######## fp16_to_int16_converter_flat ########
Figure 1. The metal 1 layer (fp16_to_int16_converter_flat).
Supply wires on this layer in gray.
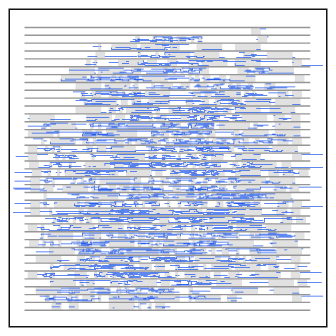
Figure 2. Clock network drawn from the DEF (fp16_to_int16_converter_flat).
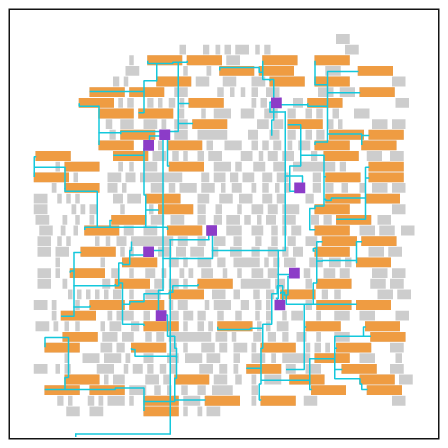
==> config.mk <==
export PLATFORM = sky130hd
export DESIGN_NAME = fp16_to_int16_converter_flat
export DESIGN_NICKNAME = d
export VERILOG_FILES = /design/src/rtl/fp16_to_int16_converter_if.sv /design/src/rtl/fp16_to_int16_converter.sv /design/src/flat_wrapper.sv
export SDC_FILE = /design/constraint.sdc
export NUM_CORES = 1
export LEC_CHECK = 0
export CAP_MARGIN = 10
export CELL_PAD_IN_SITES_DETAIL_PLACEMENT = 1
export CELL_PAD_IN_SITES_GLOBAL_PLACEMENT = 1
export CORE_MARGIN = 5
export CORE_UTILIZATION = 47
export CTS_BUF_LIST = sky130_fd_sc_hd__clkbuf_4
export DETAILED_ROUTE_END_ITERATION = 6
export GPL_ROUTABILITY_DRIVEN = 0
export PLACE_DENSITY = 0.91
export SLEW_MARGIN = 20
export SYNTH_ARGS = -nofsm -noshare
export SYNTH_HDL_FRONTEND = slang
export SYNTH_SLANG_ARGS = --single-unit
==> constraint.sdc <==
create_clock -name clk -period 3.34 [get_ports clk]
set_input_delay 0.501 -clock clk [delete_from_list [all_inputs] [get_ports clk]]
set_output_delay 0.501 -clock clk [all_outputs]
set_load 0.005 [all_outputs]
==> src/rtl/fp16_to_int16_converter_if.sv <==
// rtl/fp16_to_int16_converter_if.sv - start/done handshake and data bundle for the FP16-to-INT16 converter
interface fp16_to_int16_converter_if;
    logic        start;
    logic [15:0] X;
    logic [15:0] result;
    logic        done;
    logic        busy;
    logic [1:0]  OFUF;

    // Requester side: issues start/X, observes the conversion outcome.
    modport master (
        output start,
        output X,
        input  result,
        input  done,
        input  busy,
        input  OFUF
    );

    // Converter side.
    modport slave (
        input  start,
        input  X,
        output result,
        output done,
        output busy,
        output OFUF
    );
endinterface

==> src/rtl/fp16_to_int16_converter.sv <==
// rtl/fp16_to_int16_converter.sv - multicycle FP16 to signed INT16 converter, one shift bit per cycle (option: ROUND_NEAREST_EN)
module fp16_to_int16_converter #(
    parameter bit SAT_ON_OVF = 1'b1
) (
    input  logic                       clk,
    input  logic                       reset,
    fp16_to_int16_converter_if.slave   bus
);

    typedef enum logic [2:0] {
        IDLE,
        CLASSIFY,
        SHIFT,
        FINISH,
        DONE
    } state_t;

`ifdef ROUND_NEAREST_EN
    // e == -1 still reaches the shifter so that 0.5..1.0 can round up.
    localparam logic [4:0] MIN_NORMAL_EXP = 5'd14;
`else
    localparam logic [4:0] MIN_NORMAL_EXP = 5'd15;
`endif

    state_t      state_q, state_d;
    logic [15:0] x_q, x_d;
    logic [26:0] acc_q, acc_d;
    logic [3:0]  n_q, n_d;
    logic        left_q, left_d;
    logic [15:0] pres_q, pres_d;
    logic [1:0]  pof_q, pof_d;
    logic [15:0] result_q, result_d;
    logic [1:0]  ofuf_q, ofuf_d;
    logic        done_q, done_d;
    logic        busy_q, busy_d;
`ifdef ROUND_NEAREST_EN
    logic        g_q, g_d;
    logic        st_q, st_d;
`endif

    logic        sign_w;
    logic [4:0]  exp_w;
    logic [15:0] ovf_res_w;
    logic        rnd_w;
    logic [26:0] mag_w;

    assign sign_w    = x_q[15];
    assign exp_w     = x_q[14:10];
    assign ovf_res_w = SAT_ON_OVF ? (sign_w ? 16'h8000 : 16'h7FFF) : 16'h0000;
`ifdef ROUND_NEAREST_EN
    assign rnd_w     = g_q & (st_q | acc_q[0]);
`else
    assign rnd_w     = 1'b0;
`endif
    assign mag_w     = acc_q + {26'd0, rnd_w};

    assign bus.result = result_q;
    assign bus.OFUF   = ofuf_q;
    assign bus.done   = done_q;
    assign bus.busy   = busy_q;

    // State and datapath registers; reset aborts any conversion in flight.
    always_ff @(posedge clk or posedge reset) begin
        if (reset) begin
            state_q  <= IDLE;
            x_q      <= '0;
            acc_q    <= '0;
            n_q      <= '0;
            left_q   <= 1'b0;
            pres_q   <= '0;
            pof_q    <= '0;
            result_q <= '0;
            ofuf_q   <= '0;
            done_q   <= 1'b0;
            busy_q   <= 1'b0;
`ifdef ROUND_NEAREST_EN
            g_q      <= 1'b0;
            st_q     <= 1'b0;
`endif
        end else begin
            state_q  <= state_d;
            x_q      <= x_d;
            acc_q    <= acc_d;
            n_q      <= n_d;
            left_q   <= left_d;
            pres_q   <= pres_d;
            pof_q    <= pof_d;
            result_q <= result_d;
            ofuf_q   <= ofuf_d;
            done_q   <= done_d;
            busy_q   <= busy_d;
`ifdef ROUND_NEAREST_EN
            g_q      <= g_d;
            st_q     <= st_d;
`endif
        end
    end

    // Next-state and datapath updates for classify / shift / finish sequencing.
    always_comb begin
        state_d  = state_q;
        x_d      = x_q;
        acc_d    = acc_q;
        n_d      = n_q;
        left_d   = left_q;
        pres_d   = pres_q;
        pof_d    = pof_q;
        result_d = result_q;
        ofuf_d   = ofuf_q;
        done_d   = 1'b0;
        busy_d   = busy_q;
`ifdef ROUND_NEAREST_EN
        g_d      = g_q;
        st_d     = st_q;
`endif

        case (state_q)
            IDLE: begin
                if (bus.start) begin
                    x_d     = bus.X;
                    acc_d   = {16'd0, 1'b1, bus.X[9:0]};
                    busy_d  = 1'b1;
                    state_d = CLASSIFY;
`ifdef ROUND_NEAREST_EN
                    g_d     = 1'b0;
                    st_d    = 1'b0;
`endif
                end
            end

            CLASSIFY: begin
                state_d = DONE;
                if (x_q[14:0] == 15'd0) begin
                    pres_d = 16'h0000;
                    pof_d  = 2'b00;
                end else if (exp_w == 5'd0) begin
                    pres_d = 16'h0000;
                    pof_d  = 2'b01;
                end else if (exp_w == 5'd31) begin
                    // Inf/NaN; also the only encoding with e > 15.
                    pres_d = ovf_res_w;
                    pof_d  = 2'b10;
                end else if (exp_w < MIN_NORMAL_EXP) begin
                    pres_d = 16'h0000;
                    pof_d  = 2'b01;
                end else begin
                    // Integer point sits 10 bits above the mantissa LSB (E == 25).
                    if (exp_w >= 5'd25) begin
                        left_d = 1'b1;
                        n_d    = 4'(exp_w - 5'd25);
                    end else begin
                        left_d = 1'b0;
                        n_d    = 4'(5'd25 - exp_w);
                    end
                    state_d = (exp_w == 5'd25) ? FINISH : SHIFT;
                end
            end

            SHIFT: begin
                if (left_q) begin
                    acc_d = acc_q << 1;
                end else begin
                    acc_d = acc_q >> 1;
`ifdef ROUND_NEAREST_EN
                    g_d   = acc_q[0];
                    st_d  = st_q | g_q;
`endif
                end
                n_d = n_q - 4'd1;
                if (n_q == 4'd1) begin
                    state_d = FINISH;
                end
            end

            FINISH: begin
                state_d = DONE;
                if ((!sign_w && mag_w > 27'd32767) || (sign_w && mag_w > 27'd32768)) begin
                    pres_d = ovf_res_w;
                    pof_d  = 2'b10;
                end else begin
                    pres_d = sign_w ? (16'd0 - mag_w[15:0]) : mag_w[15:0];
                    pof_d  = (mag_w == 27'd0) ? 2'b01 : 2'b00;
                end
            end

            DONE: begin
                result_d = pres_q;
                ofuf_d   = pof_q;
                done_d   = 1'b1;
                busy_d   = 1'b0;
                state_d  = IDLE;
            end

            default: begin
                state_d = IDLE;
            end
        endcase
    end

endmodule
==> src/flat_wrapper.sv <==
// flat-port wrapper written by rule: the top's interface ports become plain ports
module fp16_to_int16_converter_flat 
#(
    parameter bit SAT_ON_OVF = 1'b1
)
  (clk, reset, bus_start, bus_X, bus_result, bus_done, bus_busy, bus_OFUF);
  fp16_to_int16_converter_if bus_i ();
  input  logic clk;
  input  logic reset;
  input wire logic [$bits(bus_i.start)-1:0] bus_start;
  input wire logic [$bits(bus_i.X)-1:0] bus_X;
  output wire logic [$bits(bus_i.result)-1:0] bus_result;
  output wire logic [$bits(bus_i.done)-1:0] bus_done;
  output wire logic [$bits(bus_i.busy)-1:0] bus_busy;
  output wire logic [$bits(bus_i.OFUF)-1:0] bus_OFUF;
  assign bus_i.start = bus_start;
  assign bus_i.X = bus_X;
  assign bus_result = bus_i.result;
  assign bus_done = bus_i.done;
  assign bus_busy = bus_i.busy;
  assign bus_OFUF = bus_i.OFUF;
  fp16_to_int16_converter #(.SAT_ON_OVF(SAT_ON_OVF)) u_core (.clk(clk), .reset(reset), .bus(bus_i));
endmodule
==> qor.txt <==
Buf+Inv Stages, Crit Path -> 1
clk_buf instances -> 11
Routed Antenna Nets -> 0
hold slack -> 0.459 ns
number of global-route vias before repair -> 3,910
H-tree depth -> 3
metal3 WL -> 424 um
final worst slack -> 0.527 ns
# setup viols final -> 0
family with the most delay on the worst path -> AND-OR/OR-AND gates
CTS Buf Count -> 9
status -> finished clean
top sig layer -> met4
GRT Max-Usage Layer -> met2
Flop pwr share -> 41.2%
Synth area leader -> dfrtp_1
DRT met1 WL -> 5280 um
total power -> 4800 uW
Total GRT Usage -> 21.2%
Leak -> 0.00219 uW
Worst R2R Start -> u_core.acc_q[1]
nets@finish -> 518
Hold-fix buffers, CTS -> 0
fin util -> 55.1%
DR pass1 iterations -> 5
io pins -> 39
Filler Cell Count -> 1,072
sequential area share after synthesis -> 48.0%
Seq. pwr -> 1970 uW
## Picture notes: Figure 1
- main direction: horizontal
- longest straight run: 30.8 um
- share of all routed wire: 45%
- wire length on this layer: 5,280 um
- nets with wire on the layer: 470
total length of routed wires: 11,700 um
met1 GRT Util: 28.5%

## Picture notes: Figure 2
- flip-flops: orange (count 89)
- clock wires: cyan (length 1,080 um)
- clock drivers: purple (count 9)
- flops lie: widely spread
- routed clock nets: 10
Clk pwr share: 17.5%
worst clock skew: 0.0142 ns
Power Clock: 841 uW
Clock Latency Late Sink: 0.44 ns

how the worst max path moves through the flow:
| stage | from | endpoint | slack, ns | cells past startpoint |
|---|---|---|---|---|
| after global routing | u_core.acc_q[1] | u_core.pres_q[14] | 0.29 | 7 |
| after floorplan | reset | u_core.acc_q[0] | 0.53 | 1 |
| after global placement | u_core.acc_q[1] | u_core.pres_q[6] | 1.09 | 7 |
| after detailed placement | u_core.acc_q[1] | u_core.pres_q[6] | 0.94 | 7 |
| after CTS | u_core.acc_q[1] | u_core.pres_q[14] | 0.56 | 7 |
| final | u_core.acc_q[1] | u_core.pres_q[14] | 0.53 | 7 |

######## modport_ctrl ########
Figure 3. Clock nets (modport_ctrl).
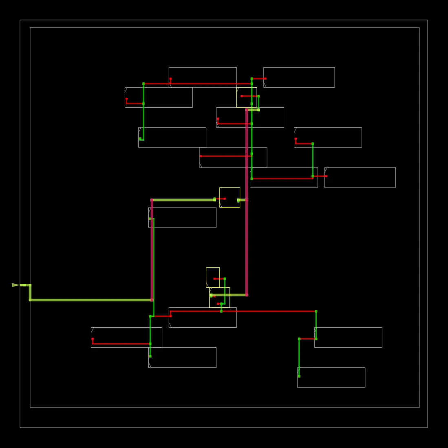
Figure 4. Sizing map (modport_ctrl).
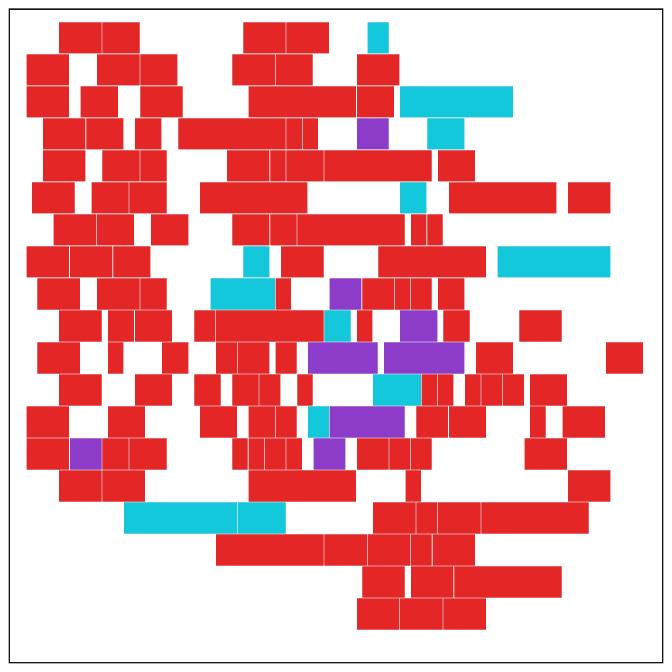
**config.mk**
```make
export PLATFORM = sky130hd
export DESIGN_NAME = modport_ctrl
export DESIGN_NICKNAME = d
export VERILOG_FILES = /design/src/rtl/modport_ctrl.sv
export SDC_FILE = /design/constraint.sdc
export NUM_CORES = 1
export LEC_CHECK = 0
export CORE_UTILIZATION = 34
export DETAILED_ROUTE_END_ITERATION = 6
export GPL_TIMING_DRIVEN = 0
export HOLD_SLACK_MARGIN = 0.15
export PLACE_DENSITY = 0.84
export SYNTH_ARGS = -nofsm -noshare
export SYNTH_HDL_FRONTEND = slang
export SYNTH_SLANG_ARGS = --single-unit
```
**constraint.sdc**
```tcl
create_clock -name clock -period 1.85 [get_ports clock]
set_clock_uncertainty 0.05 [all_clocks]
set_input_delay 0.2775 -clock clock [delete_from_list [all_inputs] [get_ports clock]]
set_output_delay 0.2775 -clock clock [all_outputs]
set_load 0.05 [all_outputs]
```
**src/rtl/modport_ctrl.sv**
```systemverilog
// Pipeline controller for the 5-stage LC-3 core: stage enables, memory-access
// sequencing, branch resolution and ALU/MEM operand bypass selects.
module modport_ctrl (
  input  logic        clock,
  input  logic        reset,
  input  logic        complete_instr,
  input  logic        complete_data,
  input  logic [15:0] IR,
  input  logic [15:0] IR_Exec,
  input  logic [15:0] Instr_dout,
  input  logic [2:0]  psr,
  input  logic [2:0]  NZP,
  output logic        enable_updatePC,
  output logic        enable_fetch,
  output logic        enable_decode,
  output logic        enable_execute,
  output logic        enable_writeback,
  output logic [1:0]  mem_state,
  output logic        br_taken,
  output logic        bypass_alu_1,
  output logic        bypass_alu_2,
  output logic        bypass_mem_1,
  output logic        bypass_mem_2
);

  localparam logic [3:0] OP_BR  = 4'b0000;
  localparam logic [3:0] OP_ADD = 4'b0001;
  localparam logic [3:0] OP_LD  = 4'b0010;
  localparam logic [3:0] OP_ST  = 4'b0011;
  localparam logic [3:0] OP_AND = 4'b0101;
  localparam logic [3:0] OP_LDR = 4'b0110;
  localparam logic [3:0] OP_STR = 4'b0111;
  localparam logic [3:0] OP_NOT = 4'b1001;
  localparam logic [3:0] OP_LDI = 4'b1010;
  localparam logic [3:0] OP_STI = 4'b1011;
  localparam logic [3:0] OP_JMP = 4'b1100;
  localparam logic [3:0] OP_LEA = 4'b1110;

  localparam logic [1:0] S_READ  = 2'd0;
  localparam logic [1:0] S_IND   = 2'd1;
  localparam logic [1:0] S_WRITE = 2'd2;
  localparam logic [1:0] S_IDLE  = 2'd3;

  localparam logic [1:0] BR_IDLE    = 2'd0;
  localparam logic [1:0] BR_RESOLVE = 2'd1;
  localparam logic [1:0] BR_REFILL  = 2'd2;

  logic       r_en_updatepc, r_en_fetch, r_en_decode, r_en_execute, r_en_writeback;
  logic [1:0] r_mem_state;
  logic       r_mem_store;
  logic       r_mem_done;
  logic [1:0] r_br_phase;
  logic       r_br_taken;
  logic       r_byp_alu_1, r_byp_alu_2, r_byp_mem_1, r_byp_mem_2;

  logic       w_nx_updatepc, w_nx_fetch, w_nx_decode, w_nx_execute, w_nx_writeback;
  logic [1:0] w_nx_mem_state;
  logic       w_nx_mem_store;
  logic       w_nx_mem_done;
  logic [1:0] w_nx_br_phase;
  logic       w_nx_br_taken;
  logic       w_nx_alu_1, w_nx_alu_2, w_nx_mem_1, w_nx_mem_2;

  logic [3:0] w_op_d, w_op_x;
  logic [2:0] w_dst_x;
  logic       w_hit_1, w_hit_2;
  logic       w_x_alu, w_x_load, w_x_store, w_x_mem;
  logic       w_d_ctrl, w_br_cond, w_mem_start;
  logic       w_unused;

  function automatic logic uses_sr1(input logic [3:0] op);
    return op inside {OP_ADD, OP_AND, OP_NOT, OP_LDR, OP_STR, OP_JMP};
  endfunction

  function automatic logic is_store(input logic [3:0] op);
    return op inside {OP_ST, OP_STR, OP_STI};
  endfunction

  assign w_op_d   = IR[15:12];
  assign w_op_x   = IR_Exec[15:12];
  assign w_dst_x  = IR_Exec[11:9];
  assign w_unused = ^{Instr_dout, IR[4:3], IR_Exec[8:0]};

  assign w_hit_1 = uses_sr1(w_op_d) && (IR[8:6] == w_dst_x);
  assign w_hit_2 = (((w_op_d == OP_ADD) || (w_op_d == OP_AND)) && !IR[5] && (IR[2:0] == w_dst_x))
                || (is_store(w_op_d) && (IR[11:9] == w_dst_x));

  assign w_x_alu   = w_op_x inside {OP_ADD, OP_AND, OP_NOT, OP_LEA};
  assign w_x_load  = w_op_x inside {OP_LD, OP_LDR, OP_LDI};
  assign w_x_store = is_store(w_op_x);
  assign w_x_mem   = w_x_load || w_x_store;
  assign w_d_ctrl  = (w_op_d == OP_BR) || (w_op_d == OP_JMP);
  assign w_br_cond = (w_op_x == OP_JMP) || ((w_op_x == OP_BR) && (|(psr & NZP)));

  // Memory handshake: the FSM presents a request by leaving S_IDLE and holds the
  // current state until complete_data=1 is sampled on a rising edge, which both
  // acknowledges that access and advances the state in the same edge.
  // r_mem_done blocks a restart while the finished op still sits in IR_Exec.
  assign w_mem_start = (r_mem_state == S_IDLE) && r_en_execute && !r_mem_done
                    && (r_br_phase == BR_IDLE) && w_x_mem;

  always_comb begin
    w_nx_updatepc  = r_en_updatepc;
    w_nx_fetch     = r_en_fetch;
    w_nx_decode    = r_en_decode;
    w_nx_execute   = r_en_execute;
    w_nx_writeback = r_en_writeback;
    w_nx_mem_state = r_mem_state;
    w_nx_mem_store = r_mem_store;
    w_nx_mem_done  = r_mem_done;
    w_nx_br_phase  = r_br_phase;
    w_nx_br_taken  = 1'b0;
    w_nx_alu_1     = r_byp_alu_1;
    w_nx_alu_2     = r_byp_alu_2;
    w_nx_mem_1     = r_byp_mem_1;
    w_nx_mem_2     = r_byp_mem_2;

    if (r_mem_state != S_IDLE) begin
      w_nx_writeback = 1'b0;
      w_nx_alu_1     = 1'b0;
      w_nx_alu_2     = 1'b0;
      w_nx_mem_1     = 1'b0;
      w_nx_mem_2     = 1'b0;
      if (complete_data) begin
        if (r_mem_state == S_IND) begin
          w_nx_mem_state = r_mem_store ? S_WRITE : S_READ;
        end else begin
          w_nx_mem_state = S_IDLE;
          w_nx_updatepc  = 1'b1;
          w_nx_fetch     = 1'b1;
          w_nx_decode    = 1'b1;
          w_nx_execute   = 1'b1;
          w_nx_writeback = (r_mem_state == S_READ);
          w_nx_mem_done  = 1'b1;
          w_nx_mem_1     = (r_mem_state == S_READ) && w_hit_1;
          w_nx_mem_2     = (r_mem_state == S_READ) && w_hit_2;
        end
      end
    end else if (w_mem_start) begin
      if (w_x_store) begin
        w_nx_mem_state = (w_op_x == OP_STI) ? S_IND : S_WRITE;
      end else begin
        w_nx_mem_state = (w_op_x == OP_LDI) ? S_IND : S_READ;
      end
      w_nx_mem_store = w_x_store;
      w_nx_updatepc  = 1'b0;
      w_nx_fetch     = 1'b0;
      w_nx_decode    = 1'b0;
      w_nx_execute   = 1'b0;
      w_nx_writeback = 1'b0;
      w_nx_alu_1     = 1'b0;
      w_nx_alu_2     = 1'b0;
      w_nx_mem_1     = 1'b0;
      w_nx_mem_2     = 1'b0;
    end else if (!complete_instr) begin
      w_nx_writeback = 1'b0;
    end else begin
      w_nx_decode    = r_en_fetch;
      w_nx_execute   = r_en_decode;
      w_nx_writeback = r_en_execute;
      w_nx_mem_done  = 1'b0;
      case (r_br_phase)
        BR_IDLE: begin
          if (r_en_decode && w_d_ctrl) begin
            w_nx_updatepc = 1'b0;
            w_nx_fetch    = 1'b0;
            w_nx_br_phase = BR_RESOLVE;
          end
        end
        BR_RESOLVE: begin
          // Branch op is now in execute; the instruction behind it becomes a bubble.
          w_nx_br_taken = w_br_cond;
          w_nx_decode   = 1'b0;
          w_nx_br_phase = BR_REFILL;
        end
        default: begin
          w_nx_updatepc = 1'b1;
          w_nx_fetch    = 1'b1;
          w_nx_br_phase = BR_IDLE;
        end
      endcase
      w_nx_alu_1 = w_nx_execute && w_x_alu && w_hit_1;
      w_nx_alu_2 = w_nx_execute && w_x_alu && w_hit_2;
      w_nx_mem_1 = 1'b0;
      w_nx_mem_2 = 1'b0;
    end
  end

  always_ff @(posedge clock or negedge reset) begin
    if (!reset) begin
      r_en_updatepc  <= 1'b1;
      r_en_fetch     <= 1'b1;
      r_en_decode    <= 1'b0;
      r_en_execute   <= 1'b0;
      r_en_writeback <= 1'b0;
      r_mem_state    <= S_IDLE;
      r_mem_store    <= 1'b0;
      r_mem_done     <= 1'b0;
      r_br_phase     <= BR_IDLE;
      r_br_taken     <= 1'b0;
      r_byp_alu_1    <= 1'b0;
      r_byp_alu_2    <= 1'b0;
      r_byp_mem_1    <= 1'b0;
      r_byp_mem_2    <= 1'b0;
    end else begin
      r_en_updatepc  <= w_nx_updatepc;
      r_en_fetch     <= w_nx_fetch;
      r_en_decode    <= w_nx_decode;
      r_en_execute   <= w_nx_execute;
      r_en_writeback <= w_nx_writeback;
      r_mem_state    <= w_nx_mem_state;
      r_mem_store    <= w_nx_mem_store;
      r_mem_done     <= w_nx_mem_done;
      r_br_phase     <= w_nx_br_phase;
      r_br_taken     <= w_nx_br_taken;
      r_byp_alu_1    <= w_nx_alu_1;
      r_byp_alu_2    <= w_nx_alu_2;
      r_byp_mem_1    <= w_nx_mem_1;
      r_byp_mem_2    <= w_nx_mem_2;
    end
  end

  assign enable_updatePC  = r_en_updatepc;
  assign enable_fetch     = r_en_fetch;
  assign enable_decode    = r_en_decode;
  assign enable_execute   = r_en_execute;
  assign enable_writeback = r_en_writeback;
  assign mem_state        = r_mem_state;
  assign br_taken         = r_br_taken;
  assign bypass_alu_1     = r_byp_alu_1;
  assign bypass_alu_2     = r_byp_alu_2;
  assign bypass_mem_1     = r_byp_mem_1;
  assign bypass_mem_2     = r_byp_mem_2;

endmodule

```
==> qor.txt <==
most frequent cells in the layout -> clkdlybuf4s50_1, dfrtp_1, nand2_1, xnor2_1
CP Cell Sequence -> buf_4 -> clkdlybuf4s15_1
ys async rst share -> 100%
status -> finished clean
DRC -> 0
number of global-route vias before repair -> 942
number of cells produced by synthesis -> 99
dpl cells -> 171
first-pass GRT wire length -> 4100 um
XOR Share, Synth -> 9.03%
setup_tns -> 0 ns
cycle use final -> 97.1%
CP Launch Point -> enable_fetch
io pins -> 70
mux share of post-synthesis cell area -> 1.16%
HP Start -> complete_instr
layout cell share with drive strength beyond 1 -> 13.9%
Final Non-Filler Cells -> 175
DR pass1 iterations -> 4
Adder Share, Synth -> 0%
Crit. path cell count -> 2
Total GRT Usage -> 16.9%
most used logic cell in the final layout -> clkdlybuf4s50_1
Period minus WS final -> 1.80 ns
DRT met1 WL -> 958 um
critical path's slowest cell -> dfstp_2
core area -> 0.00273 mm^2
FF-to-FF End -> br_taken
Notes on Figure 3 above:
CTS Buf Count: 3
clk_buf instances: 3
Clock Latency Late Sink: 0.29 ns

Notes on Figure 4 above:
- _3 and _4 cells: purple (cells 8; share 5.6%)
- _2 cells: cyan (cells 12; share 8.3%)
- _0 and _1 cells: red (cells 124; share 86%)
Finished Cell Area: 0.00144 mm^2
final worst slack: 0.0537 ns
bufs w/o clock: 43
Syn-to-layout area delta: 48.8%

-- worst register-to-register path, delay by kind of cell, from the launching register on --
| family | cells | cell delay (ns) |
|---|---|---|
| DFF | 1 | 0.61 |
| and+or+nand+nor | 4 | 0.96 |
-- layout make-up --
type	instances	area, um^2
sequential	15	379
clock inverter	1	5.00
multi-input combinational	77	562
timing repair buffer	41	404
fill	253	1290
buffer	2	12.5
clock buffer	3	22.5
inverter	5	18.8
tap	31	38.8
-- where the power goes --
group	leakage, uW	total, uW	internal (uW)	switching (uW)
clock network	0.0000177	198	80.6	117
registers	0.000189	563	448	114
logic	0.000344	906	364	542

######## endstop_capture_multi_flat ########
Figure 5. Clock network drawn from the DEF (endstop_capture_multi_flat).
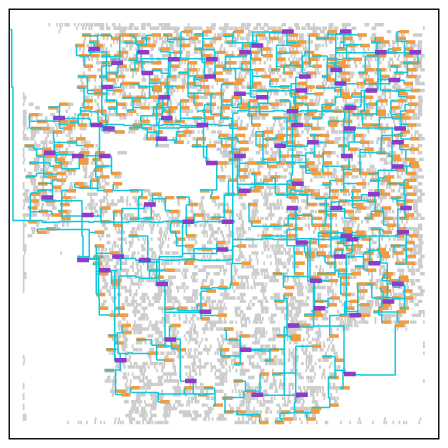
Figure 6. Clock nets (endstop_capture_multi_flat).
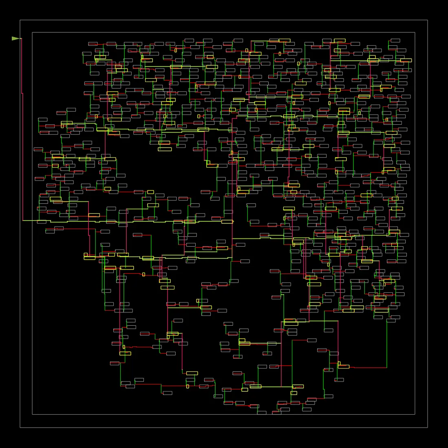
<file path="src/rtl/debounce_pkg.sv">
// Shared types for the endstop capture block: debounce and lock FSM state
// encodings plus the width of the per-channel qualified-change counter.
package debounce_pkg;

   typedef enum logic [1:0] {
      STABLE  = 2'd0,
      BOUNCE1 = 2'd1,
      BOUNCE2 = 2'd2
   } dstate_t;

   typedef enum logic {
      UNLOCKED = 1'b0,
      LOCKED   = 1'b1
   } lstate_t;

   localparam int CYC_W = 8;

endpackage

</file>
<file path="src/rtl/endstop_capture_multi_if.sv">
// Bundle between the endstop pins / step-generator position bus and the
// motion-control register block; the capture block sits on the slave side.
interface endstop_capture_multi_if #(
   parameter int N_CH  = 4,
   parameter int POS_W = 64,
   parameter int TMR_W = 32
);
   import debounce_pkg::*;

   logic [N_CH-1:0]       sig_in;
   logic [N_CH-1:0]       invert;
   logic [N_CH-1:0]       unlock;
   logic [POS_W-1:0]      pos_in;
   logic [TMR_W-1:0]      timeout;
   logic [N_CH-1:0]       sig_out;
   logic [N_CH-1:0]       sig_changed;
   logic [N_CH*POS_W-1:0] pos_out;
   logic [N_CH*TMR_W-1:0] max_bounce;
   logic [N_CH*CYC_W-1:0] cycles;
   logic                  any_changed;

   modport master (
      output sig_in, invert, unlock, pos_in, timeout,
      input  sig_out, sig_changed, pos_out, max_bounce, cycles, any_changed
   );

   modport slave (
      input  sig_in, invert, unlock, pos_in, timeout,
      output sig_out, sig_changed, pos_out, max_bounce, cycles, any_changed
   );

endinterface

</file>
<file path="src/rtl/debounce_chan.sv">
// One endstop channel: synchroniser, polarity, debounce FSM, lock FSM and
// optional bounce statistics (enabled by defining DEBOUNCE_STATS_EN).
module debounce_chan
   import debounce_pkg::*;
#(
   parameter int POS_W = 64,
   parameter int TMR_W = 32
) (
   input  logic             clk,
   input  logic             reset,
   input  logic             sig_i,
   input  logic             invert_i,
   input  logic             unlock_i,
   input  logic [POS_W-1:0] pos_i,
   input  logic [TMR_W-1:0] timeout_i,
   output logic             sig_o,
   output logic             changed_o,
   output logic [POS_W-1:0] pos_o,
   output logic [TMR_W-1:0] max_bounce_o,
   output logic [CYC_W-1:0] cycles_o
);

   logic [1:0]       sync_q;
   logic             s;
   dstate_t          dstate_q, dstate_d;
   logic [TMR_W-1:0] timer_q, timer_d, timer_inc;
   logic             value_q, value_d;
   logic [POS_W-1:0] start_pos_q, start_pos_d;
   logic             vchg_q, vchg_d;
   lstate_t          lstate_q, lstate_d;
   logic             sig_out_q, sig_out_d;
   logic             changed_q, changed_d;
   logic [POS_W-1:0] pos_out_q, pos_out_d;

   // invert bypasses the synchroniser, so flipping it looks like an input edge
   assign s         = sync_q[1] ^ invert_i;
   assign timer_inc = (timer_q == '1) ? timer_q : timer_q + 1'b1;

   always_ff @(posedge clk) begin
      if (reset) begin
         sync_q      <= '0;
         dstate_q    <= STABLE;
         timer_q     <= '0;
         value_q     <= 1'b0;
         start_pos_q <= '0;
         vchg_q      <= 1'b0;
         lstate_q    <= UNLOCKED;
         sig_out_q   <= 1'b0;
         changed_q   <= 1'b0;
         pos_out_q   <= '0;
      end else begin
         sync_q      <= {sync_q[0], sig_i};
         dstate_q    <= dstate_d;
         timer_q     <= timer_d;
         value_q     <= value_d;
         start_pos_q <= start_pos_d;
         vchg_q      <= vchg_d;
         lstate_q    <= lstate_d;
         sig_out_q   <= sig_out_d;
         changed_q   <= changed_d;
         pos_out_q   <= pos_out_d;
      end
   end

   // Debounce: BOUNCE1 counts time at the new level, BOUNCE2 time back at the old one
   always_comb begin
      dstate_d    = dstate_q;
      timer_d     = timer_q;
      value_d     = value_q;
      start_pos_d = start_pos_q;
      vchg_d      = 1'b0;
      case (dstate_q)
         STABLE: begin
            if (s != value_q) begin
               dstate_d    = BOUNCE1;
               timer_d     = '0;
               start_pos_d = pos_i;
            end
         end
         BOUNCE1: begin
            if (s == value_q) begin
               dstate_d = BOUNCE2;
               timer_d  = '0;
            end else if (timer_q > timeout_i) begin
               value_d  = s;
               vchg_d   = 1'b1;
               dstate_d = STABLE;
            end else begin
               timer_d = timer_inc;
            end
         end
         BOUNCE2: begin
            if (s != value_q) begin
               dstate_d = BOUNCE1;
               timer_d  = '0;
            end else if (timer_q > timeout_i) begin
               dstate_d = STABLE;
            end else begin
               timer_d = timer_inc;
            end
         end
         default: dstate_d = STABLE;
      endcase
   end

   // Lock: first event captures position; unlock beats a coincident event
   always_comb begin
      lstate_d  = lstate_q;
      sig_out_d = sig_out_q;
      changed_d = changed_q;
      pos_out_d = pos_out_q;
      case (lstate_q)
         UNLOCKED: begin
            sig_out_d = value_q;
            if (vchg_q) begin
               lstate_d  = LOCKED;
               pos_out_d = start_pos_q;
               changed_d = 1'b1;
            end
         end
         LOCKED: begin
            if (unlock_i) begin
               lstate_d  = UNLOCKED;
               changed_d = 1'b0;
               sig_out_d = value_q;
            end
         end
         default: lstate_d = UNLOCKED;
      endcase
   end

   assign sig_o     = sig_out_q;
   assign changed_o = changed_q;
   assign pos_o     = pos_out_q;

`ifdef DEBOUNCE_STATS_EN
   logic             bounce_end;
   logic             count_evt;
   logic [TMR_W-1:0] max_bounce_q, max_bounce_d;
   logic [CYC_W-1:0] cycles_q, cycles_d;

   assign bounce_end = ((dstate_q == BOUNCE1) && (s == value_q)) ||
                       ((dstate_q == BOUNCE2) && (s != value_q));
   assign count_evt  = vchg_q && !((lstate_q == LOCKED) && unlock_i);

   // A bounce-interval update in the same cycle as unlock takes priority over the clear
   always_comb begin
      max_bounce_d = max_bounce_q;
      cycles_d     = cycles_q;
      if (bounce_end) begin
         if (timer_q > max_bounce_q) max_bounce_d = timer_q;
      end else if (unlock_i) begin
         max_bounce_d = '0;
      end
      if (count_evt) cycles_d = cycles_q + 1'b1;
   end

   always_ff @(posedge clk) begin
      if (reset) begin
         max_bounce_q <= '0;
         cycles_q     <= '0;
      end else begin
         max_bounce_q <= max_bounce_d;
         cycles_q     <= cycles_d;
      end
   end

   assign max_bounce_o = max_bounce_q;
   assign cycles_o     = cycles_q;
`else
   assign max_bounce_o = '0;
   assign cycles_o     = '0;
`endif

endmodule

</file>
<file path="src/rtl/endstop_capture_multi.sv">
// N independent endstop capture channels sharing one position bus and timeout.
// Bounce statistics are present only when DEBOUNCE_STATS_EN is defined.
module endstop_capture_multi
   import debounce_pkg::*;
#(
   parameter int N_CH  = 4,
   parameter int POS_W = 64,
   parameter int TMR_W = 32
) (
   input logic                    clk,
   input logic                    reset,
   endstop_capture_multi_if.slave bus
);

   logic [N_CH-1:0]       sigOut;
   logic [N_CH-1:0]       changed;
   logic [N_CH*POS_W-1:0] posOut;
   logic [N_CH*TMR_W-1:0] maxBounce;
   logic [N_CH*CYC_W-1:0] cycleCount;

   for (genvar g = 0; g < N_CH; g++) begin : gChan
      debounce_chan #(
         .POS_W (POS_W),
         .TMR_W (TMR_W)
      ) uChan (
         .clk          (clk),
         .reset        (reset),
         .sig_i        (bus.sig_in[g]),
         .invert_i     (bus.invert[g]),
         .unlock_i     (bus.unlock[g]),
         .pos_i        (bus.pos_in),
         .timeout_i    (bus.timeout),
         .sig_o        (sigOut[g]),
         .changed_o    (changed[g]),
         .pos_o        (posOut[g*POS_W +: POS_W]),
         .max_bounce_o (maxBounce[g*TMR_W +: TMR_W]),
         .cycles_o     (cycleCount[g*CYC_W +: CYC_W])
      );
   end

   assign bus.sig_out     = sigOut;
   assign bus.sig_changed = changed;
   assign bus.pos_out     = posOut;
   assign bus.max_bounce  = maxBounce;
   assign bus.cycles      = cycleCount;
   assign bus.any_changed = |changed;

endmodule

</file>
<file path="src/flat_wrapper.sv">
// flat-port wrapper written by rule: the top's interface ports become plain ports
module endstop_capture_multi_flat import debounce_pkg::*;
#(
   parameter int N_CH  = 4,
   parameter int POS_W = 64,
   parameter int TMR_W = 32
)
  (clk, reset, bus_sig_in, bus_invert, bus_unlock, bus_pos_in, bus_timeout, bus_sig_out, bus_sig_changed, bus_pos_out, bus_max_bounce, bus_cycles, bus_any_changed);
  endstop_capture_multi_if #(.N_CH(N_CH), .POS_W(POS_W), .TMR_W(TMR_W)) bus_i ();
  input logic clk;
  input logic reset;
  input wire logic [$bits(bus_i.sig_in)-1:0] bus_sig_in;
  input wire logic [$bits(bus_i.invert)-1:0] bus_invert;
  input wire logic [$bits(bus_i.unlock)-1:0] bus_unlock;
  input wire logic [$bits(bus_i.pos_in)-1:0] bus_pos_in;
  input wire logic [$bits(bus_i.timeout)-1:0] bus_timeout;
  output wire logic [$bits(bus_i.sig_out)-1:0] bus_sig_out;
  output wire logic [$bits(bus_i.sig_changed)-1:0] bus_sig_changed;
  output wire logic [$bits(bus_i.pos_out)-1:0] bus_pos_out;
  output wire logic [$bits(bus_i.max_bounce)-1:0] bus_max_bounce;
  output wire logic [$bits(bus_i.cycles)-1:0] bus_cycles;
  output wire logic [$bits(bus_i.any_changed)-1:0] bus_any_changed;
  assign bus_i.sig_in = bus_sig_in;
  assign bus_i.invert = bus_invert;
  assign bus_i.unlock = bus_unlock;
  assign bus_i.pos_in = bus_pos_in;
  assign bus_i.timeout = bus_timeout;
  assign bus_sig_out = bus_i.sig_out;
  assign bus_sig_changed = bus_i.sig_changed;
  assign bus_pos_out = bus_i.pos_out;
  assign bus_max_bounce = bus_i.max_bounce;
  assign bus_cycles = bus_i.cycles;
  assign bus_any_changed = bus_i.any_changed;
  endstop_capture_multi #(.N_CH(N_CH), .POS_W(POS_W), .TMR_W(TMR_W)) u_core (.clk(clk), .reset(reset), .bus(bus_i));
endmodule
</file>
<file path="config.mk">
export PLATFORM = sky130hd
export DESIGN_NAME = endstop_capture_multi_flat
export DESIGN_NICKNAME = d
export VERILOG_FILES = /design/src/rtl/debounce_pkg.sv /design/src/rtl/endstop_capture_multi_if.sv /design/src/rtl/debounce_chan.sv /design/src/rtl/endstop_capture_multi.sv /design/src/flat_wrapper.sv
export SDC_FILE = /design/constraint.sdc
export NUM_CORES = 2
export LEC_CHECK = 0
export ABC_AREA = 1
export CAP_MARGIN = 20
export CELL_PAD_IN_SITES_DETAIL_PLACEMENT = 0
export CELL_PAD_IN_SITES_GLOBAL_PLACEMENT = 2
export CORE_MARGIN = 10
export CORE_UTILIZATION = 33
export CTS_CLUSTER_SIZE = 28
export DETAILED_ROUTE_END_ITERATION = 10
export PLACE_DENSITY = 0.89
export SLEW_MARGIN = 0
export SYNTH_ARGS = -nofsm -noshare
export SYNTH_HDL_FRONTEND = slang
export SYNTH_SLANG_ARGS = --single-unit
</file>
<file path="constraint.sdc">
create_clock -name clk -period 4.9 [get_ports clk]
set_clock_uncertainty 0.1 [all_clocks]
set_input_delay 0.98 -clock clk [delete_from_list [all_inputs] [get_ports clk]]
set_output_delay 0.98 -clock clk [all_outputs]
set_load 0.01 [all_outputs]
</file>
==> qor.txt <==
status -> finished clean
CP most frequent cell -> nand2_1
Yosys warning count -> 0
CP Cell Sequence -> clkdlybuf4s50_1 -> inv_1 -> ha_1 -> a21oi_1 -> o21ai_0 -> nand2_1 -> nand2_1 -> a21oi_1 -> nand2_1 -> nand2_1 -> nand2_1 -> inv_2 -> nand2_1 -> o21ai_0 -> nor2_1
max-slew violations -> 0
initial antenna violation count -> 6
Area-dominant class -> logic gates
Leak -> 0.0154 uW
CP required -> 5.33 ns
Worst R2R Start -> u_core.gChan[0].uChan.timer_q[27]
Adder Share, Synth -> 5.60%
die width -> 337 um
combinational share of cell area -> 42.0%
# setup viols final -> 0
via count -> 31,455
Post-Syn Area per Cell -> 7.15 um^2
Worst R2R Path Depth -> 12
Notes on Figure 5 above:
- flip-flops: orange (count 676)
- clock wires: cyan (length 10,000 um)
- clock drivers: purple (count 81)
- routed clock nets: 82
Power Clock: 6230 uW
Clock Latency Late Sink: 0.67 ns
Clk pwr share: 45.0%

Notes on Figure 6 above:
FF+latch count: 676
Sinks on Clock Net: 676
clk_buf instances: 120
CTS Buf Count: 81

registers in the layout, indices dropped and copies added, names as in the netlist:
| register | cells |
|---|---|
| u_core.gChan.uChan.changed_o | 4 |
| u_core.gChan.uChan.dstate_q | 8 |
| u_core.gChan.uChan.lstate_q | 4 |
| u_core.gChan.uChan.pos_o | 256 |
| u_core.gChan.uChan.sig_o | 4 |
| u_core.gChan.uChan.start_pos_q | 256 |
| u_core.gChan.uChan.sync_q | 8 |
| u_core.gChan.uChan.timer_q | 128 |
| u_core.gChan.uChan.value_q | 4 |
| u_core.gChan.uChan.vchg_q | 4 |

######## deu_gpr_wb_arb ########
Figure 7. Clock nets (deu_gpr_wb_arb).
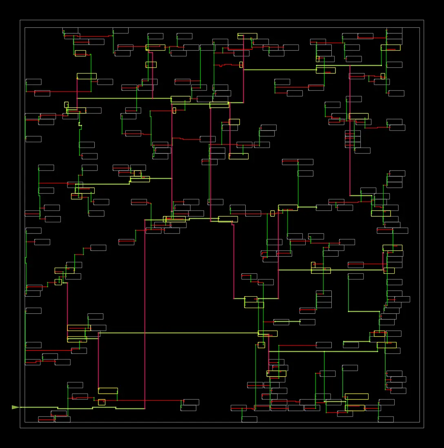
Figure 8. Clock network drawn from the DEF (deu_gpr_wb_arb).
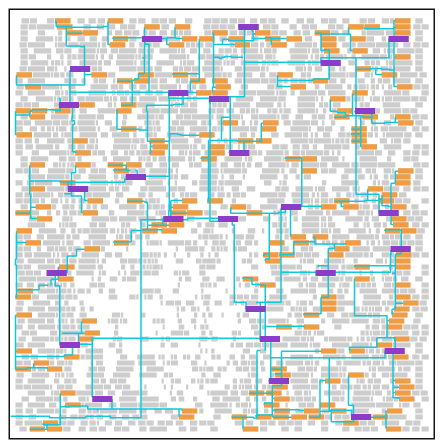
[src/rtl/deu_pkg.sv]
// +--------------------------------------------------------------------------+
// | deu_pkg : shared writeback-arbiter constants and request type            |
// | Rev 1.0 : initial release                                                |
// +--------------------------------------------------------------------------+
`default_nettype none

`ifndef LA64_ARF_SEL
`define LA64_ARF_SEL 5
`endif
`ifndef LA64_DATA_WIDTH
`define LA64_DATA_WIDTH 64
`endif

package deu_pkg;
  localparam int NREQ   = 4;
  localparam int NPORT  = 3;
  localparam int HEAD_W = 2;

  typedef struct packed {
    logic [`LA64_ARF_SEL-1:0]    addr;
    logic [`LA64_DATA_WIDTH-1:0] data;
  } wb_req_t;
endpackage

`default_nettype wire

[src/rtl/deu_dff.sv]
// +--------------------------------------------------------------------------+
// | dff / dffe : codebase flop cells, synchronous active-high reset to zero  |
// | Rev 1.0 : initial release                                                |
// +--------------------------------------------------------------------------+
`default_nettype none

module dff #(
  parameter int W = 1
) (
  input  logic         clk,
  input  logic         rst,
  input  logic [W-1:0] d,
  output logic [W-1:0] q
);
  always_ff @(posedge clk) begin
    if (rst) q <= '0;
    else     q <= d;
  end
endmodule

module dffe #(
  parameter int W = 1
) (
  input  logic         clk,
  input  logic         rst,
  input  logic         en,
  input  logic [W-1:0] d,
  output logic [W-1:0] q
);
  always_ff @(posedge clk) begin
    if (rst)     q <= '0;
    else if (en) q <= d;
  end
endmodule

`default_nettype wire

[src/rtl/deu_wb_prio_sel.sv]
// +--------------------------------------------------------------------------+
// | deu_wb_prio_sel : rotated priority scan, address-conflict masking, port  |
// | mapping for the GPR writeback arbiter.  Rev 1.0 : initial release        |
// +--------------------------------------------------------------------------+
`default_nettype none

`ifndef LA64_ARF_SEL
`define LA64_ARF_SEL 5
`endif
`ifndef LA64_DATA_WIDTH
`define LA64_DATA_WIDTH 64
`endif

module deu_wb_prio_sel #(
  parameter int NREQ   = deu_pkg::NREQ,
  parameter int NPORT  = deu_pkg::NPORT,
  parameter int HEAD_W = deu_pkg::HEAD_W
) (
  input  logic [HEAD_W-1:0]                          head,
  input  logic [NREQ-1:0]                            valid,
  input  logic [NREQ-1:0][`LA64_ARF_SEL-1:0]         addr,
  input  logic [NREQ-1:0][`LA64_DATA_WIDTH-1:0]      data,
  output logic [NREQ-1:0]                            accept,
  output logic [NPORT-1:0]                           port_en,
  output deu_pkg::wb_req_t [NPORT-1:0]               port_req,
  output logic                                       any_grant,
  output logic [HEAD_W-1:0]                          next_head
);
  import deu_pkg::*;

  localparam logic [2:0] PORT_CNT = 3'(NPORT);

  logic [HEAD_W-1:0] idx;
  logic [2:0]        used;
  logic              conflict;

  always_comb begin
    accept    = '0;
    port_en   = '0;
    port_req  = '0;
    any_grant = 1'b0;
    next_head = head;
    used      = '0;
    idx       = '0;
    conflict  = 1'b0;
    for (int k = 0; k < NREQ; k++) begin
      idx      = head + HEAD_W'(k);
      conflict = 1'b0;
      // Only requests already granted this cycle block a matching address.
      for (int p = 0; p < NPORT; p++) begin
        if (port_en[p] && (port_req[p].addr == addr[idx])) conflict = 1'b1;
      end
      if (valid[idx]) begin
        if (addr[idx] == '0) begin
          accept[idx] = 1'b1;
        end else if ((used < PORT_CNT) && !conflict) begin
          port_en[used[1:0]]       = 1'b1;
          port_req[used[1:0]].addr = addr[idx];
          port_req[used[1:0]].data = data[idx];
          accept[idx]              = 1'b1;
          used                     = used + 3'd1;
          any_grant                = 1'b1;
          next_head                = idx + HEAD_W'(1);
        end
      end
    end
  end
endmodule

`default_nettype wire

[src/rtl/deu_gpr_wb_arb.sv]
// +--------------------------------------------------------------------------+
// | deu_gpr_wb_arb : 4-requester to 3-port GPR writeback arbiter.            |
// | DEU_WB_RR_EN selects round-robin priority (fixed req0-first otherwise).  |
// | Rev 1.0 : initial release                                                |
// +--------------------------------------------------------------------------+
`default_nettype none

`ifndef LA64_ARF_SEL
`define LA64_ARF_SEL 5
`endif
`ifndef LA64_DATA_WIDTH
`define LA64_DATA_WIDTH 64
`endif

module deu_gpr_wb_arb #(
  parameter int NREQ  = deu_pkg::NREQ,
  parameter int NPORT = deu_pkg::NPORT
) (
  input  logic                                   clk,
  input  logic                                   rst,
  input  logic [NREQ-1:0]                        req_valid,
  input  logic [NREQ-1:0][`LA64_ARF_SEL-1:0]     req_addr,
  input  logic [NREQ-1:0][`LA64_DATA_WIDTH-1:0]  req_data,
  output logic [NREQ-1:0]                        req_ready,
  output logic                                   we0,
  output logic                                   we1,
  output logic                                   we2,
  output logic [`LA64_ARF_SEL-1:0]               waddr0,
  output logic [`LA64_ARF_SEL-1:0]               waddr1,
  output logic [`LA64_ARF_SEL-1:0]               waddr2,
  output logic [`LA64_DATA_WIDTH-1:0]            wdata0,
  output logic [`LA64_DATA_WIDTH-1:0]            wdata1,
  output logic [`LA64_DATA_WIDTH-1:0]            wdata2
);
  import deu_pkg::*;

  localparam int AW = `LA64_ARF_SEL;
  localparam int DW = `LA64_DATA_WIDTH;
  localparam int OW = 1 + AW + DW;

  logic [HEAD_W-1:0]         head;
  logic [HEAD_W-1:0]         next_head;
  logic                      any_grant;
  logic [NREQ-1:0]           accept;
  logic [NPORT-1:0]          port_en;
  wb_req_t [NPORT-1:0]       port_req;
  logic [NPORT-1:0][OW-1:0]  out_q;

  deu_wb_prio_sel #(
    .NREQ   (NREQ),
    .NPORT  (NPORT),
    .HEAD_W (HEAD_W)
  ) u_sel (
    .head      (head),
    .valid     (req_valid),
    .addr      (req_addr),
    .data      (req_data),
    .accept    (accept),
    .port_en   (port_en),
    .port_req  (port_req),
    .any_grant (any_grant),
    .next_head (next_head)
  );

  // Nothing is accepted while reset is held; requesters re-present afterwards.
  assign req_ready = rst ? '0 : accept;

`ifdef DEU_WB_RR_EN
  dffe #(.W(HEAD_W)) u_head (
    .clk (clk),
    .rst (rst),
    .en  (any_grant),
    .d   (next_head),
    .q   (head)
  );
`else
  logic unused_rr;
  assign head      = '0;
  assign unused_rr = ^{any_grant, next_head};
`endif

  // Unused ports already carry all-zero payload from the selector.
  generate
    for (genvar p = 0; p < NPORT; p++) begin : g_port
      dff #(.W(OW)) u_out (
        .clk (clk),
        .rst (rst),
        .d   ({port_en[p], port_req[p]}),
        .q   (out_q[p])
      );
    end
  endgenerate

  assign we0    = out_q[0][OW-1];
  assign we1    = out_q[1][OW-1];
  assign we2    = out_q[2][OW-1];
  assign waddr0 = out_q[0][OW-2 -: AW];
  assign waddr1 = out_q[1][OW-2 -: AW];
  assign waddr2 = out_q[2][OW-2 -: AW];
  assign wdata0 = out_q[0][DW-1:0];
  assign wdata1 = out_q[1][DW-1:0];
  assign wdata2 = out_q[2][DW-1:0];
endmodule

`default_nettype wire

[config.mk]
export PLATFORM = sky130hd
export DESIGN_NAME = deu_gpr_wb_arb
export DESIGN_NICKNAME = d
export VERILOG_FILES = /design/src/rtl/deu_pkg.sv /design/src/rtl/deu_dff.sv /design/src/rtl/deu_wb_prio_sel.sv /design/src/rtl/deu_gpr_wb_arb.sv
export SDC_FILE = /design/constraint.sdc
export NUM_CORES = 1
export LEC_CHECK = 0
export ABC_CLOCK_PERIOD_IN_PS = 15200
export CAP_MARGIN = 10
export CORE_AREA = 2 2 190 192
export CTS_CLUSTER_DIAMETER = 80
export DETAILED_ROUTE_END_ITERATION = 8
export DIE_AREA = 0 0 192 194
export PLACE_DENSITY_LB_ADDON = 0.12
export SLEW_MARGIN = 5
export SYNTH_ARGS = -nofsm -noshare
export SYNTH_HDL_FRONTEND = slang
export SYNTH_HIERARCHICAL = 1
export SYNTH_SLANG_ARGS = --single-unit
[constraint.sdc]
create_clock -name clk -period 15.2 [get_ports clk]
set_input_delay 3.04 -clock clk [delete_from_list [all_inputs] [get_ports clk]]
set_output_delay 3.04 -clock clk [all_outputs]
set_load 0.01 [all_outputs]
==> qor.txt <==
fin util -> 69.3%
WHS Path Cells -> 2
grt ovf -> 0
status -> finished clean
Worst EP arrival -> 8.81 ns
layout cell share with drive strength beyond 1 -> 16.6%
DRC -> 0
CP required -> 12.16 ns
io pins -> 496
Most flops, register -> g_port.u_out/q
FP Util -> 53.2%
DRT met1 WL -> 24,000 um
max-slew violations -> 0
PwrDens -> 99.5 mW/mm^2
met2 routed WL -> 31,800 um
Filler Cell Count -> 2,689
RSZ-0062 raised after global routing -> no
core area -> 0.0352 mm^2
pre-CTS WS -> 3.49 ns
most used logic cell in the final layout -> clkdlybuf4s50_1
largest net degree at the start of global routing -> 281
slowest stage delay, CP -> 0.78 ns
DR WL/cell -> 25.5 um
## Picture notes: Figure 7
CTS Buf Count: 26
clk_buf instances: 36
FF+latch count: 210
Power Clock: 646 uW

## Picture notes: Figure 8
- flip-flops: orange (count 210)
- clock drivers: purple (count 26)
- clock wires: cyan (length 3,290 um)
- routed clock nets: 27
- flops lie: widely spread
Clk pwr share: 26.6%

## area by class of cell
cell class,instances,area share [%]
multi-input cells,1315,54.8
repair buffers,507,20.7
flip-flops and latches,210,17.2
clock buffers,36,3.07
well taps,461,2.36
inverters,82,1.26
clock inverters,11,0.538
diodes,6,0.0615
## critical path, delay by kind of cell
kind / cells / cell delay [ns]
fa+ha+maj: 1 / 0.25
simple gates: 6 / 1.39
xor+xnor: 1 / 0.20
mux: 1 / 0.65
compound gates: 4 / 1.14
buf+inv: 4 / 2.06
## final timing paths
path	from	slack, ns	to
max	req_addr[5]	3.35	req_ready[3]
min	rst	3.07	g_port[2].u_out/q[56]

######## muldiv_unit ########
Figure 9. Sizing map (muldiv_unit).
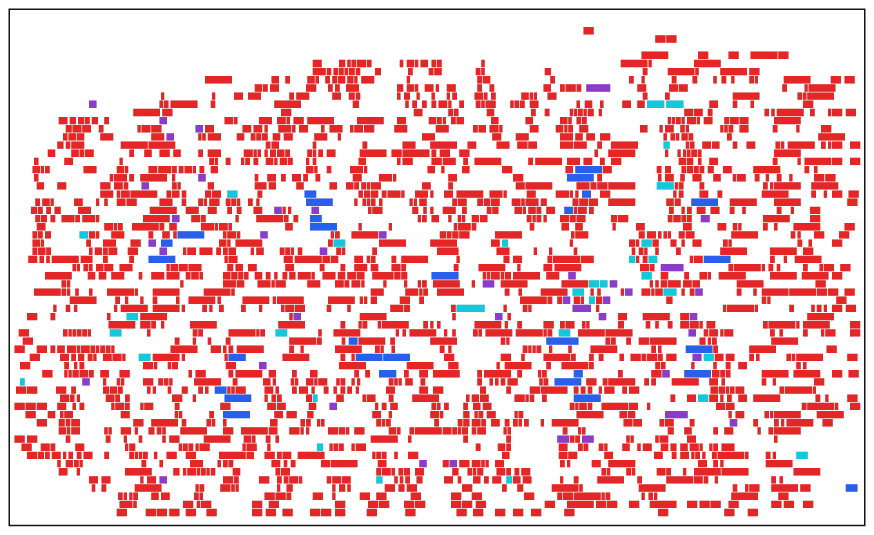
Figure 10. The metal 1 layer (muldiv_unit).
Supply wires on this layer in gray.
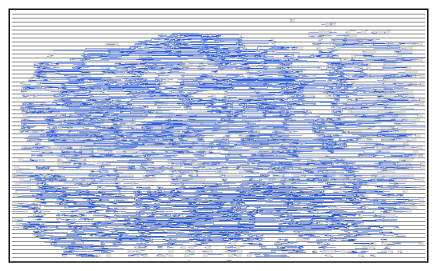
<file path="src/rtl/muldiv_unit.sv">
// Iterative radix-2 multiply/divide unit (MULT, MULTU, DIV, DIVU) feeding the HI/LO pair.
// One bit per enabled clock: shift-add multiply, restoring divide, then a single sign-fix cycle.
module muldiv_unit #(
   parameter int WIDTH = 32
) (
   input  logic             clk,
   input  logic             rst,
   input  logic             ena,
   input  logic             start,
   input  logic [1:0]       op,
   input  logic [WIDTH-1:0] a,
   input  logic [WIDTH-1:0] b,
   output logic             busy,
   output logic             ready,
   output logic [WIDTH-1:0] hi_out,
   output logic [WIDTH-1:0] lo_out,
   output logic             div_zero
);

   localparam int CW = $clog2(WIDTH);

   typedef enum logic [1:0] {IDLE, CALC, FIX} state_t;

   state_t               state;
   logic [CW-1:0]        count;
   logic                 is_div;
   logic                 sign_a;
   logic                 sign_b;
   logic                 zero_div;
   logic [WIDTH-1:0]     operand;   // multiplicand (multiply) or divisor (divide)
   logic [2*WIDTH-1:0]   acc;       // {upper, multiplier} or {remainder, quotient}

   logic [WIDTH-1:0]     a_mag;
   logic [WIDTH-1:0]     b_mag;
   logic [WIDTH:0]       mul_sum;
   logic [WIDTH:0]       rem_shift;
   logic [WIDTH:0]       trial;
   logic                 trial_neg;
   logic [2*WIDTH-1:0]   acc_next;
   logic [2*WIDTH-1:0]   prod_neg;
   logic [WIDTH-1:0]     fix_hi;
   logic [WIDTH-1:0]     fix_lo;

   // NOTE: every variable gets a default at the top of always_comb so no path can infer a latch.
   always_comb begin
      a_mag     = (!op[0] && a[WIDTH-1]) ? (~a + 1'b1) : a;
      b_mag     = (!op[0] && b[WIDTH-1]) ? (~b + 1'b1) : b;

      mul_sum   = {1'b0, acc[2*WIDTH-1:WIDTH]} + (acc[0] ? {1'b0, operand} : '0);
      rem_shift = {acc[2*WIDTH-1:WIDTH], acc[WIDTH-1]};
      trial     = rem_shift - {1'b0, operand};
      // rem < divisor keeps the difference within +/-2^WIDTH, so bit WIDTH is its sign;
      // with a zero divisor every trial must succeed to yield an all-ones quotient.
      trial_neg = trial[WIDTH] & ~zero_div;

      acc_next  = {mul_sum, acc[WIDTH-1:1]};
      if (is_div) begin
         if (trial_neg)
            acc_next = {rem_shift[WIDTH-1:0], acc[WIDTH-2:0], 1'b0};
         else
            acc_next = {trial[WIDTH-1:0], acc[WIDTH-2:0], 1'b1};
      end

      prod_neg  = ~acc + 1'b1;
      fix_hi    = (sign_a ^ sign_b) ? prod_neg[2*WIDTH-1:WIDTH] : acc[2*WIDTH-1:WIDTH];
      fix_lo    = (sign_a ^ sign_b) ? prod_neg[WIDTH-1:0]       : acc[WIDTH-1:0];
      if (is_div) begin
         fix_lo = (sign_a ^ sign_b) ? (~acc[WIDTH-1:0] + 1'b1) : acc[WIDTH-1:0];
         fix_hi = sign_a ? (~acc[2*WIDTH-1:WIDTH] + 1'b1) : acc[2*WIDTH-1:WIDTH];
      end
   end

   // NOTE: sequential state uses non-blocking assignments so all registers update from pre-edge values.
   always_ff @(posedge clk or negedge rst) begin
      if (!rst) begin
         state    <= IDLE;
         count    <= '0;
         is_div   <= 1'b0;
         sign_a   <= 1'b0;
         sign_b   <= 1'b0;
         zero_div <= 1'b0;
         operand  <= '0;
         acc      <= '0;
         busy     <= 1'b0;
         ready    <= 1'b0;
         hi_out   <= '0;
         lo_out   <= '0;
         div_zero <= 1'b0;
      end else if (ena) begin
         ready <= 1'b0;
         case (state)
            IDLE: begin
               if (start) begin
                  // Sign flags stay 0 for unsigned ops, so the fix cycle needs no op decode.
                  is_div   <= op[1];
                  sign_a   <= ~op[0] & a[WIDTH-1];
                  sign_b   <= ~op[0] & b[WIDTH-1];
                  zero_div <= op[1] && (b == '0);
                  operand  <= op[1] ? b_mag : a_mag;
                  acc      <= {{WIDTH{1'b0}}, (op[1] ? a_mag : b_mag)};
                  count    <= '0;
                  busy     <= 1'b1;
                  state    <= CALC;
               end
            end
            CALC: begin
               acc   <= acc_next;
               count <= count + 1'b1;
               if (count == CW'(WIDTH - 1))
                  state <= FIX;
            end
            FIX: begin
               hi_out   <= fix_hi;
               lo_out   <= fix_lo;
               div_zero <= is_div & zero_div;
               ready    <= 1'b1;
               busy     <= 1'b0;
               state    <= IDLE;
            end
            default: state <= IDLE;
         endcase
      end
   end

endmodule

</file>
<file path="config.mk">
export PLATFORM = sky130hd
export DESIGN_NAME = muldiv_unit
export DESIGN_NICKNAME = d
export VERILOG_FILES = /design/src/rtl/muldiv_unit.sv
export SDC_FILE = /design/constraint.sdc
export NUM_CORES = 1
export LEC_CHECK = 0
export CAP_MARGIN = 10
export CORE_ASPECT_RATIO = 0.6
export CORE_UTILIZATION = 30
export DETAILED_ROUTE_END_ITERATION = 8
export PLACE_DENSITY = 0.43
export SYNTH_ARGS = -nofsm -noshare
export SYNTH_HDL_FRONTEND = slang
export SYNTH_SLANG_ARGS = --single-unit
</file>
<file path="constraint.sdc">
create_clock -name clk -period 6.8 [get_ports clk]
set_input_delay 1.02 -clock clk [delete_from_list [all_inputs] [get_ports clk]]
set_output_delay 1.02 -clock clk [all_outputs]
set_load 0.02 [all_outputs]
</file>
==> qor.txt <==
dpl cells -> 2,532
Tap Cells -> 630
synthesized area -> 0.0144 mm^2
Syn-to-layout area delta -> 18.3%
hold slack -> 0.481 ns
PwrDens -> 384 mW/mm^2
met3 usage in global routing -> 6.46%
sequential area share after synthesis -> 30.3%
family with the most delay on the worst path -> AND-OR/OR-AND gates
Clock Latency Late Sink -> 0.47 ns
status -> finished clean
DR pass1 iterations -> 7
ys flop type -> dfrtp_1
grt ovf -> 0
Sw Ratio -> 50.3%
bufs w/o clock -> 169
Top logic family -> AND-OR/OR-AND gates
Worst R2R Start -> acc[31]
Max IR drop VDD -> 0.221 mV
FF-to-FF End -> acc[39]
GRT Max-Usage Layer -> met1
Core Rows -> 61
top sig layer -> met4
About Figure 9:
- _0 and _1 cells: red (cells 1,833; share 95%)
- _3 and _4 cells: purple (cells 42; share 2.2%)
- _6 and larger: blue (cells 29; share 1.5%)
- _2 cells: cyan (cells 31; share 1.6%)
Finished Cell Area: 0.0170 mm^2
final worst slack: 1.91 ns

About Figure 10:
- longest straight run: 94.3 um
- wire length on this layer: 29.4 mm
- main direction: horizontal
total length of routed wires: 54,500 um
met1 GRT Util: 36.2%
via count: 13,858

cells in the mapped netlist, drive strengths merged, types with 17 or more instances:
cell type / instances / area share (%)
nand3: 26 / 0.94
xnor2: 91 / 5.5
a21o: 26 / 1.4
dfrtp: 174 / 30
a21oi: 193 / 6.8
xor2: 84 / 5.1
nor3: 42 / 1.6
nand2: 211 / 5.5
o211ai: 17 / 0.89
inv: 71 / 1.9
clkbuf: 88 / 2.3
nor4: 19 / 1.0
or4: 20 / 1.1
ha: 70 / 6.1
a31oi: 19 / 0.83
o31ai: 17 / 0.89
mux2i: 68 / 4.8
nor2: 195 / 5.1
o21ai: 206 / 7.2

######## mef_agenda_rega_flat ########
--- src/rtl/rega_pkg.sv ---
// rega_pkg: state encoding and default timing constants for the irrigation
// scheduler (mef_agenda_rega). The fertilize/clean responder uses the same
// encoding, so keep the values stable.
package rega_pkg;

  // 3-bit state encoding of the scheduler FSM.
  typedef enum logic [2:0] {
    IDLE  = 3'd0,
    DEB   = 3'd1,
    IRR   = 3'd2,
    WAIT  = 3'd3,
    COOL  = 3'd4,
    FAULT = 3'd5
  } state_t;

  // Default cycle counts. Each count must fit in DEF_CW bits and be >= 1.
  localparam int DEF_DEB_CYC  = 4;   // consecutive dry cycles before irrigating
  localparam int DEF_IRR_CYC  = 16;  // Asp high time in IRR
  localparam int DEF_COOL_CYC = 8;   // forced idle after a cycle
  localparam int DEF_TMO_CYC  = 64;  // responder stall limit in WAIT
  localparam int DEF_CW       = 8;   // counter width

endpackage

--- src/rtl/mef_agenda_rega_if.sv ---
// mef_agenda_rega_if: sprinkle/fertilize handshake between the irrigation
// scheduler (master) and the fertilize/clean responder (slave).
//   Asp  master->slave  sprinkle enable
//   Adub master->slave  fertilize request, meaningful only with Asp
//   Ve   slave->master  tank refill valve open
//   Mist slave->master  mixing (fertilize) active
//   Limp slave->master  cleaning active
interface mef_agenda_rega_if;
  logic Asp;
  logic Adub;
  logic Ve;
  logic Mist;
  logic Limp;

  modport master (output Asp, Adub, input  Ve, Mist, Limp);
  modport slave  (input  Asp, Adub, output Ve, Mist, Limp);
endinterface

--- src/rtl/sincroniza_borda.sv ---
// sincroniza_borda: 2-FF synchronizer for an asynchronous input, plus a
// rising-edge pulse derived from the synchronized value and its delayed copy.
//   clk   in  system clock
//   reset in  asynchronous active-high reset
//   d     in  asynchronous input
//   q     out synchronized level
//   rise  out one-cycle pulse when q goes 0->1
module sincroniza_borda (
  input  logic clk,
  input  logic reset,
  input  logic d,
  output logic q,
  output logic rise
);

  logic meta;
  logic sync;
  logic sync_d;

  always_ff @(posedge clk or posedge reset) begin
    if (reset) begin
      meta   <= 1'b0;
      sync   <= 1'b0;
      sync_d <= 1'b0;
    end else begin
      // NOTE: non-blocking so the three stages shift as a pipeline;
      // blocking here would collapse them into a single flop.
      meta   <= d;
      sync   <= meta;
      sync_d <= sync;
    end
  end

  assign q    = sync;
  assign rise = sync & ~sync_d;

endmodule

--- src/rtl/mef_agenda_rega.sv ---
// mef_agenda_rega: irrigation scheduler FSM, initiator of the sprinkle/
// fertilize handshake. Debounces the soil-dry sensor, drives Asp/Adub to the
// fertilize/clean responder and faults if the responder stalls too long.
//   clk    in  system clock, rising edge
//   reset  in  asynchronous active-high reset
//   Seco   in  soil-dry sensor (async, 1 = dry)
//   AdubSw in  fertilize request pushbutton (async, 1 = pressed)
//   rsp    master side of the handshake (Asp, Adub out; Ve, Mist, Limp in)
//   Busy   out high in IRR, WAIT, COOL
//   Err    out sticky fault flag (left only through reset)
module mef_agenda_rega
  import rega_pkg::*;
#(
  parameter int DEB_CYC  = DEF_DEB_CYC,
  parameter int IRR_CYC  = DEF_IRR_CYC,
  parameter int COOL_CYC = DEF_COOL_CYC,
  parameter int TMO_CYC  = DEF_TMO_CYC,
  parameter int CW       = DEF_CW
) (
  input  logic               clk,
  input  logic               reset,
  input  logic               Seco,
  input  logic               AdubSw,
  mef_agenda_rega_if.master  rsp,
  output logic               Busy,
  output logic               Err
);

  localparam logic [CW-1:0] DEB_LAST  = CW'(DEB_CYC - 1);
  localparam logic [CW-1:0] IRR_LAST  = CW'(IRR_CYC - 1);
  localparam logic [CW-1:0] COOL_LAST = CW'(COOL_CYC - 1);
  localparam logic [CW-1:0] TMO_LAST  = CW'(TMO_CYC - 1);

  state_t        state, state_nxt;
  logic [CW-1:0] cnt, cnt_nxt;
  logic          seco_s;
  logic          seco_rise_unused;
  logic          adub_s;
  logic          adub_rise;
  logic          adub_lat;
  logic          adub_cur;
  logic          rsp_active;
  logic          to_irr;

  sincroniza_borda u_sync_seco (
    .clk   (clk),
    .reset (reset),
    .d     (Seco),
    .q     (seco_s),
    .rise  (seco_rise_unused)
  );

  sincroniza_borda u_sync_adub (
    .clk   (clk),
    .reset (reset),
    .d     (AdubSw),
    .q     (adub_s),
    .rise  (adub_rise)
  );

  assign rsp_active = rsp.Ve | rsp.Mist | rsp.Limp;
  assign to_irr     = (state == DEB) && (state_nxt == IRR);

  // State register and counter.
  always_ff @(posedge clk or posedge reset) begin
    if (reset) begin
      state <= IDLE;
      cnt   <= '0;
    end else begin
      state <= state_nxt;
      cnt   <= cnt_nxt;
    end
  end

  // Next-state and next-count logic. Every state leaves at its terminal
  // count, so cnt never wraps; cnt restarts at 0 on every transition.
  always_comb begin
    // NOTE: defaults first so every path assigns both outputs; a missing
    // branch would otherwise infer a latch.
    state_nxt = state;
    cnt_nxt   = cnt;
    unique case (state)
      IDLE: begin
        if (seco_s) begin
          state_nxt = DEB;
          cnt_nxt   = '0;
        end
      end
      DEB: begin
        if (!seco_s) begin
          // Dry reading lost: restart the debounce with no partial credit.
          state_nxt = IDLE;
          cnt_nxt   = '0;
        end else if (cnt == DEB_LAST) begin
          state_nxt = IRR;
          cnt_nxt   = '0;
        end else begin
          cnt_nxt = cnt + 1'b1;
        end
      end
      IRR: begin
        if (cnt == IRR_LAST) begin
          state_nxt = rsp_active ? WAIT : COOL;
          cnt_nxt   = '0;
        end else begin
          cnt_nxt = cnt + 1'b1;
        end
      end
      WAIT: begin
        if (!rsp_active) begin
          state_nxt = COOL;
          cnt_nxt   = '0;
        end else if (cnt == TMO_LAST) begin
          state_nxt = FAULT;
          cnt_nxt   = '0;
        end else begin
          cnt_nxt = cnt + 1'b1;
        end
      end
      COOL: begin
        if (cnt == COOL_LAST) begin
          state_nxt = IDLE;
          cnt_nxt   = '0;
        end else begin
          cnt_nxt = cnt + 1'b1;
        end
      end
      FAULT: begin
        state_nxt = FAULT;
      end
      default: begin
        state_nxt = IDLE;
        cnt_nxt   = '0;
      end
    endcase
  end

  // Fertilize request bookkeeping. adub_lat remembers a press until the next
  // irrigation starts; adub_cur is the value frozen for the running cycle, so
  // Adub cannot change while Asp is high.
  always_ff @(posedge clk or posedge reset) begin
    if (reset) begin
      adub_lat <= 1'b0;
      adub_cur <= 1'b0;
    end else begin
      // A press on the same edge as the copy wins, so it is not lost.
      if (adub_rise && (state != FAULT)) begin
        adub_lat <= 1'b1;
      end else if (to_irr) begin
        adub_lat <= 1'b0;
      end

      if (to_irr) begin
        adub_cur <= adub_lat;
      end else if (state == COOL) begin
        adub_cur <= 1'b0;
      end
    end
  end

  // Output decode: Moore, except Asp in WAIT follows ~Ve so the sprinkler
  // backs off while the responder refills its tank.
  always_comb begin
    rsp.Asp  = 1'b0;
    rsp.Adub = 1'b0;
    Busy     = 1'b0;
    Err      = 1'b0;
    unique case (state)
      IRR: begin
        rsp.Asp  = 1'b1;
        rsp.Adub = adub_cur;
        Busy     = 1'b1;
      end
      WAIT: begin
        rsp.Asp  = ~rsp.Ve;
        rsp.Adub = adub_cur;
        Busy     = 1'b1;
      end
      COOL: begin
        Busy = 1'b1;
      end
      FAULT: begin
        Err = 1'b1;
      end
      default: begin
      end
    endcase
  end

endmodule
--- src/flat_wrapper.sv ---
// flat-port wrapper written by rule: the top's interface ports become plain ports
module mef_agenda_rega_flat import rega_pkg::*;
#(
  parameter int DEB_CYC  = DEF_DEB_CYC,
  parameter int IRR_CYC  = DEF_IRR_CYC,
  parameter int COOL_CYC = DEF_COOL_CYC,
  parameter int TMO_CYC  = DEF_TMO_CYC,
  parameter int CW       = DEF_CW
)
  (clk, reset, Seco, AdubSw, Busy, Err, rsp_Asp, rsp_Adub, rsp_Ve, rsp_Mist, rsp_Limp);
  mef_agenda_rega_if rsp_i ();
  input  logic clk;
  input  logic reset;
  input  logic Seco;
  input  logic AdubSw;
  output logic Busy;
  output logic Err;
  output wire logic [$bits(rsp_i.Asp)-1:0] rsp_Asp;
  output wire logic [$bits(rsp_i.Adub)-1:0] rsp_Adub;
  input wire logic [$bits(rsp_i.Ve)-1:0] rsp_Ve;
  input wire logic [$bits(rsp_i.Mist)-1:0] rsp_Mist;
  input wire logic [$bits(rsp_i.Limp)-1:0] rsp_Limp;
  assign rsp_Asp = rsp_i.Asp;
  assign rsp_Adub = rsp_i.Adub;
  assign rsp_i.Ve = rsp_Ve;
  assign rsp_i.Mist = rsp_Mist;
  assign rsp_i.Limp = rsp_Limp;
  mef_agenda_rega #(.DEB_CYC(DEB_CYC), .IRR_CYC(IRR_CYC), .COOL_CYC(COOL_CYC), .TMO_CYC(TMO_CYC), .CW(CW)) u_core (.clk(clk), .reset(reset), .Seco(Seco), .AdubSw(AdubSw), .rsp(rsp_i), .Busy(Busy), .Err(Err));
endmodule
--- config.mk ---
export PLATFORM = sky130hd
export DESIGN_NAME = mef_agenda_rega_flat
export DESIGN_NICKNAME = d
export VERILOG_FILES = /design/src/rtl/rega_pkg.sv /design/src/rtl/mef_agenda_rega_if.sv /design/src/rtl/sincroniza_borda.sv /design/src/rtl/mef_agenda_rega.sv /design/src/flat_wrapper.sv
export SDC_FILE = /design/constraint.sdc
export NUM_CORES = 1
export LEC_CHECK = 0
export CAP_MARGIN = 20
export CORE_AREA = 2 2 69 51
export DETAILED_ROUTE_END_ITERATION = 6
export DIE_AREA = 0 0 71 53
export DONT_BUFFER_PORTS = 1
export SLEW_MARGIN = 10
export SYNTH_ARGS = -nofsm -noshare
export SYNTH_HDL_FRONTEND = slang
export SYNTH_SLANG_ARGS = --single-unit
--- constraint.sdc ---
create_clock -name clk -period 2.45 [get_ports clk]
set_input_delay 0.735 -clock clk [delete_from_list [all_inputs] [get_ports clk]]
set_output_delay 0.735 -clock clk [all_outputs]
set_load 0.03 [all_outputs]
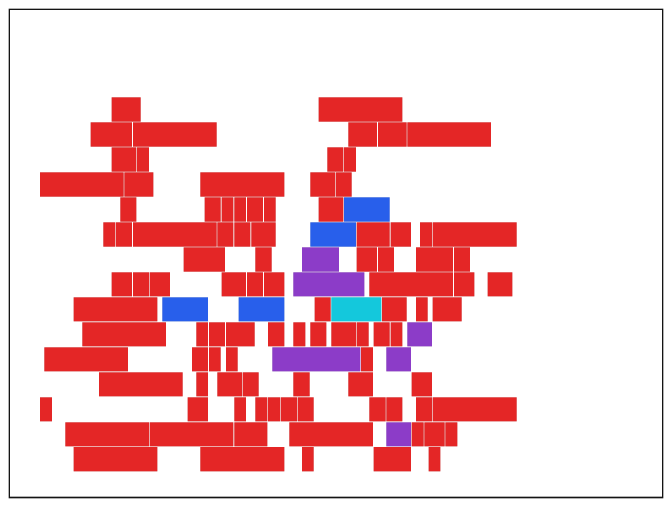
Figure 11: mef_agenda_rega_flat, sizing map.
- _6 and larger: blue (cells 4; share 3.6%)
- _0 and _1 cells: red (cells 99; share 90%)
- _3 and _4 cells: purple (cells 6; share 5.5%)
- _2 cells: cyan (cells 1; share 0.91%)
Finished Cell Area: 0.00112 mm^2
bufs w/o clock: 3
Syn-to-layout area delta: 7.95%
final worst slack: 0.182 ns

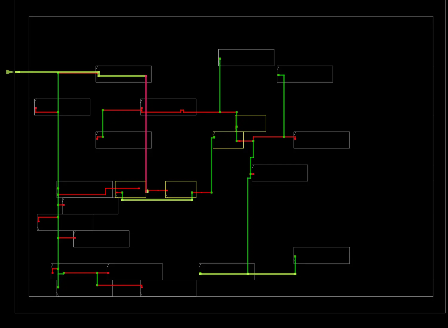
Figure 12: mef_agenda_rega_flat, clock nets.
Clock Latency Late Sink: 0.26 ns
Power Clock: 246 uW
clk_buf instances: 4
FF+latch count: 18

==> qor.txt <==
clock root buffer -> clkbuf_8
Fin. Hold Viols -> 0
mux share of post-synthesis cell area -> 1.08%
Setup crit end -> Busy
fmax -> 441 MHz
H-tree depth -> 1
logic gate share of total power -> 37.1%
fin util -> 36.3%
status -> finished clean
net count after synthesis -> 119
grt ovf -> 0
synthesized area -> 0.00104 mm^2
Clock transition at path regs -> 0.07 ns
vias per std cell -> 5.40
ys flop type -> dfrtp_1
Worst R2R Start -> u_core.cnt[6]
ys async rst share -> 100%
CP Launch Point -> u_core.state[2]
Worst Hold End -> u_core.u_sync_seco.q
critical-path maximum fanout -> 9
Cell Type Count -> 35
first-pass GRT wire length -> 3650 um
number of global-route vias before repair -> 757
Die ar. -> 0.00376 mm^2
# setup viols final -> 0
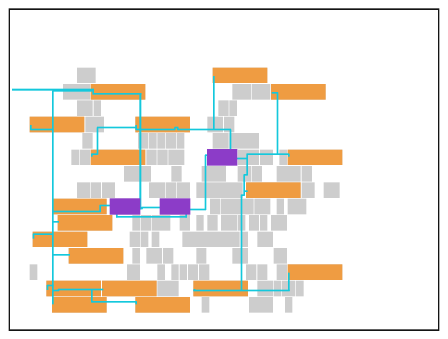
Figure 13: mef_agenda_rega_flat, clock network drawn from the DEF.
- flip-flops: orange (count 18)
- clock drivers: purple (count 3)
- clock wires: cyan (length 267 um)
- routed clock nets: 4
worst clock skew: 0.00728 ns
Clk pwr share: 23.3%

metal layers:
layer,vias up,GRT usage (%),routed length [um]
met5,-,0,0
met4,0,4.72,19
met3,2,2.86,87
met2,18,20.2,890
met1,383,17.2,1020
li1,396,-,-
layout make-up:
| class | count | area (um^2) |
|---|---|---|
| multi-input cells | 79 | 523 |
| flip-flops and latches | 18 | 450 |
| well taps | 38 | 47.5 |
| inverters | 6 | 22.5 |
| clock buffers | 4 | 55.1 |
| fillers | 307 | 1960 |
| repair buffers | 3 | 22.5 |

######## env_write_sched ########
==> src/rtl/env_write_sched.sv <==
// Single write-port scheduler for the environment. Ant writes are arbitrated
// round-robin; a periodic sweep decays every location by one via read-modify-write.
module env_write_sched #(
  parameter int N_ANTS       = 4,
  parameter int X_bits       = 6,
  parameter int Y_bits       = 5,
  parameter int PIXELS_X     = 64,
  parameter int PIXELS_Y     = 32,
  parameter int SIGNAL_bits  = 4,
  parameter int DECAY_PERIOD = 1024
) (
  input  logic                                   Clk,
  input  logic                                   RESET_SIM_n,
  input  logic [N_ANTS-1:0]                      req,
  input  logic [N_ANTS-1:0][X_bits-1:0]          req_X,
  input  logic [N_ANTS-1:0][Y_bits-1:0]          req_Y,
  input  logic [N_ANTS-1:0][SIGNAL_bits-1:0]     req_signal,
  input  logic [N_ANTS-1:0]                      req_sugar,
  output logic [N_ANTS-1:0]                      grant,
  output logic                                   write_en,
  output logic [X_bits-1:0]                      write_X,
  output logic [Y_bits-1:0]                      write_Y,
  output logic [SIGNAL_bits-1:0]                 write_signal,
  output logic                                   write_sugar,
  output logic [X_bits-1:0]                      lookup_X,
  output logic [Y_bits-1:0]                      lookup_Y,
  input  logic [SIGNAL_bits:0]                   lookup_data,
  output logic                                   sweep_busy,
  output logic                                   sweep_done
);

  localparam int RRW = (N_ANTS > 1) ? $clog2(N_ANTS) : 1;
  localparam int CW  = (DECAY_PERIOD > 2) ? $clog2(DECAY_PERIOD) : 1;
  localparam logic [X_bits-1:0] X_MAX   = X_bits'(PIXELS_X - 1);
  localparam logic [Y_bits-1:0] Y_MAX   = Y_bits'(PIXELS_Y - 1);
  localparam logic [CW-1:0]     CNT_MAX = CW'(DECAY_PERIOD - 1);

  typedef enum logic {IDLE, SWEEP} state_t;

  state_t                  state_q, state_d;
  logic [CW-1:0]           cnt_q, cnt_d;
  logic [X_bits-1:0]       ptr_x_q, ptr_x_d;
  logic [Y_bits-1:0]       ptr_y_q, ptr_y_d;
  logic [RRW-1:0]          rr_q, rr_d;
  logic [N_ANTS-1:0]       grant_q, grant_d;
  logic                    we_q, we_d;
  logic [X_bits-1:0]       wx_q, wx_d;
  logic [Y_bits-1:0]       wy_q, wy_d;
  logic [SIGNAL_bits-1:0]  ws_q, ws_d;
  logic                    wsug_q, wsug_d;
  logic                    done_q, done_d;

  logic [N_ANTS-1:0]       elig;
  logic                    any_elig, win_found, decay_take, ant_take, fwd, ptr_last;
  logic [RRW-1:0]          win_idx;
  logic [SIGNAL_bits:0]    src;
  logic [SIGNAL_bits-1:0]  dec_sig;
  int                      idx;

  // Round-robin pick: first eligible ant at or after the pointer.
  always_comb begin
    elig      = req & ~grant_q;
    any_elig  = |elig;
    win_found = 1'b0;
    win_idx   = '0;
    idx       = 0;
    for (int i = 0; i < N_ANTS; i++) begin
      idx = int'(rr_q) + i;
      if (idx >= N_ANTS) idx = idx - N_ANTS;
      if (!win_found && elig[idx]) begin
        win_found = 1'b1;
        win_idx   = RRW'(idx);
      end
    end
  end

  // Forward the in-flight write when it targets the location being decayed.
  always_comb begin
    fwd      = we_q && (wx_q == ptr_x_q) && (wy_q == ptr_y_q);
    src      = fwd ? {ws_q, wsug_q} : lookup_data;
    dec_sig  = (src[SIGNAL_bits:1] == '0) ? '0 : src[SIGNAL_bits:1] - 1'b1;
    ptr_last = (ptr_x_q == X_MAX) && (ptr_y_q == Y_MAX);
    // Decay takes the slot when nobody else wants it or an ant just had it.
    decay_take = (state_q == SWEEP) && (!any_elig || (|grant_q));
    ant_take   = any_elig && !decay_take;
  end

  always_comb begin
    state_d = state_q;
    cnt_d   = cnt_q;
    ptr_x_d = ptr_x_q;
    ptr_y_d = ptr_y_q;
    rr_d    = rr_q;
    grant_d = '0;
    we_d    = 1'b0;
    wx_d    = wx_q;
    wy_d    = wy_q;
    ws_d    = ws_q;
    wsug_d  = wsug_q;
    done_d  = 1'b0;
    case (state_q)
      IDLE: begin
        if (cnt_q == CNT_MAX) begin
          cnt_d   = '0;
          state_d = SWEEP;
          ptr_x_d = '0;
          ptr_y_d = '0;
        end else begin
          cnt_d = cnt_q + 1'b1;
        end
      end
      SWEEP: begin
        if (decay_take) begin
          we_d   = 1'b1;
          wx_d   = ptr_x_q;
          wy_d   = ptr_y_q;
          ws_d   = dec_sig;
          wsug_d = src[0];
          if (ptr_x_q == X_MAX) begin
            ptr_x_d = '0;
            ptr_y_d = (ptr_y_q == Y_MAX) ? '0 : ptr_y_q + 1'b1;
          end else begin
            ptr_x_d = ptr_x_q + 1'b1;
          end
          if (ptr_last) begin
            state_d = IDLE;
            done_d  = 1'b1;
          end
        end
      end
      default: state_d = IDLE;
    endcase
    if (ant_take) begin
      we_d             = 1'b1;
      grant_d[win_idx] = 1'b1;
      wx_d             = req_X[win_idx];
      wy_d             = req_Y[win_idx];
      ws_d             = req_signal[win_idx];
      wsug_d           = req_sugar[win_idx];
      rr_d             = (win_idx == RRW'(N_ANTS - 1)) ? '0 : RRW'(win_idx + 1'b1);
    end
  end

  always_ff @(posedge Clk or negedge RESET_SIM_n) begin
    if (!RESET_SIM_n) begin
      state_q <= IDLE;
      cnt_q   <= '0;
      ptr_x_q <= '0;
      ptr_y_q <= '0;
      rr_q    <= '0;
      grant_q <= '0;
      we_q    <= 1'b0;
      wx_q    <= '0;
      wy_q    <= '0;
      ws_q    <= '0;
      wsug_q  <= 1'b0;
      done_q  <= 1'b0;
    end else begin
      state_q <= state_d;
      cnt_q   <= cnt_d;
      ptr_x_q <= ptr_x_d;
      ptr_y_q <= ptr_y_d;
      rr_q    <= rr_d;
      grant_q <= grant_d;
      we_q    <= we_d;
      wx_q    <= wx_d;
      wy_q    <= wy_d;
      ws_q    <= ws_d;
      wsug_q  <= wsug_d;
      done_q  <= done_d;
    end
  end

  assign grant        = grant_q;
  assign write_en     = we_q;
  assign write_X      = wx_q;
  assign write_Y      = wy_q;
  assign write_signal = ws_q;
  assign write_sugar  = wsug_q;
  assign lookup_X     = ptr_x_q;
  assign lookup_Y     = ptr_y_q;
  assign sweep_busy   = (state_q == SWEEP);
  assign sweep_done   = done_q;

endmodule

==> config.mk <==
export PLATFORM = sky130hd
export DESIGN_NAME = env_write_sched
export DESIGN_NICKNAME = d
export VERILOG_FILES = /design/src/rtl/env_write_sched.sv
export SDC_FILE = /design/constraint.sdc
export NUM_CORES = 1
export LEC_CHECK = 0
export CAP_MARGIN = 20
export CORE_MARGIN = 4
export CORE_UTILIZATION = 48
export DETAILED_ROUTE_END_ITERATION = 6
export PLACE_DENSITY = 0.86
export REMOVE_ABC_BUFFERS = 1
export SLEW_MARGIN = 20
export SYNTH_ARGS = -nofsm -noshare
export SYNTH_HDL_FRONTEND = slang
export SYNTH_SLANG_ARGS = --single-unit
==> constraint.sdc <==
create_clock -name Clk -period 5.1 [get_ports Clk]
set_input_delay 1.02 -clock Clk [delete_from_list [all_inputs] [get_ports Clk]]
set_output_delay 1.02 -clock Clk [all_outputs]
set_load 0.05 [all_outputs]
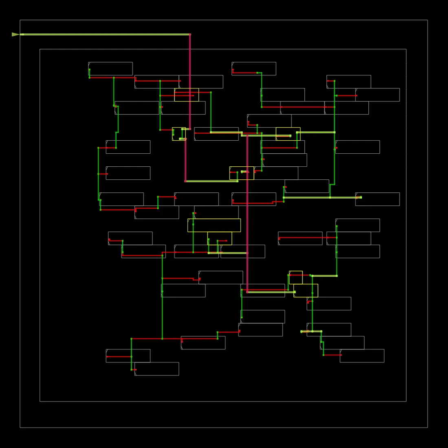
Figure 14: env_write_sched, clock nets.
FF+latch count: 46
Clock Latency Late Sink: 0.31 ns
CTS Buf Count: 5
Power Clock: 278 uW

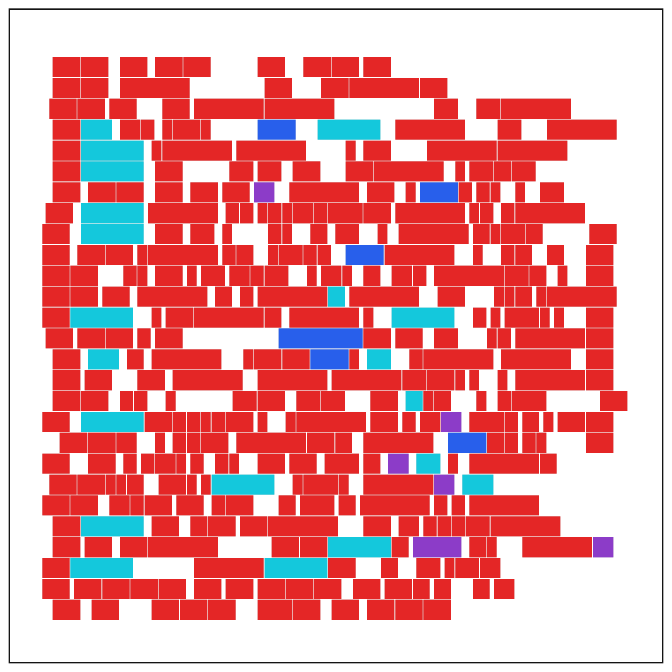
Figure 15: env_write_sched, sizing map.
- _0 and _1 cells: red (cells 351; share 92%)
- _3 and _4 cells: purple (cells 6; share 1.6%)
- _6 and larger: blue (cells 6; share 1.6%)
- _2 cells: cyan (cells 20; share 5.2%)
bufs w/o clock: 110
final worst slack: 1.66 ns
Syn-to-layout area delta: 43.4%

==> qor.txt <==
nets@finish -> 465
slowest stage delay, CP -> 0.66 ns
sequential area share after synthesis -> 40.5%
synth cell count leaders -> dfrtp_1, nand2_1, inv_1, o21ai_0, xnor2_1
P_sw -> 1100 uW
critical path class -> in2reg
Post-synth EDFFs -> 0
Crit. path cell count -> 7
Filler Cell Count -> 442
met2 GRT Util -> 39.8%
Critical Path Sink Type -> register
clock root buffer -> clkbuf_8
Setup Buffers After CTS -> 0
CP required -> 5.32 ns
status -> finished clean
Power Combinational -> 1470 uW
initial antenna violation count -> 0
DR WL/cell -> 17.6 um
Clock transition at path regs -> 0.10 ns
Worst R2R Path Depth -> 6
Tap Cells -> 72
most used logic cell in the final layout -> clkdlybuf4s50_1
FF-to-FF End -> lookup_Y[0]
[per-stage QoR]
stage	util, %	power [uW]	cells	cell area [um^2]
4_1_cts	72.6	2340	455	4070
3_5_place_dp	70.6	2060	447	3960
3_3_place_gp	70.6	2030	447	3960
5_1_grt	72.7	2480	455	4080
6_report	72.7	2330	455	4080
2_1_floorplan	-	1580	265	2770
[sequential cells by signal (all words and copies together) (netlist names)]
name,cells
cnt_q,10
grant,4
lookup_X,6
lookup_Y,5
rr_q,2
sweep_busy,1
sweep_done,1
write_X,6
write_Y,5
write_en,1
write_signal,4
write_sugar,1

######## inv_key_expansion ########
===== src/rtl/inv_key_expansion.sv =====
// Reverse AES-128 key schedule: loads the round-10 key and streams round keys
// 10 down to 0 over valid/ready, rebuilding each earlier key from the later one.
module inv_key_expansion #(
    parameter int NR    = 10,
    parameter int KEY_W = 128
) (
    input  logic             clk,
    input  logic             rst,
    input  logic             start,
    input  logic [KEY_W-1:0] key_in,
    output logic             busy,
    output logic             rk_valid,
    input  logic             rk_ready,
    output logic [KEY_W-1:0] rk_out,
    output logic [3:0]       rk_round,
    output logic             done
);
    if (NR != 10 || KEY_W != 128) begin : g_param_check
        $error("inv_key_expansion supports only NR=10 and KEY_W=128");
    end

    typedef enum logic [1:0] {ST_IDLE, ST_EMIT, ST_DONE} state_t;

    state_t             state_q, state_d;
    logic [KEY_W-1:0]   key_q, key_d;
    logic [3:0]         round_q, round_d;

    logic [31:0] w0, w1, w2, w3;
    logic [31:0] w1_prev, w2_prev, w3_prev, w0_prev;
    logic [31:0] rot_word, sub_word;
    logic [7:0]  rcon;

    // Rcon of the round being left; round 0 is never left.
    always_comb begin
        rcon = 8'h00;
        case (round_q)
            4'd1:  rcon = 8'h01;
            4'd2:  rcon = 8'h02;
            4'd3:  rcon = 8'h04;
            4'd4:  rcon = 8'h08;
            4'd5:  rcon = 8'h10;
            4'd6:  rcon = 8'h20;
            4'd7:  rcon = 8'h40;
            4'd8:  rcon = 8'h80;
            4'd9:  rcon = 8'h1b;
            4'd10: rcon = 8'h36;
            default: rcon = 8'h00;
        endcase
    end

    assign {w0, w1, w2, w3} = key_q;
    assign w3_prev  = w3 ^ w2;
    assign w2_prev  = w2 ^ w1;
    assign w1_prev  = w1 ^ w0;
    assign rot_word = {w3_prev[23:0], w3_prev[31:24]};

    subword u_subword (
        .word_i (rot_word),
        .word_o (sub_word)
    );

    assign w0_prev = w0 ^ sub_word ^ {rcon, 24'h0};

    // Handshake: a key transfers on any rising edge where rk_valid & rk_ready;
    // rk_valid depends only on state, so rk_ready never feeds back into it.
    always_comb begin
        state_d = state_q;
        key_d   = key_q;
        round_d = round_q;
        case (state_q)
            ST_IDLE: begin
                if (start) begin
                    key_d   = key_in;
                    round_d = 4'd10;
                    state_d = ST_EMIT;
                end
            end
            ST_EMIT: begin
                if (rk_ready) begin
                    if (round_q != 4'd0) begin
                        key_d   = {w0_prev, w1_prev, w2_prev, w3_prev};
                        round_d = round_q - 4'd1;
                    end else begin
                        state_d = ST_DONE;
                    end
                end
            end
            ST_DONE: state_d = ST_IDLE;
            default: state_d = ST_IDLE;
        endcase
    end

    always_ff @(posedge clk or posedge rst) begin
        if (rst) begin
            state_q <= ST_IDLE;
            key_q   <= '0;
            round_q <= '0;
        end else begin
            state_q <= state_d;
            key_q   <= key_d;
            round_q <= round_d;
        end
    end

    assign busy     = (state_q == ST_EMIT);
    assign rk_valid = (state_q == ST_EMIT);
    assign done     = (state_q == ST_DONE);
    assign rk_out   = key_q;
    assign rk_round = round_q;
endmodule

// SubWord: forward AES S-box on each byte, built as GF(2^8) inverse plus affine map.
module subword (
    input  logic [31:0] word_i,
    output logic [31:0] word_o
);
    function automatic logic [7:0] gf_mul(input logic [7:0] a, input logic [7:0] b);
        logic [7:0] p;
        logic [7:0] x;
        p = 8'h00;
        x = a;
        for (int i = 0; i < 8; i++) begin
            if (b[i]) p = p ^ x;
            x = {x[6:0], 1'b0} ^ (x[7] ? 8'h1b : 8'h00);
        end
        return p;
    endfunction

    // Inverse computed as b^254 (maps 0 to 0, as the S-box requires).
    function automatic logic [7:0] sbox(input logic [7:0] b);
        logic [7:0] x2, x3, x6, x12, x15, x30, x60, x120, x240, x252, inv;
        x2   = gf_mul(b, b);
        x3   = gf_mul(x2, b);
        x6   = gf_mul(x3, x3);
        x12  = gf_mul(x6, x6);
        x15  = gf_mul(x12, x3);
        x30  = gf_mul(x15, x15);
        x60  = gf_mul(x30, x30);
        x120 = gf_mul(x60, x60);
        x240 = gf_mul(x120, x120);
        x252 = gf_mul(x240, x12);
        inv  = gf_mul(x252, x2);
        return inv ^ {inv[6:0], inv[7]} ^ {inv[5:0], inv[7:6]}
                   ^ {inv[4:0], inv[7:5]} ^ {inv[3:0], inv[7:4]} ^ 8'h63;
    endfunction

    assign word_o = {sbox(word_i[31:24]), sbox(word_i[23:16]),
                     sbox(word_i[15:8]),  sbox(word_i[7:0])};
endmodule


===== config.mk =====
export PLATFORM = sky130hd
export DESIGN_NAME = inv_key_expansion
export DESIGN_NICKNAME = d
export VERILOG_FILES = /design/src/rtl/inv_key_expansion.sv
export SDC_FILE = /design/constraint.sdc
export NUM_CORES = 2
export LEC_CHECK = 0
export CAP_MARGIN = 20
export CORE_ASPECT_RATIO = 0.7
export CORE_UTILIZATION = 50
export CTS_CLUSTER_SIZE = 40
export DETAILED_ROUTE_END_ITERATION = 8
export GPL_TIMING_DRIVEN = 0
export PLACE_DENSITY = 0.68
export SLEW_MARGIN = 20
export SYNTH_ARGS = -nofsm -noshare
export SYNTH_HDL_FRONTEND = slang
export SYNTH_SLANG_ARGS = --single-unit

===== constraint.sdc =====
create_clock -name clk -period 54.4 [get_ports clk]
set_input_delay 5.44 -clock clk [delete_from_list [all_inputs] [get_ports clk]]
set_output_delay 5.44 -clock clk [all_outputs]
set_load 0.03 [all_outputs]

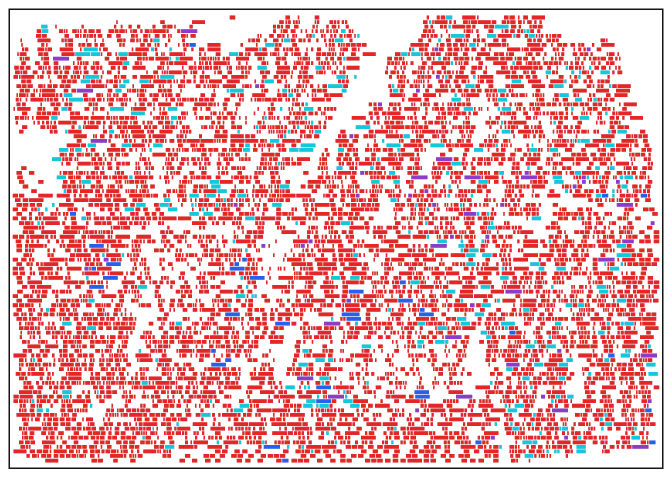
Figure 16: inv_key_expansion, sizing map.
- _3 and _4 cells: purple (cells 58; share 0.81%)
- _6 and larger: blue (cells 36; share 0.50%)
- _0 and _1 cells: red (cells 6,696; share 93%)
- _2 cells: cyan (cells 391; share 5.4%)
Syn-to-layout area delta: 9.65%
Finished Cell Area: 0.0573 mm^2
final worst slack: 29.13 ns
bufs w/o clock: 762

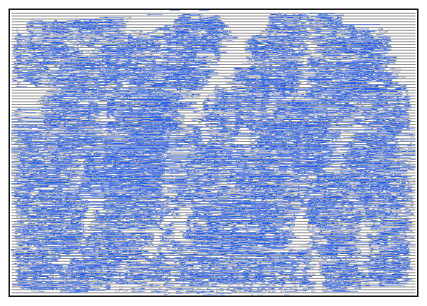
Figure 17: inv_key_expansion, the metal 1 layer.
Supply wires on this layer in gray.
- nets with wire on the layer: 6,910
- wire length on this layer: 85.6 mm
- longest straight run: 103 um
- share of all routed wire: 45%
- main direction: horizontal
via count: 53,371
total length of routed wires: 190,000 um

==> qor.txt <==
tool warnings -> 30
status -> finished clean
met3 usage in global routing -> 9.49%
max-slew violations -> 0
metal3 WL -> 23,100 um
critical path's slowest cell -> xnor2_1
count leader, synth -> xnor2_1
Setup Buffers After CTS -> 0
net count after synthesis -> 7,044
Cell Type Count -> 116
Top cell area share -> 20.1%
DRT iter0 DRCs -> 6,762
DRC -> 0
FF+latch count -> 134
Area-dominant class -> logic gates
Final clock-cell share -> 0.992%
Post-Syn Area per Cell -> 7.59 um^2
synthesized area -> 0.0522 mm^2
cycle use final -> 46.5%
clock root buffer -> clkbuf_16
Clock transition at path regs -> 0.07 ns
synth cell count leaders -> xnor2_1, nor2_1, nand2_1
Non-clk invs -> 108
## final timing paths
kind                                  from     endpoint  slack (ns)  cells past startpoint
worst max register to register  rk_out[48]  rk_out[124]       29.13                     79
max in group asynchronous              rst   rk_out[95]       48.12                      3
min in group asynchronous              rst   rk_out[47]        5.41                      2
worst min-delay path            state_q[1]   state_q[0]        0.54                      1
worst min register to register  state_q[1]   state_q[0]        0.54                      1
worst max-delay path            rk_out[48]  rk_out[124]       29.13                     79

######## store_data_unit ########
Figure 18. Sizing map (store_data_unit).
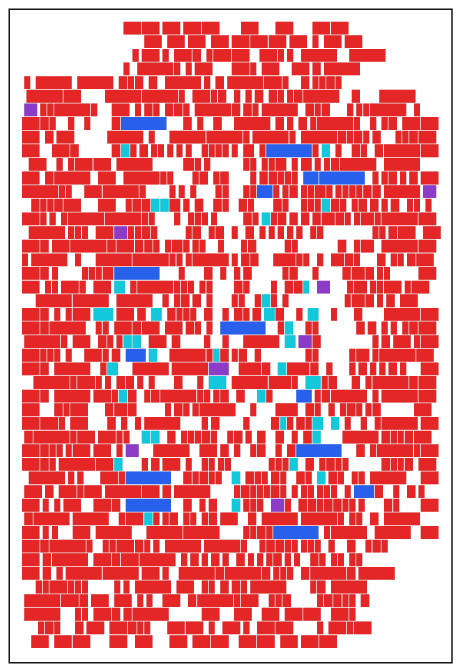
File: src/rtl/riscv_pkg.sv
// Shared RISC-V pipeline definitions: funct3 encodings, store FSM states, store request payload.
package riscv_pkg;

  localparam int unsigned XLEN   = 32;
  localparam int unsigned F3_W   = 3;
  localparam int unsigned LANE_W = 2;

  localparam logic [F3_W-1:0] F3_LB  = 3'b000;
  localparam logic [F3_W-1:0] F3_LH  = 3'b001;
  localparam logic [F3_W-1:0] F3_LW  = 3'b010;
  localparam logic [F3_W-1:0] F3_LBU = 3'b100;
  localparam logic [F3_W-1:0] F3_LHU = 3'b101;

  localparam logic [F3_W-1:0] F3_SB  = 3'b000;
  localparam logic [F3_W-1:0] F3_SH  = 3'b001;
  localparam logic [F3_W-1:0] F3_SW  = 3'b010;

  typedef enum logic [1:0] {
    ST_IDLE,
    ST_RD,
    ST_WR,
    ST_DONE
  } store_state_t;

  typedef struct packed {
    logic [F3_W-1:0]   func3;
    logic [LANE_W-1:0] lane;
    logic [XLEN-1:0]   data;
  } store_req_t;

  // A store is legal when funct3 is a store encoding and the address is naturally aligned.
  function automatic logic store_legal(input logic [F3_W-1:0] func3,
                                       input logic [LANE_W-1:0] lane);
    case (func3)
      F3_SB:   return 1'b1;
      F3_SH:   return ~lane[0];
      F3_SW:   return (lane == 2'b00);
      default: return 1'b0;
    endcase
  endfunction

endpackage

File: src/rtl/store_merge.sv
// Combinational byte-lane merge of store data into an existing memory word.
module store_merge
  import riscv_pkg::*;
(
  input  logic [F3_W-1:0]   func3,
  input  logic [LANE_W-1:0] lane,
  input  logic [XLEN-1:0]   store_data,
  input  logic [XLEN-1:0]   old_word,
  output logic [XLEN-1:0]   merged_c
);

  always_comb begin
    merged_c = old_word;
    case (func3)
      F3_SB:   merged_c[8*lane +: 8]      = store_data[7:0];
      F3_SH:   merged_c[16*lane[1] +: 16] = store_data[15:0];
      F3_SW:   merged_c                   = store_data;
      default: merged_c                   = old_word;
    endcase
  end

endmodule

File: src/rtl/store_data_unit.sv
// MEM-stage store unit: aligns rs2 into byte lanes, read-modify-write for sub-word stores.
module store_data_unit
  import riscv_pkg::*;
#(
  parameter int unsigned ADDR_W = 32
) (
  input  logic              CLK,
  input  logic              RESET,
  input  logic              mem_write,
  input  logic [F3_W-1:0]   func3,
  input  logic [ADDR_W-1:0] address,
  input  logic [XLEN-1:0]   store_data,
  output logic              busywait,
  output logic              misaligned,
  output logic              dmem_read,
  output logic              dmem_write,
  output logic [ADDR_W-1:0] dmem_address,
  output logic [XLEN-1:0]   dmem_writedata,
  input  logic [XLEN-1:0]   dmem_readdata,
  input  logic              dmem_busywait
);

  store_state_t    state_q, state_d;
  store_req_t      req_q;
  logic            legal_c;
  logic            accept_c;
  logic [XLEN-1:0] merged_c;

  assign legal_c  = store_legal(func3, address[1:0]);
  assign accept_c = (state_q == ST_IDLE) && mem_write && legal_c;

  // Stall and error flags are combinational so they act in the request cycle.
  assign busywait   = accept_c || (state_q == ST_RD) || (state_q == ST_WR);
  assign misaligned = (state_q == ST_IDLE) && mem_write && !legal_c;

  store_merge u_merge (
    .func3      (req_q.func3),
    .lane       (req_q.lane),
    .store_data (req_q.data),
    .old_word   (dmem_readdata),
    .merged_c   (merged_c)
  );

  // Next-state logic.
  always_comb begin
    state_d = state_q;
    case (state_q)
      ST_IDLE: if (accept_c)      state_d = (func3 == F3_SW) ? ST_WR : ST_RD;
      ST_RD:   if (!dmem_busywait) state_d = ST_WR;
      ST_WR:   if (!dmem_busywait) state_d = ST_DONE;
      ST_DONE:                    state_d = ST_IDLE;
      default:                    state_d = ST_IDLE;
    endcase
  end

  // State, operand latches and registered dmem interface.
  always_ff @(posedge CLK) begin
    if (RESET) begin
      state_q        <= ST_IDLE;
      req_q          <= '0;
      dmem_read      <= 1'b0;
      dmem_write     <= 1'b0;
      dmem_address   <= '0;
      dmem_writedata <= '0;
    end else begin
      state_q    <= state_d;
      dmem_read  <= (state_d == ST_RD);
      dmem_write <= (state_d == ST_WR);
      if (accept_c) begin
        req_q.func3    <= func3;
        req_q.lane     <= address[1:0];
        req_q.data     <= store_data;
        dmem_address   <= {address[ADDR_W-1:2], 2'b00};
        dmem_writedata <= store_data;
      end else if ((state_q == ST_RD) && !dmem_busywait) begin
        dmem_writedata <= merged_c;
      end
    end
  end

endmodule

File: config.mk
export PLATFORM = sky130hd
export DESIGN_NAME = store_data_unit
export DESIGN_NICKNAME = d
export VERILOG_FILES = /design/src/rtl/riscv_pkg.sv /design/src/rtl/store_merge.sv /design/src/rtl/store_data_unit.sv
export SDC_FILE = /design/constraint.sdc
export NUM_CORES = 1
export LEC_CHECK = 0
export ABC_AREA = 1
export CORE_ASPECT_RATIO = 1.5
export CORE_MARGIN = 2
export CORE_UTILIZATION = 50
export CTS_CLUSTER_DIAMETER = 200
export CTS_CLUSTER_SIZE = 20
export DETAILED_ROUTE_END_ITERATION = 10
export GPL_TIMING_DRIVEN = 0
export PLACE_DENSITY = 0.89
export SLEW_MARGIN = 20
export SYNTH_ARGS = -nofsm -noshare
export SYNTH_HDL_FRONTEND = slang
export SYNTH_SLANG_ARGS = --single-unit
File: constraint.sdc
create_clock -name CLK -period 4 [get_ports CLK]
set_clock_uncertainty 0.1 [all_clocks]
set_input_delay 0.8 -clock CLK [delete_from_list [all_inputs] [get_ports CLK]]
set_output_delay 0.8 -clock CLK [all_outputs]
set_load 0.02 [all_outputs]
==> qor.txt <==
status -> finished clean
Clock Latency Late Sink -> 0.35 ns
fmax -> 269 MHz
clk_buf instances -> 9
core area -> 0.0105 mm^2
Period minus WS final -> 3.72 ns
Synth area leader -> dfxtp_1
RSZ-0062 raised after global routing -> no
Routed Antenna Nets -> 0
Worst Hold End -> req_q[13]
Worst R2R Start -> req_q[33]
nets@finish -> 1,126
Cell Type Count -> 28
initial antenna violation count -> 0
CTS Buf Count -> 9
About Figure 18:
- _3 and _4 cells: purple (cells 8; share 0.78%)
- _2 cells: cyan (cells 37; share 3.6%)
- _6 and larger: blue (cells 14; share 1.4%)
- _0 and _1 cells: red (cells 964; share 94%)
Finished Cell Area: 0.00744 mm^2
bufs w/o clock: 218

## cell families (layout without fill, tap and decap cells)
kind of cell,count (synthesis),after routing,synth area share (%)
AND/OR/NAND/NOR,465,465,36.2
multiplexers,1,1,0.212
AND-OR/OR-AND,137,137,13.4
other,1,2,0.0708
flip-flops,103,103,38.9
adder cells (fa/ha/maj),5,5,1.18
buffers and inverters,126,310,10.0
## where the power goes
group | internal [uW] | leakage (uW) | total, uW | switching [uW]
Sequential | 1070 | 0.000837 | 1100 | 25.5
Combinational | 236 | 0.00202 | 516 | 279
Clock | 428 | 0.000129 | 845 | 417
Total | 1730 | 0.00298 | 2460 | 722

######## fir_resp_capture ########
Figure 19. Clock network drawn from the DEF (fir_resp_capture).
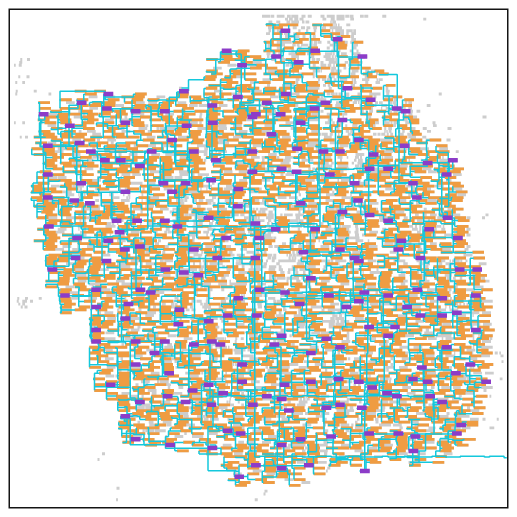
Figure 20. Sizing map (fir_resp_capture).
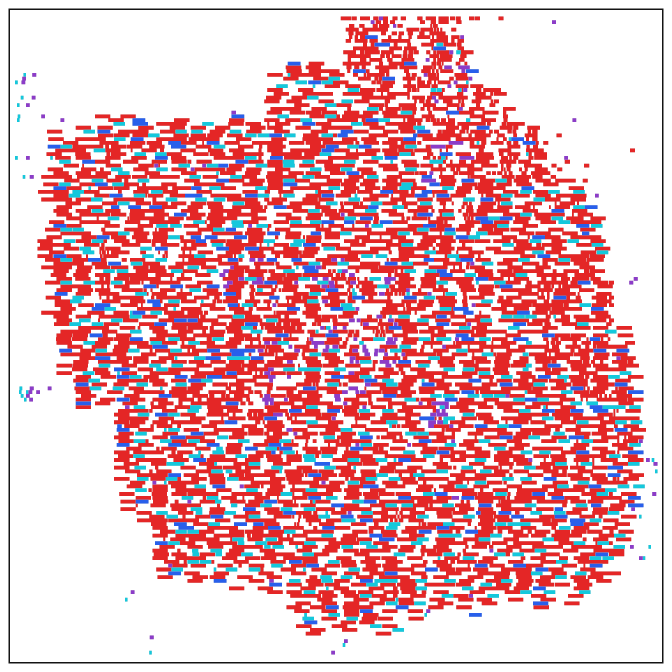
==> src/rtl/fir_capture_pkg.sv <==
// Shared types and sizing helpers for the FIR response capture block.
// Optional running sum enabled by FIR_RESP_CAPTURE_SUM_EN.
package fir_capture_pkg;

  localparam int DEF_DW    = 33;
  localparam int DEF_DEPTH = 64;
  localparam int DEF_SKIP  = 0;

  typedef enum logic [1:0] {
    IDLE,
    ARMED,
    CAPTURE,
    READOUT
  } cap_state_e;

  function automatic int cnt_w(input int depth);
    return $clog2(depth) + 1;
  endfunction

endpackage

==> src/rtl/fir_capture_mem.sv <==
// Capture buffer: one write port, one registered read port.
// Plain array with no reset so it maps onto block RAM.
module fir_capture_mem #(
  parameter int DATA_WIDTH = 33,
  parameter int DEPTH      = 64,
  parameter int AW         = $clog2(DEPTH)
) (
  input  logic                  clk,
  input  logic                  wr_en,
  input  logic [AW-1:0]         wr_addr,
  input  logic [DATA_WIDTH-1:0] wr_data,
  input  logic                  rd_en,
  input  logic [AW-1:0]         rd_addr,
  output logic [DATA_WIDTH-1:0] rd_data
);

  logic [DATA_WIDTH-1:0] mem [DEPTH];

  // Write port and registered read port.
  always_ff @(posedge clk) begin
    if (wr_en) mem[wr_addr] <= wr_data;
    if (rd_en) rd_data <= mem[rd_addr];
  end

endmodule

==> src/rtl/fir_resp_capture.sv <==
// Capture of a FIR output stream with valid/ready readout.
// Define FIR_RESP_CAPTURE_SUM_EN to add the signed sum output.
module fir_resp_capture
  import fir_capture_pkg::*;
#(
  parameter int DATA_WIDTH = DEF_DW,
  parameter int DEPTH      = DEF_DEPTH,
  parameter int SKIP       = DEF_SKIP
) (
  input  logic                      clk,
  input  logic                      rst,
  input  logic                      arm,
  input  logic                      valid_in,
  input  logic [DATA_WIDTH-1:0]     din,
  output logic                      busy,
  output logic                      done,
  output logic [cnt_w(DEPTH)-1:0]   count,
  output logic                      rd_valid,
  input  logic                      rd_ready,
  output logic [DATA_WIDTH-1:0]     rd_data,
  output logic                      rd_last
`ifdef FIR_RESP_CAPTURE_SUM_EN
  ,
  output logic signed [DATA_WIDTH+$clog2(DEPTH)-1:0] sum
`endif
);

  localparam int CW = cnt_w(DEPTH);
  localparam int AW = $clog2(DEPTH);
  localparam int SW = (SKIP > 0) ? $clog2(SKIP + 1) : 1;
`ifdef FIR_RESP_CAPTURE_SUM_EN
  localparam int SUM_W = DATA_WIDTH + $clog2(DEPTH);
`endif

  cap_state_e state, nxt;

  logic [SW-1:0]         skip_cnt;
  logic [CW-1:0]         rd_idx;
  logic                  out_v, out_last;
  logic                  sk_v, sk_last;
  logic [DATA_WIDTH-1:0] sk_q;
  logic                  pend, pend_last;
  logic [DATA_WIDTH-1:0] mem_q;
  logic [1:0]            items;
  logic                  wr_en, pop, last_pop;
  logic                  enter_ro, issue;

  assign wr_en    = (state == CAPTURE) && valid_in;
  assign pop      = out_v && rd_ready;
  assign last_pop = pop && out_last;
  assign enter_ro = wr_en && (count == CW'(DEPTH - 1));
  assign items    = 2'(out_v) + 2'(sk_v) + 2'(pend);
  // Fetch only when the output and skid registers can absorb it.
  assign issue    = (state == READOUT)
                 && (rd_idx < CW'(DEPTH))
                 && ((items - 2'(pop)) < 2'd2);

  assign rd_valid = out_v;
  assign rd_last  = out_v && out_last;

  fir_capture_mem #(
    .DATA_WIDTH (DATA_WIDTH),
    .DEPTH      (DEPTH)
  ) u_mem (
    .clk     (clk),
    .wr_en   (wr_en),
    .wr_addr (count[AW-1:0]),
    .wr_data (din),
    .rd_en   (issue),
    .rd_addr (rd_idx[AW-1:0]),
    .rd_data (mem_q)
  );

  // State register.
  always_ff @(posedge clk or posedge rst) begin
    if (rst) state <= IDLE;
    else     state <= nxt;
  end

  // Next-state decode and busy flag.
  always_comb begin
    nxt  = state;
    busy = (state != IDLE);
    unique case (state)
      IDLE:
        if (arm) nxt = (SKIP > 0) ? ARMED : CAPTURE;
      ARMED:
        if (valid_in && (skip_cnt == SW'(SKIP - 1)))
          nxt = CAPTURE;
      CAPTURE:
        if (enter_ro) nxt = READOUT;
      READOUT:
        if (last_pop) nxt = IDLE;
      default: nxt = IDLE;
    endcase
  end

  // Run counters, done pulse and optional sum.
  always_ff @(posedge clk or posedge rst) begin
    if (rst) begin
      count    <= '0;
      skip_cnt <= '0;
      done     <= 1'b0;
`ifdef FIR_RESP_CAPTURE_SUM_EN
      sum      <= '0;
`endif
    end else begin
      done <= (state == READOUT) && last_pop;
      if ((state == IDLE) && arm) begin
        count    <= '0;
        skip_cnt <= '0;
`ifdef FIR_RESP_CAPTURE_SUM_EN
        sum      <= '0;
`endif
      end
      if ((state == ARMED) && valid_in)
        skip_cnt <= skip_cnt + 1'b1;
      if (wr_en) begin
        count <= count + 1'b1;
`ifdef FIR_RESP_CAPTURE_SUM_EN
        sum   <= sum + SUM_W'(signed'(din));
`endif
      end
    end
  end

  // Readout path: samples 0 and 1 are snooped from din into the
  // output and skid registers, so READOUT starts with two words
  // ready while the RAM read latency for word 2 is hidden.
  always_ff @(posedge clk or posedge rst) begin
    if (rst) begin
      out_v     <= 1'b0;
      out_last  <= 1'b0;
      rd_data   <= '0;
      sk_v      <= 1'b0;
      sk_last   <= 1'b0;
      sk_q      <= '0;
      pend      <= 1'b0;
      pend_last <= 1'b0;
      rd_idx    <= '0;
    end else begin
      pend      <= issue;
      pend_last <= issue && (rd_idx == CW'(DEPTH - 1));
      if (wr_en && (count == '0)) begin
        rd_data  <= din;
        out_last <= 1'b0;
      end
      if (wr_en && (count == CW'(1))) begin
        sk_q    <= din;
        sk_last <= (DEPTH == 2);
      end
      if (enter_ro) begin
        out_v  <= 1'b1;
        sk_v   <= 1'b1;
        rd_idx <= CW'(2);
      end else if (state == READOUT) begin
        if (issue) rd_idx <= rd_idx + 1'b1;
        if (!out_v || pop) begin
          if (sk_v) begin
            rd_data  <= sk_q;
            out_last <= sk_last;
            out_v    <= 1'b1;
            sk_v     <= pend;
            if (pend) begin
              sk_q    <= mem_q;
              sk_last <= pend_last;
            end
          end else if (pend) begin
            rd_data  <= mem_q;
            out_last <= pend_last;
            out_v    <= 1'b1;
          end else begin
            out_v <= 1'b0;
          end
        end else if (pend) begin
          sk_v    <= 1'b1;
          sk_q    <= mem_q;
          sk_last <= pend_last;
        end
      end
    end
  end

endmodule

==> config.mk <==
export PLATFORM = sky130hd
export DESIGN_NAME = fir_resp_capture
export DESIGN_NICKNAME = d
export VERILOG_FILES = /design/src/rtl/fir_capture_pkg.sv /design/src/rtl/fir_capture_mem.sv /design/src/rtl/fir_resp_capture.sv
export SDC_FILE = /design/constraint.sdc
export NUM_CORES = 2
export LEC_CHECK = 0
export CORE_MARGIN = 3
export CORE_UTILIZATION = 40
export DETAILED_ROUTE_END_ITERATION = 6
export HOLD_SLACK_MARGIN = 0.12
export PLACE_DENSITY = 0.63
export SLEW_MARGIN = 20
export SYNTH_ARGS = -nofsm -noshare
export SYNTH_HDL_FRONTEND = slang
export SYNTH_HIERARCHICAL = 1
export SYNTH_SLANG_ARGS = --single-unit
==> constraint.sdc <==
create_clock -name clk -period 9 [get_ports clk]
set_input_delay 2.25 -clock clk [delete_from_list [all_inputs] [get_ports clk]]
set_output_delay 2.25 -clock clk [all_outputs]
set_load 0.02 [all_outputs]
==> qor.txt <==
status -> finished clean
Top cell area share -> 74.9%
register area -> 0.0667 mm^2
FF+latch count -> 2,235
io pins -> 82
die width -> 470 um
Worst Setup Start Kind -> primary input
clk_buf instances -> 277
PostCTS Resize Cnt -> 0
GRT Max-Usage Layer -> met2
XOR Share, Synth -> 0.0305%
Worst R2R Path Depth -> 7
Main power group -> sequential cells
Fin. Hold Viols -> 0
FP Util -> 40.4%
# setup viols final -> 0
layout cell share with drive strength beyond 1 -> 24.6%
Routed Antenna Nets -> 0
most used logic cell in the final layout -> edfxtp_1
met2 routed WL -> 110,000 um
ys flops -> 2,235
MaxCap Viol Count -> 0
Worst Hold End -> sk_last
Notes on Figure 19 above:
- flip-flops: orange (count 2,235)
- clock wires: cyan (length 24.7 mm)
- clock drivers: purple (count 219)
- routed clock nets: 220
- flops lie: widely spread
Power Clock: 9220 uW
Clock Latency Late Sink: 0.87 ns

Notes on Figure 20 above:
- _3 and _4 cells: purple (cells 205; share 4.6%)
- _6 and larger: blue (cells 291; share 6.6%)
- _0 and _1 cells: red (cells 3,331; share 75%)
- _2 cells: cyan (cells 588; share 13%)
Finished Cell Area: 0.0981 mm^2
Syn-to-layout area delta: 14.0%
final worst slack: 3.91 ns
bufs w/o clock: 220

## metrics by stage
step	setup WS, ns	instances	area, um^2	util [%]
floorplan	3.29	4025	86000	-
global placement	3.13	6807	90400	42.4
detailed placement	3.13	6816	90600	42.5
CTS	4.03	7224	97800	45.9
global route	3.82	7239	98100	46.1
finish	3.91	7249	98100	46.1
## worst max-delay path, cell delays in order
cell and delay (ns):
clkdlybuf4s50_1 0.55, nand3b_1 0.20, inv_1 0.10, buf_4 0.23
nor2b_1 0.29, nand3_1 0.47, buf_4 0.41, nor2_4 0.82
buf_4 0.31

######## path_gnt_arbiter ########
File: src/rtl/path_arb_pkg.sv
// Shared sizing helpers and the round-robin pointer step for path_gnt_arbiter.
package path_arb_pkg;

  localparam int MAX_NREQ = 16;

  function automatic int idx_w(input int n);
    return (n <= 2) ? 1 : $clog2(n);
  endfunction

  typedef logic [$clog2(MAX_NREQ)-1:0] idx_t;

  // Pointer moves just past the granted path, wrapping at the last one.
  function automatic int unsigned rr_next(input int unsigned idx, input int unsigned n);
    return (idx >= n - 1) ? 0 : idx + 1;
  endfunction

endpackage

File: src/rtl/path_gnt_arbiter_rr_pick.sv
// rr_pick: combinational round-robin picker, first requester at/after ptr_i wins.
module rr_pick #(
  parameter int NREQ = 4,
  parameter int IW   = 2
) (
  input  logic [NREQ-1:0] req_i,
  input  logic [IW-1:0]   ptr_i,
  output logic [NREQ-1:0] gnt_o,
  output logic [IW-1:0]   idx_o,
  output logic            any_o
);

  int j;

  always_comb begin
    gnt_o = '0;
    idx_o = '0;
    any_o = 1'b0;
    j     = 0;
    for (int k = 0; k < NREQ; k++) begin
      j = int'(ptr_i) + k;
      if (j >= NREQ) j = j - NREQ;
      if (!any_o && req_i[j]) begin
        gnt_o[j] = 1'b1;
        idx_o    = IW'(j);
        any_o    = 1'b1;
      end
    end
  end

endmodule

File: src/rtl/path_gnt_arbiter.sv
// Round-robin grant responder with a one-entry valid/ready output stage.
// Optional starvation monitor enabled by defining PATH_ARB_WAIT_MON_EN.
module path_gnt_arbiter
  import path_arb_pkg::*;
#(
  parameter int DWIDTH   = 8,
  parameter int NREQ     = 4,
  parameter int MAX_WAIT = 15
) (
  input  logic                     clk,
  input  logic                     rst_n,
  input  logic [NREQ-1:0]          req_i,
  input  logic [NREQ*DWIDTH-1:0]   data_i,
  output logic [NREQ-1:0]          gnt_o,
  output logic                     out_valid_o,
  output logic [DWIDTH-1:0]        out_data_o,
  output logic [idx_w(NREQ)-1:0]   out_src_o,
  input  logic                     out_ready_i
`ifdef PATH_ARB_WAIT_MON_EN
  ,
  output logic                     starve_err_o
`endif
);

  localparam int IW = idx_w(NREQ);

  if (NREQ < 2 || NREQ > MAX_NREQ || MAX_WAIT < 1) begin : g_param_err
    $error("path_gnt_arbiter: NREQ must be 2..16 and MAX_WAIT >= 1");
  end

  logic [IW-1:0]     ptr_q, ptr_d;
  logic              vld_p0_q, vld_p0_d;
  logic [DWIDTH-1:0] data_p0_q, data_p0_d;
  logic [IW-1:0]     src_p0_q, src_p0_d;
  logic              can_take;
  logic [NREQ-1:0]   req_eff;
  logic [NREQ-1:0]   pick_gnt;
  logic [IW-1:0]     pick_idx;
  logic              pick_any;
  idx_t              ptr_step;

  // Requests are masked while in reset or while the held word cannot move.
  assign can_take = !vld_p0_q || out_ready_i;
  assign req_eff  = (rst_n && can_take) ? req_i : '0;

  rr_pick #(.NREQ(NREQ), .IW(IW)) u_pick (
    .req_i (req_eff),
    .ptr_i (ptr_q),
    .gnt_o (pick_gnt),
    .idx_o (pick_idx),
    .any_o (pick_any)
  );

  assign gnt_o = pick_gnt;

  always_comb begin
    ptr_step  = idx_t'(rr_next(int'(pick_idx), NREQ));
    ptr_d     = ptr_q;
    vld_p0_d  = vld_p0_q;
    data_p0_d = data_p0_q;
    src_p0_d  = src_p0_q;
    if (pick_any) begin
      ptr_d     = IW'(ptr_step);
      vld_p0_d  = 1'b1;
      data_p0_d = data_i[int'(pick_idx)*DWIDTH +: DWIDTH];
      src_p0_d  = pick_idx;
    end else if (out_ready_i) begin
      vld_p0_d  = 1'b0;
    end
  end

  // Stage p0: captured word, source index and round-robin pointer.
  always_ff @(posedge clk) begin
    if (!rst_n) begin
      ptr_q     <= '0;
      vld_p0_q  <= 1'b0;
      data_p0_q <= '0;
      src_p0_q  <= '0;
    end else begin
      ptr_q     <= ptr_d;
      vld_p0_q  <= vld_p0_d;
      data_p0_q <= data_p0_d;
      src_p0_q  <= src_p0_d;
    end
  end

  assign out_valid_o = vld_p0_q;
  assign out_data_o  = data_p0_q;
  assign out_src_o   = src_p0_q;

`ifdef PATH_ARB_WAIT_MON_EN
  localparam int CW = idx_w(MAX_WAIT + 1) + 1;

  logic [CW-1:0] wait_q [NREQ];
  logic [CW-1:0] wait_d [NREQ];
  logic          starve_q, starve_d;

  always_comb begin
    starve_d = starve_q;
    for (int i = 0; i < NREQ; i++) begin
      wait_d[i] = '0;
      if (req_i[i] && !gnt_o[i])
        wait_d[i] = (wait_q[i] == '1) ? wait_q[i] : wait_q[i] + 1'b1;
      if (int'(wait_d[i]) > MAX_WAIT) starve_d = 1'b1;
    end
  end

  always_ff @(posedge clk) begin
    if (!rst_n) begin
      starve_q <= 1'b0;
      for (int i = 0; i < NREQ; i++) wait_q[i] <= '0;
    end else begin
      starve_q <= starve_d;
      for (int i = 0; i < NREQ; i++) wait_q[i] <= wait_d[i];
    end
  end

  assign starve_err_o = starve_q;
`endif

endmodule

File: config.mk
export PLATFORM = sky130hd
export DESIGN_NAME = path_gnt_arbiter
export DESIGN_NICKNAME = d
export VERILOG_FILES = /design/src/rtl/path_arb_pkg.sv /design/src/rtl/path_gnt_arbiter_rr_pick.sv /design/src/rtl/path_gnt_arbiter.sv
export SDC_FILE = /design/constraint.sdc
export NUM_CORES = 1
export LEC_CHECK = 0
export ABC_AREA = 1
export ABC_CLOCK_PERIOD_IN_PS = 2700
export CAP_MARGIN = 20
export CORE_MARGIN = 2
export CORE_UTILIZATION = 40
export DETAILED_ROUTE_END_ITERATION = 10
export GPL_ROUTABILITY_DRIVEN = 1
export GPL_TIMING_DRIVEN = 0
export PLACE_DENSITY_LB_ADDON = 0.12
export SYNTH_ARGS = -nofsm -noshare
export SYNTH_HDL_FRONTEND = slang
export SYNTH_SLANG_ARGS = --single-unit
export TNS_END_PERCENT = 50
File: constraint.sdc
create_clock -name clk -period 2.7 [get_ports clk]
set_input_delay 0.405 -clock clk [delete_from_list [all_inputs] [get_ports clk]]
set_output_delay 0.405 -clock clk [all_outputs]
set_load 0.01 [all_outputs]
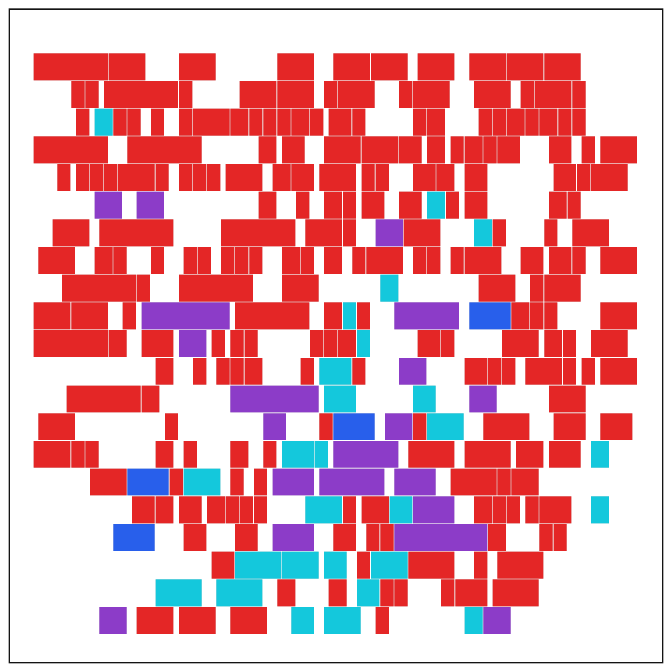
Figure 21: path_gnt_arbiter, sizing map.
- _3 and _4 cells: purple (cells 20; share 7.0%)
- _2 cells: cyan (cells 27; share 9.4%)
- _0 and _1 cells: red (cells 236; share 82%)
- _6 and larger: blue (cells 4; share 1.4%)
Syn-to-layout area delta: 46.3%
final worst slack: 0.0796 ns
Finished Cell Area: 0.00211 mm^2
bufs w/o clock: 64

==> qor.txt <==
Adder Share, Synth -> 6.94%
Sw Ratio -> 55.1%
Die Ht -> 64.1 um
WHS Path Cells -> 2
CTS tree -> yes
Yosys Chip Area -> 0.00144 mm^2
fmax -> 382 MHz
ys flops -> 13
Setup crit end -> gnt_o[1]
Top cell area share -> 18.0%
fin util -> 62.3%
Hold-fix buffers, CTS -> 0
FF+latch count -> 13
Tap Cells -> 46
Worst Tran Pin Value -> 0.425 ns
Core Rows -> 21
Post-Syn Area per Cell -> 6.33 um^2
logic area -> 0.00100 mm^2
Flop pwr share -> 12.9%
Cell Type Count -> 26
Area-dominant class -> logic gates
status -> finished clean
total power -> 2680 uW
fraction of area in non-clock buffers -> 28.5%
Final clock-cell share -> 1.30%
Clock transition at path regs -> 0.09 ns
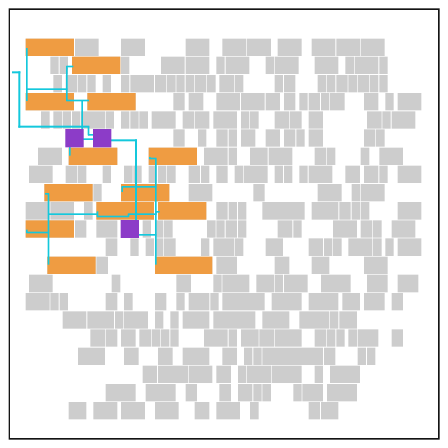
Figure 22: path_gnt_arbiter, clock network drawn from the DEF.
- clock drivers: purple (count 3)
- flip-flops: orange (count 13)
- clock wires: cyan (length 140 um)
- routed clock nets: 4
worst clock skew: 0.0130 ns
Power Clock: 118 uW
Clock Latency Late Sink: 0.28 ns
Clk pwr share: 4.4%

==> routing by layer <==
| metal | share of wire (%) | GRT usage [%] | wire, um |
|---|---|---|---|
| met1 | 50 | 29.1 | 2010 |
| met2 | 44 | 27.7 | 1770 |
| met3 | 5.6 | 2.11 | 226 |
| met4 | 0.52 | 2.45 | 21 |
| met5 | 0 | 0 | 0 |
==> power groups by stage <==
stage	Sequential, uW	Clock (uW)	Combinational (uW)
2_1_floorplan	356	0	1510
3_3_place_gp	337	0	2120
4_1_cts	339	120	2140
6_report	346	118	2220
5_1_grt	356	129	2450
3_5_place_dp	338	0	2130


## Gallery

Clock nets.
(a)
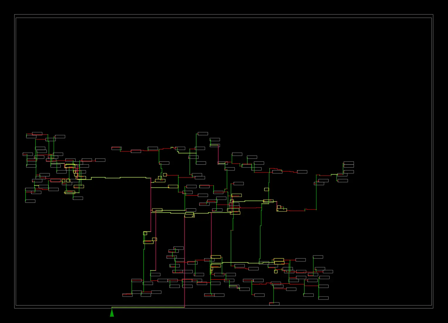
(b)
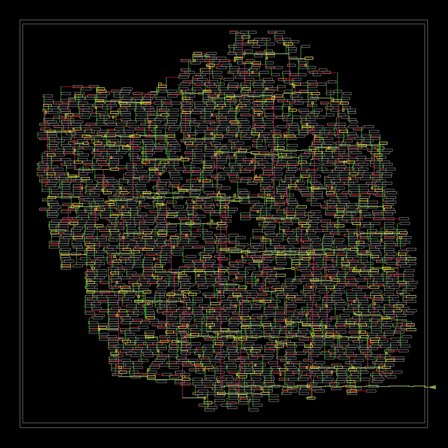
(c)
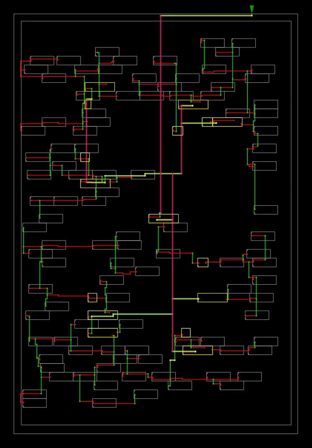
(d)
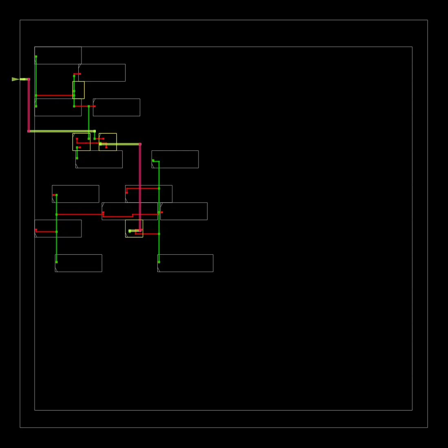
(e)
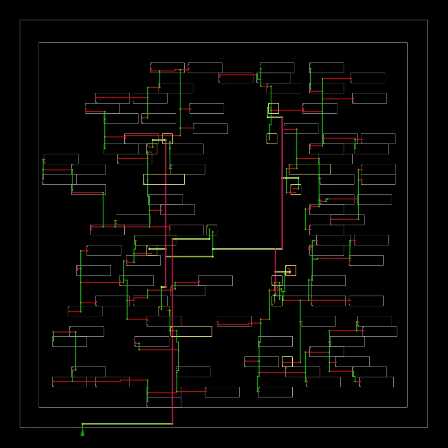
(f)
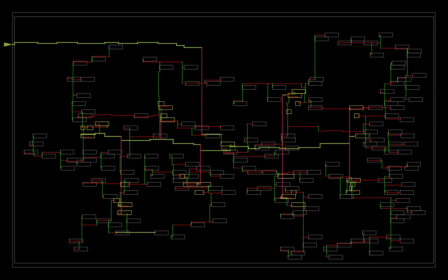
path_gnt_arbiter: (d)
inv_key_expansion: (a)
store_data_unit: (c)
muldiv_unit: (f)
fir_resp_capture: (b)
fp16_to_int16_converter_flat: (e)
Of these, fewest sequential cells: (d)
Of these, most clock buffers: (b)


==> gallery <==
Sizing map.
picture 1
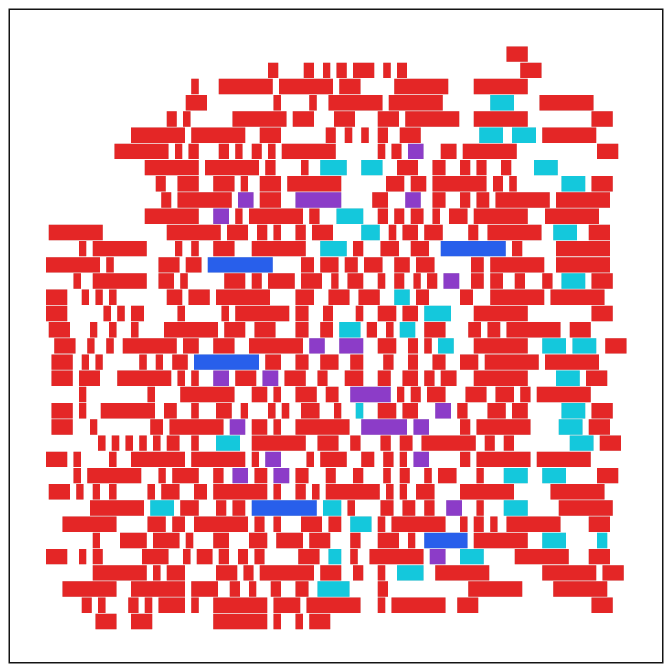
picture 2
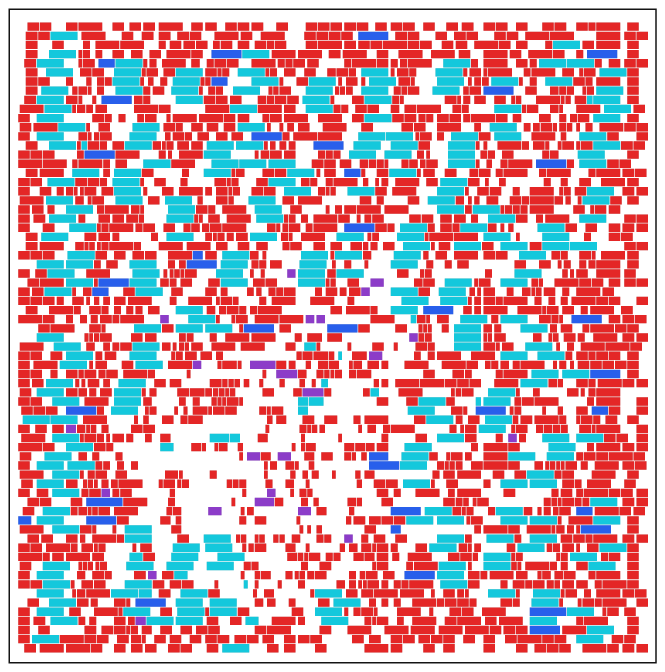
picture 3
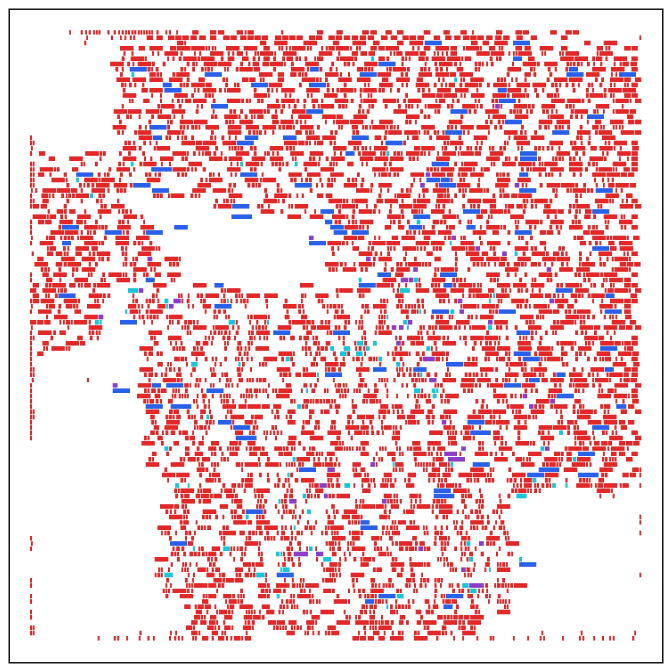
| picture | from |
|---|---|
| picture 2 | deu_gpr_wb_arb |
| picture 1 | fp16_to_int16_converter_flat |
| picture 3 | endstop_capture_multi_flat |
- most cells: picture 3
- fewest cells: picture 1

Power and IR drop assume default switching activity.
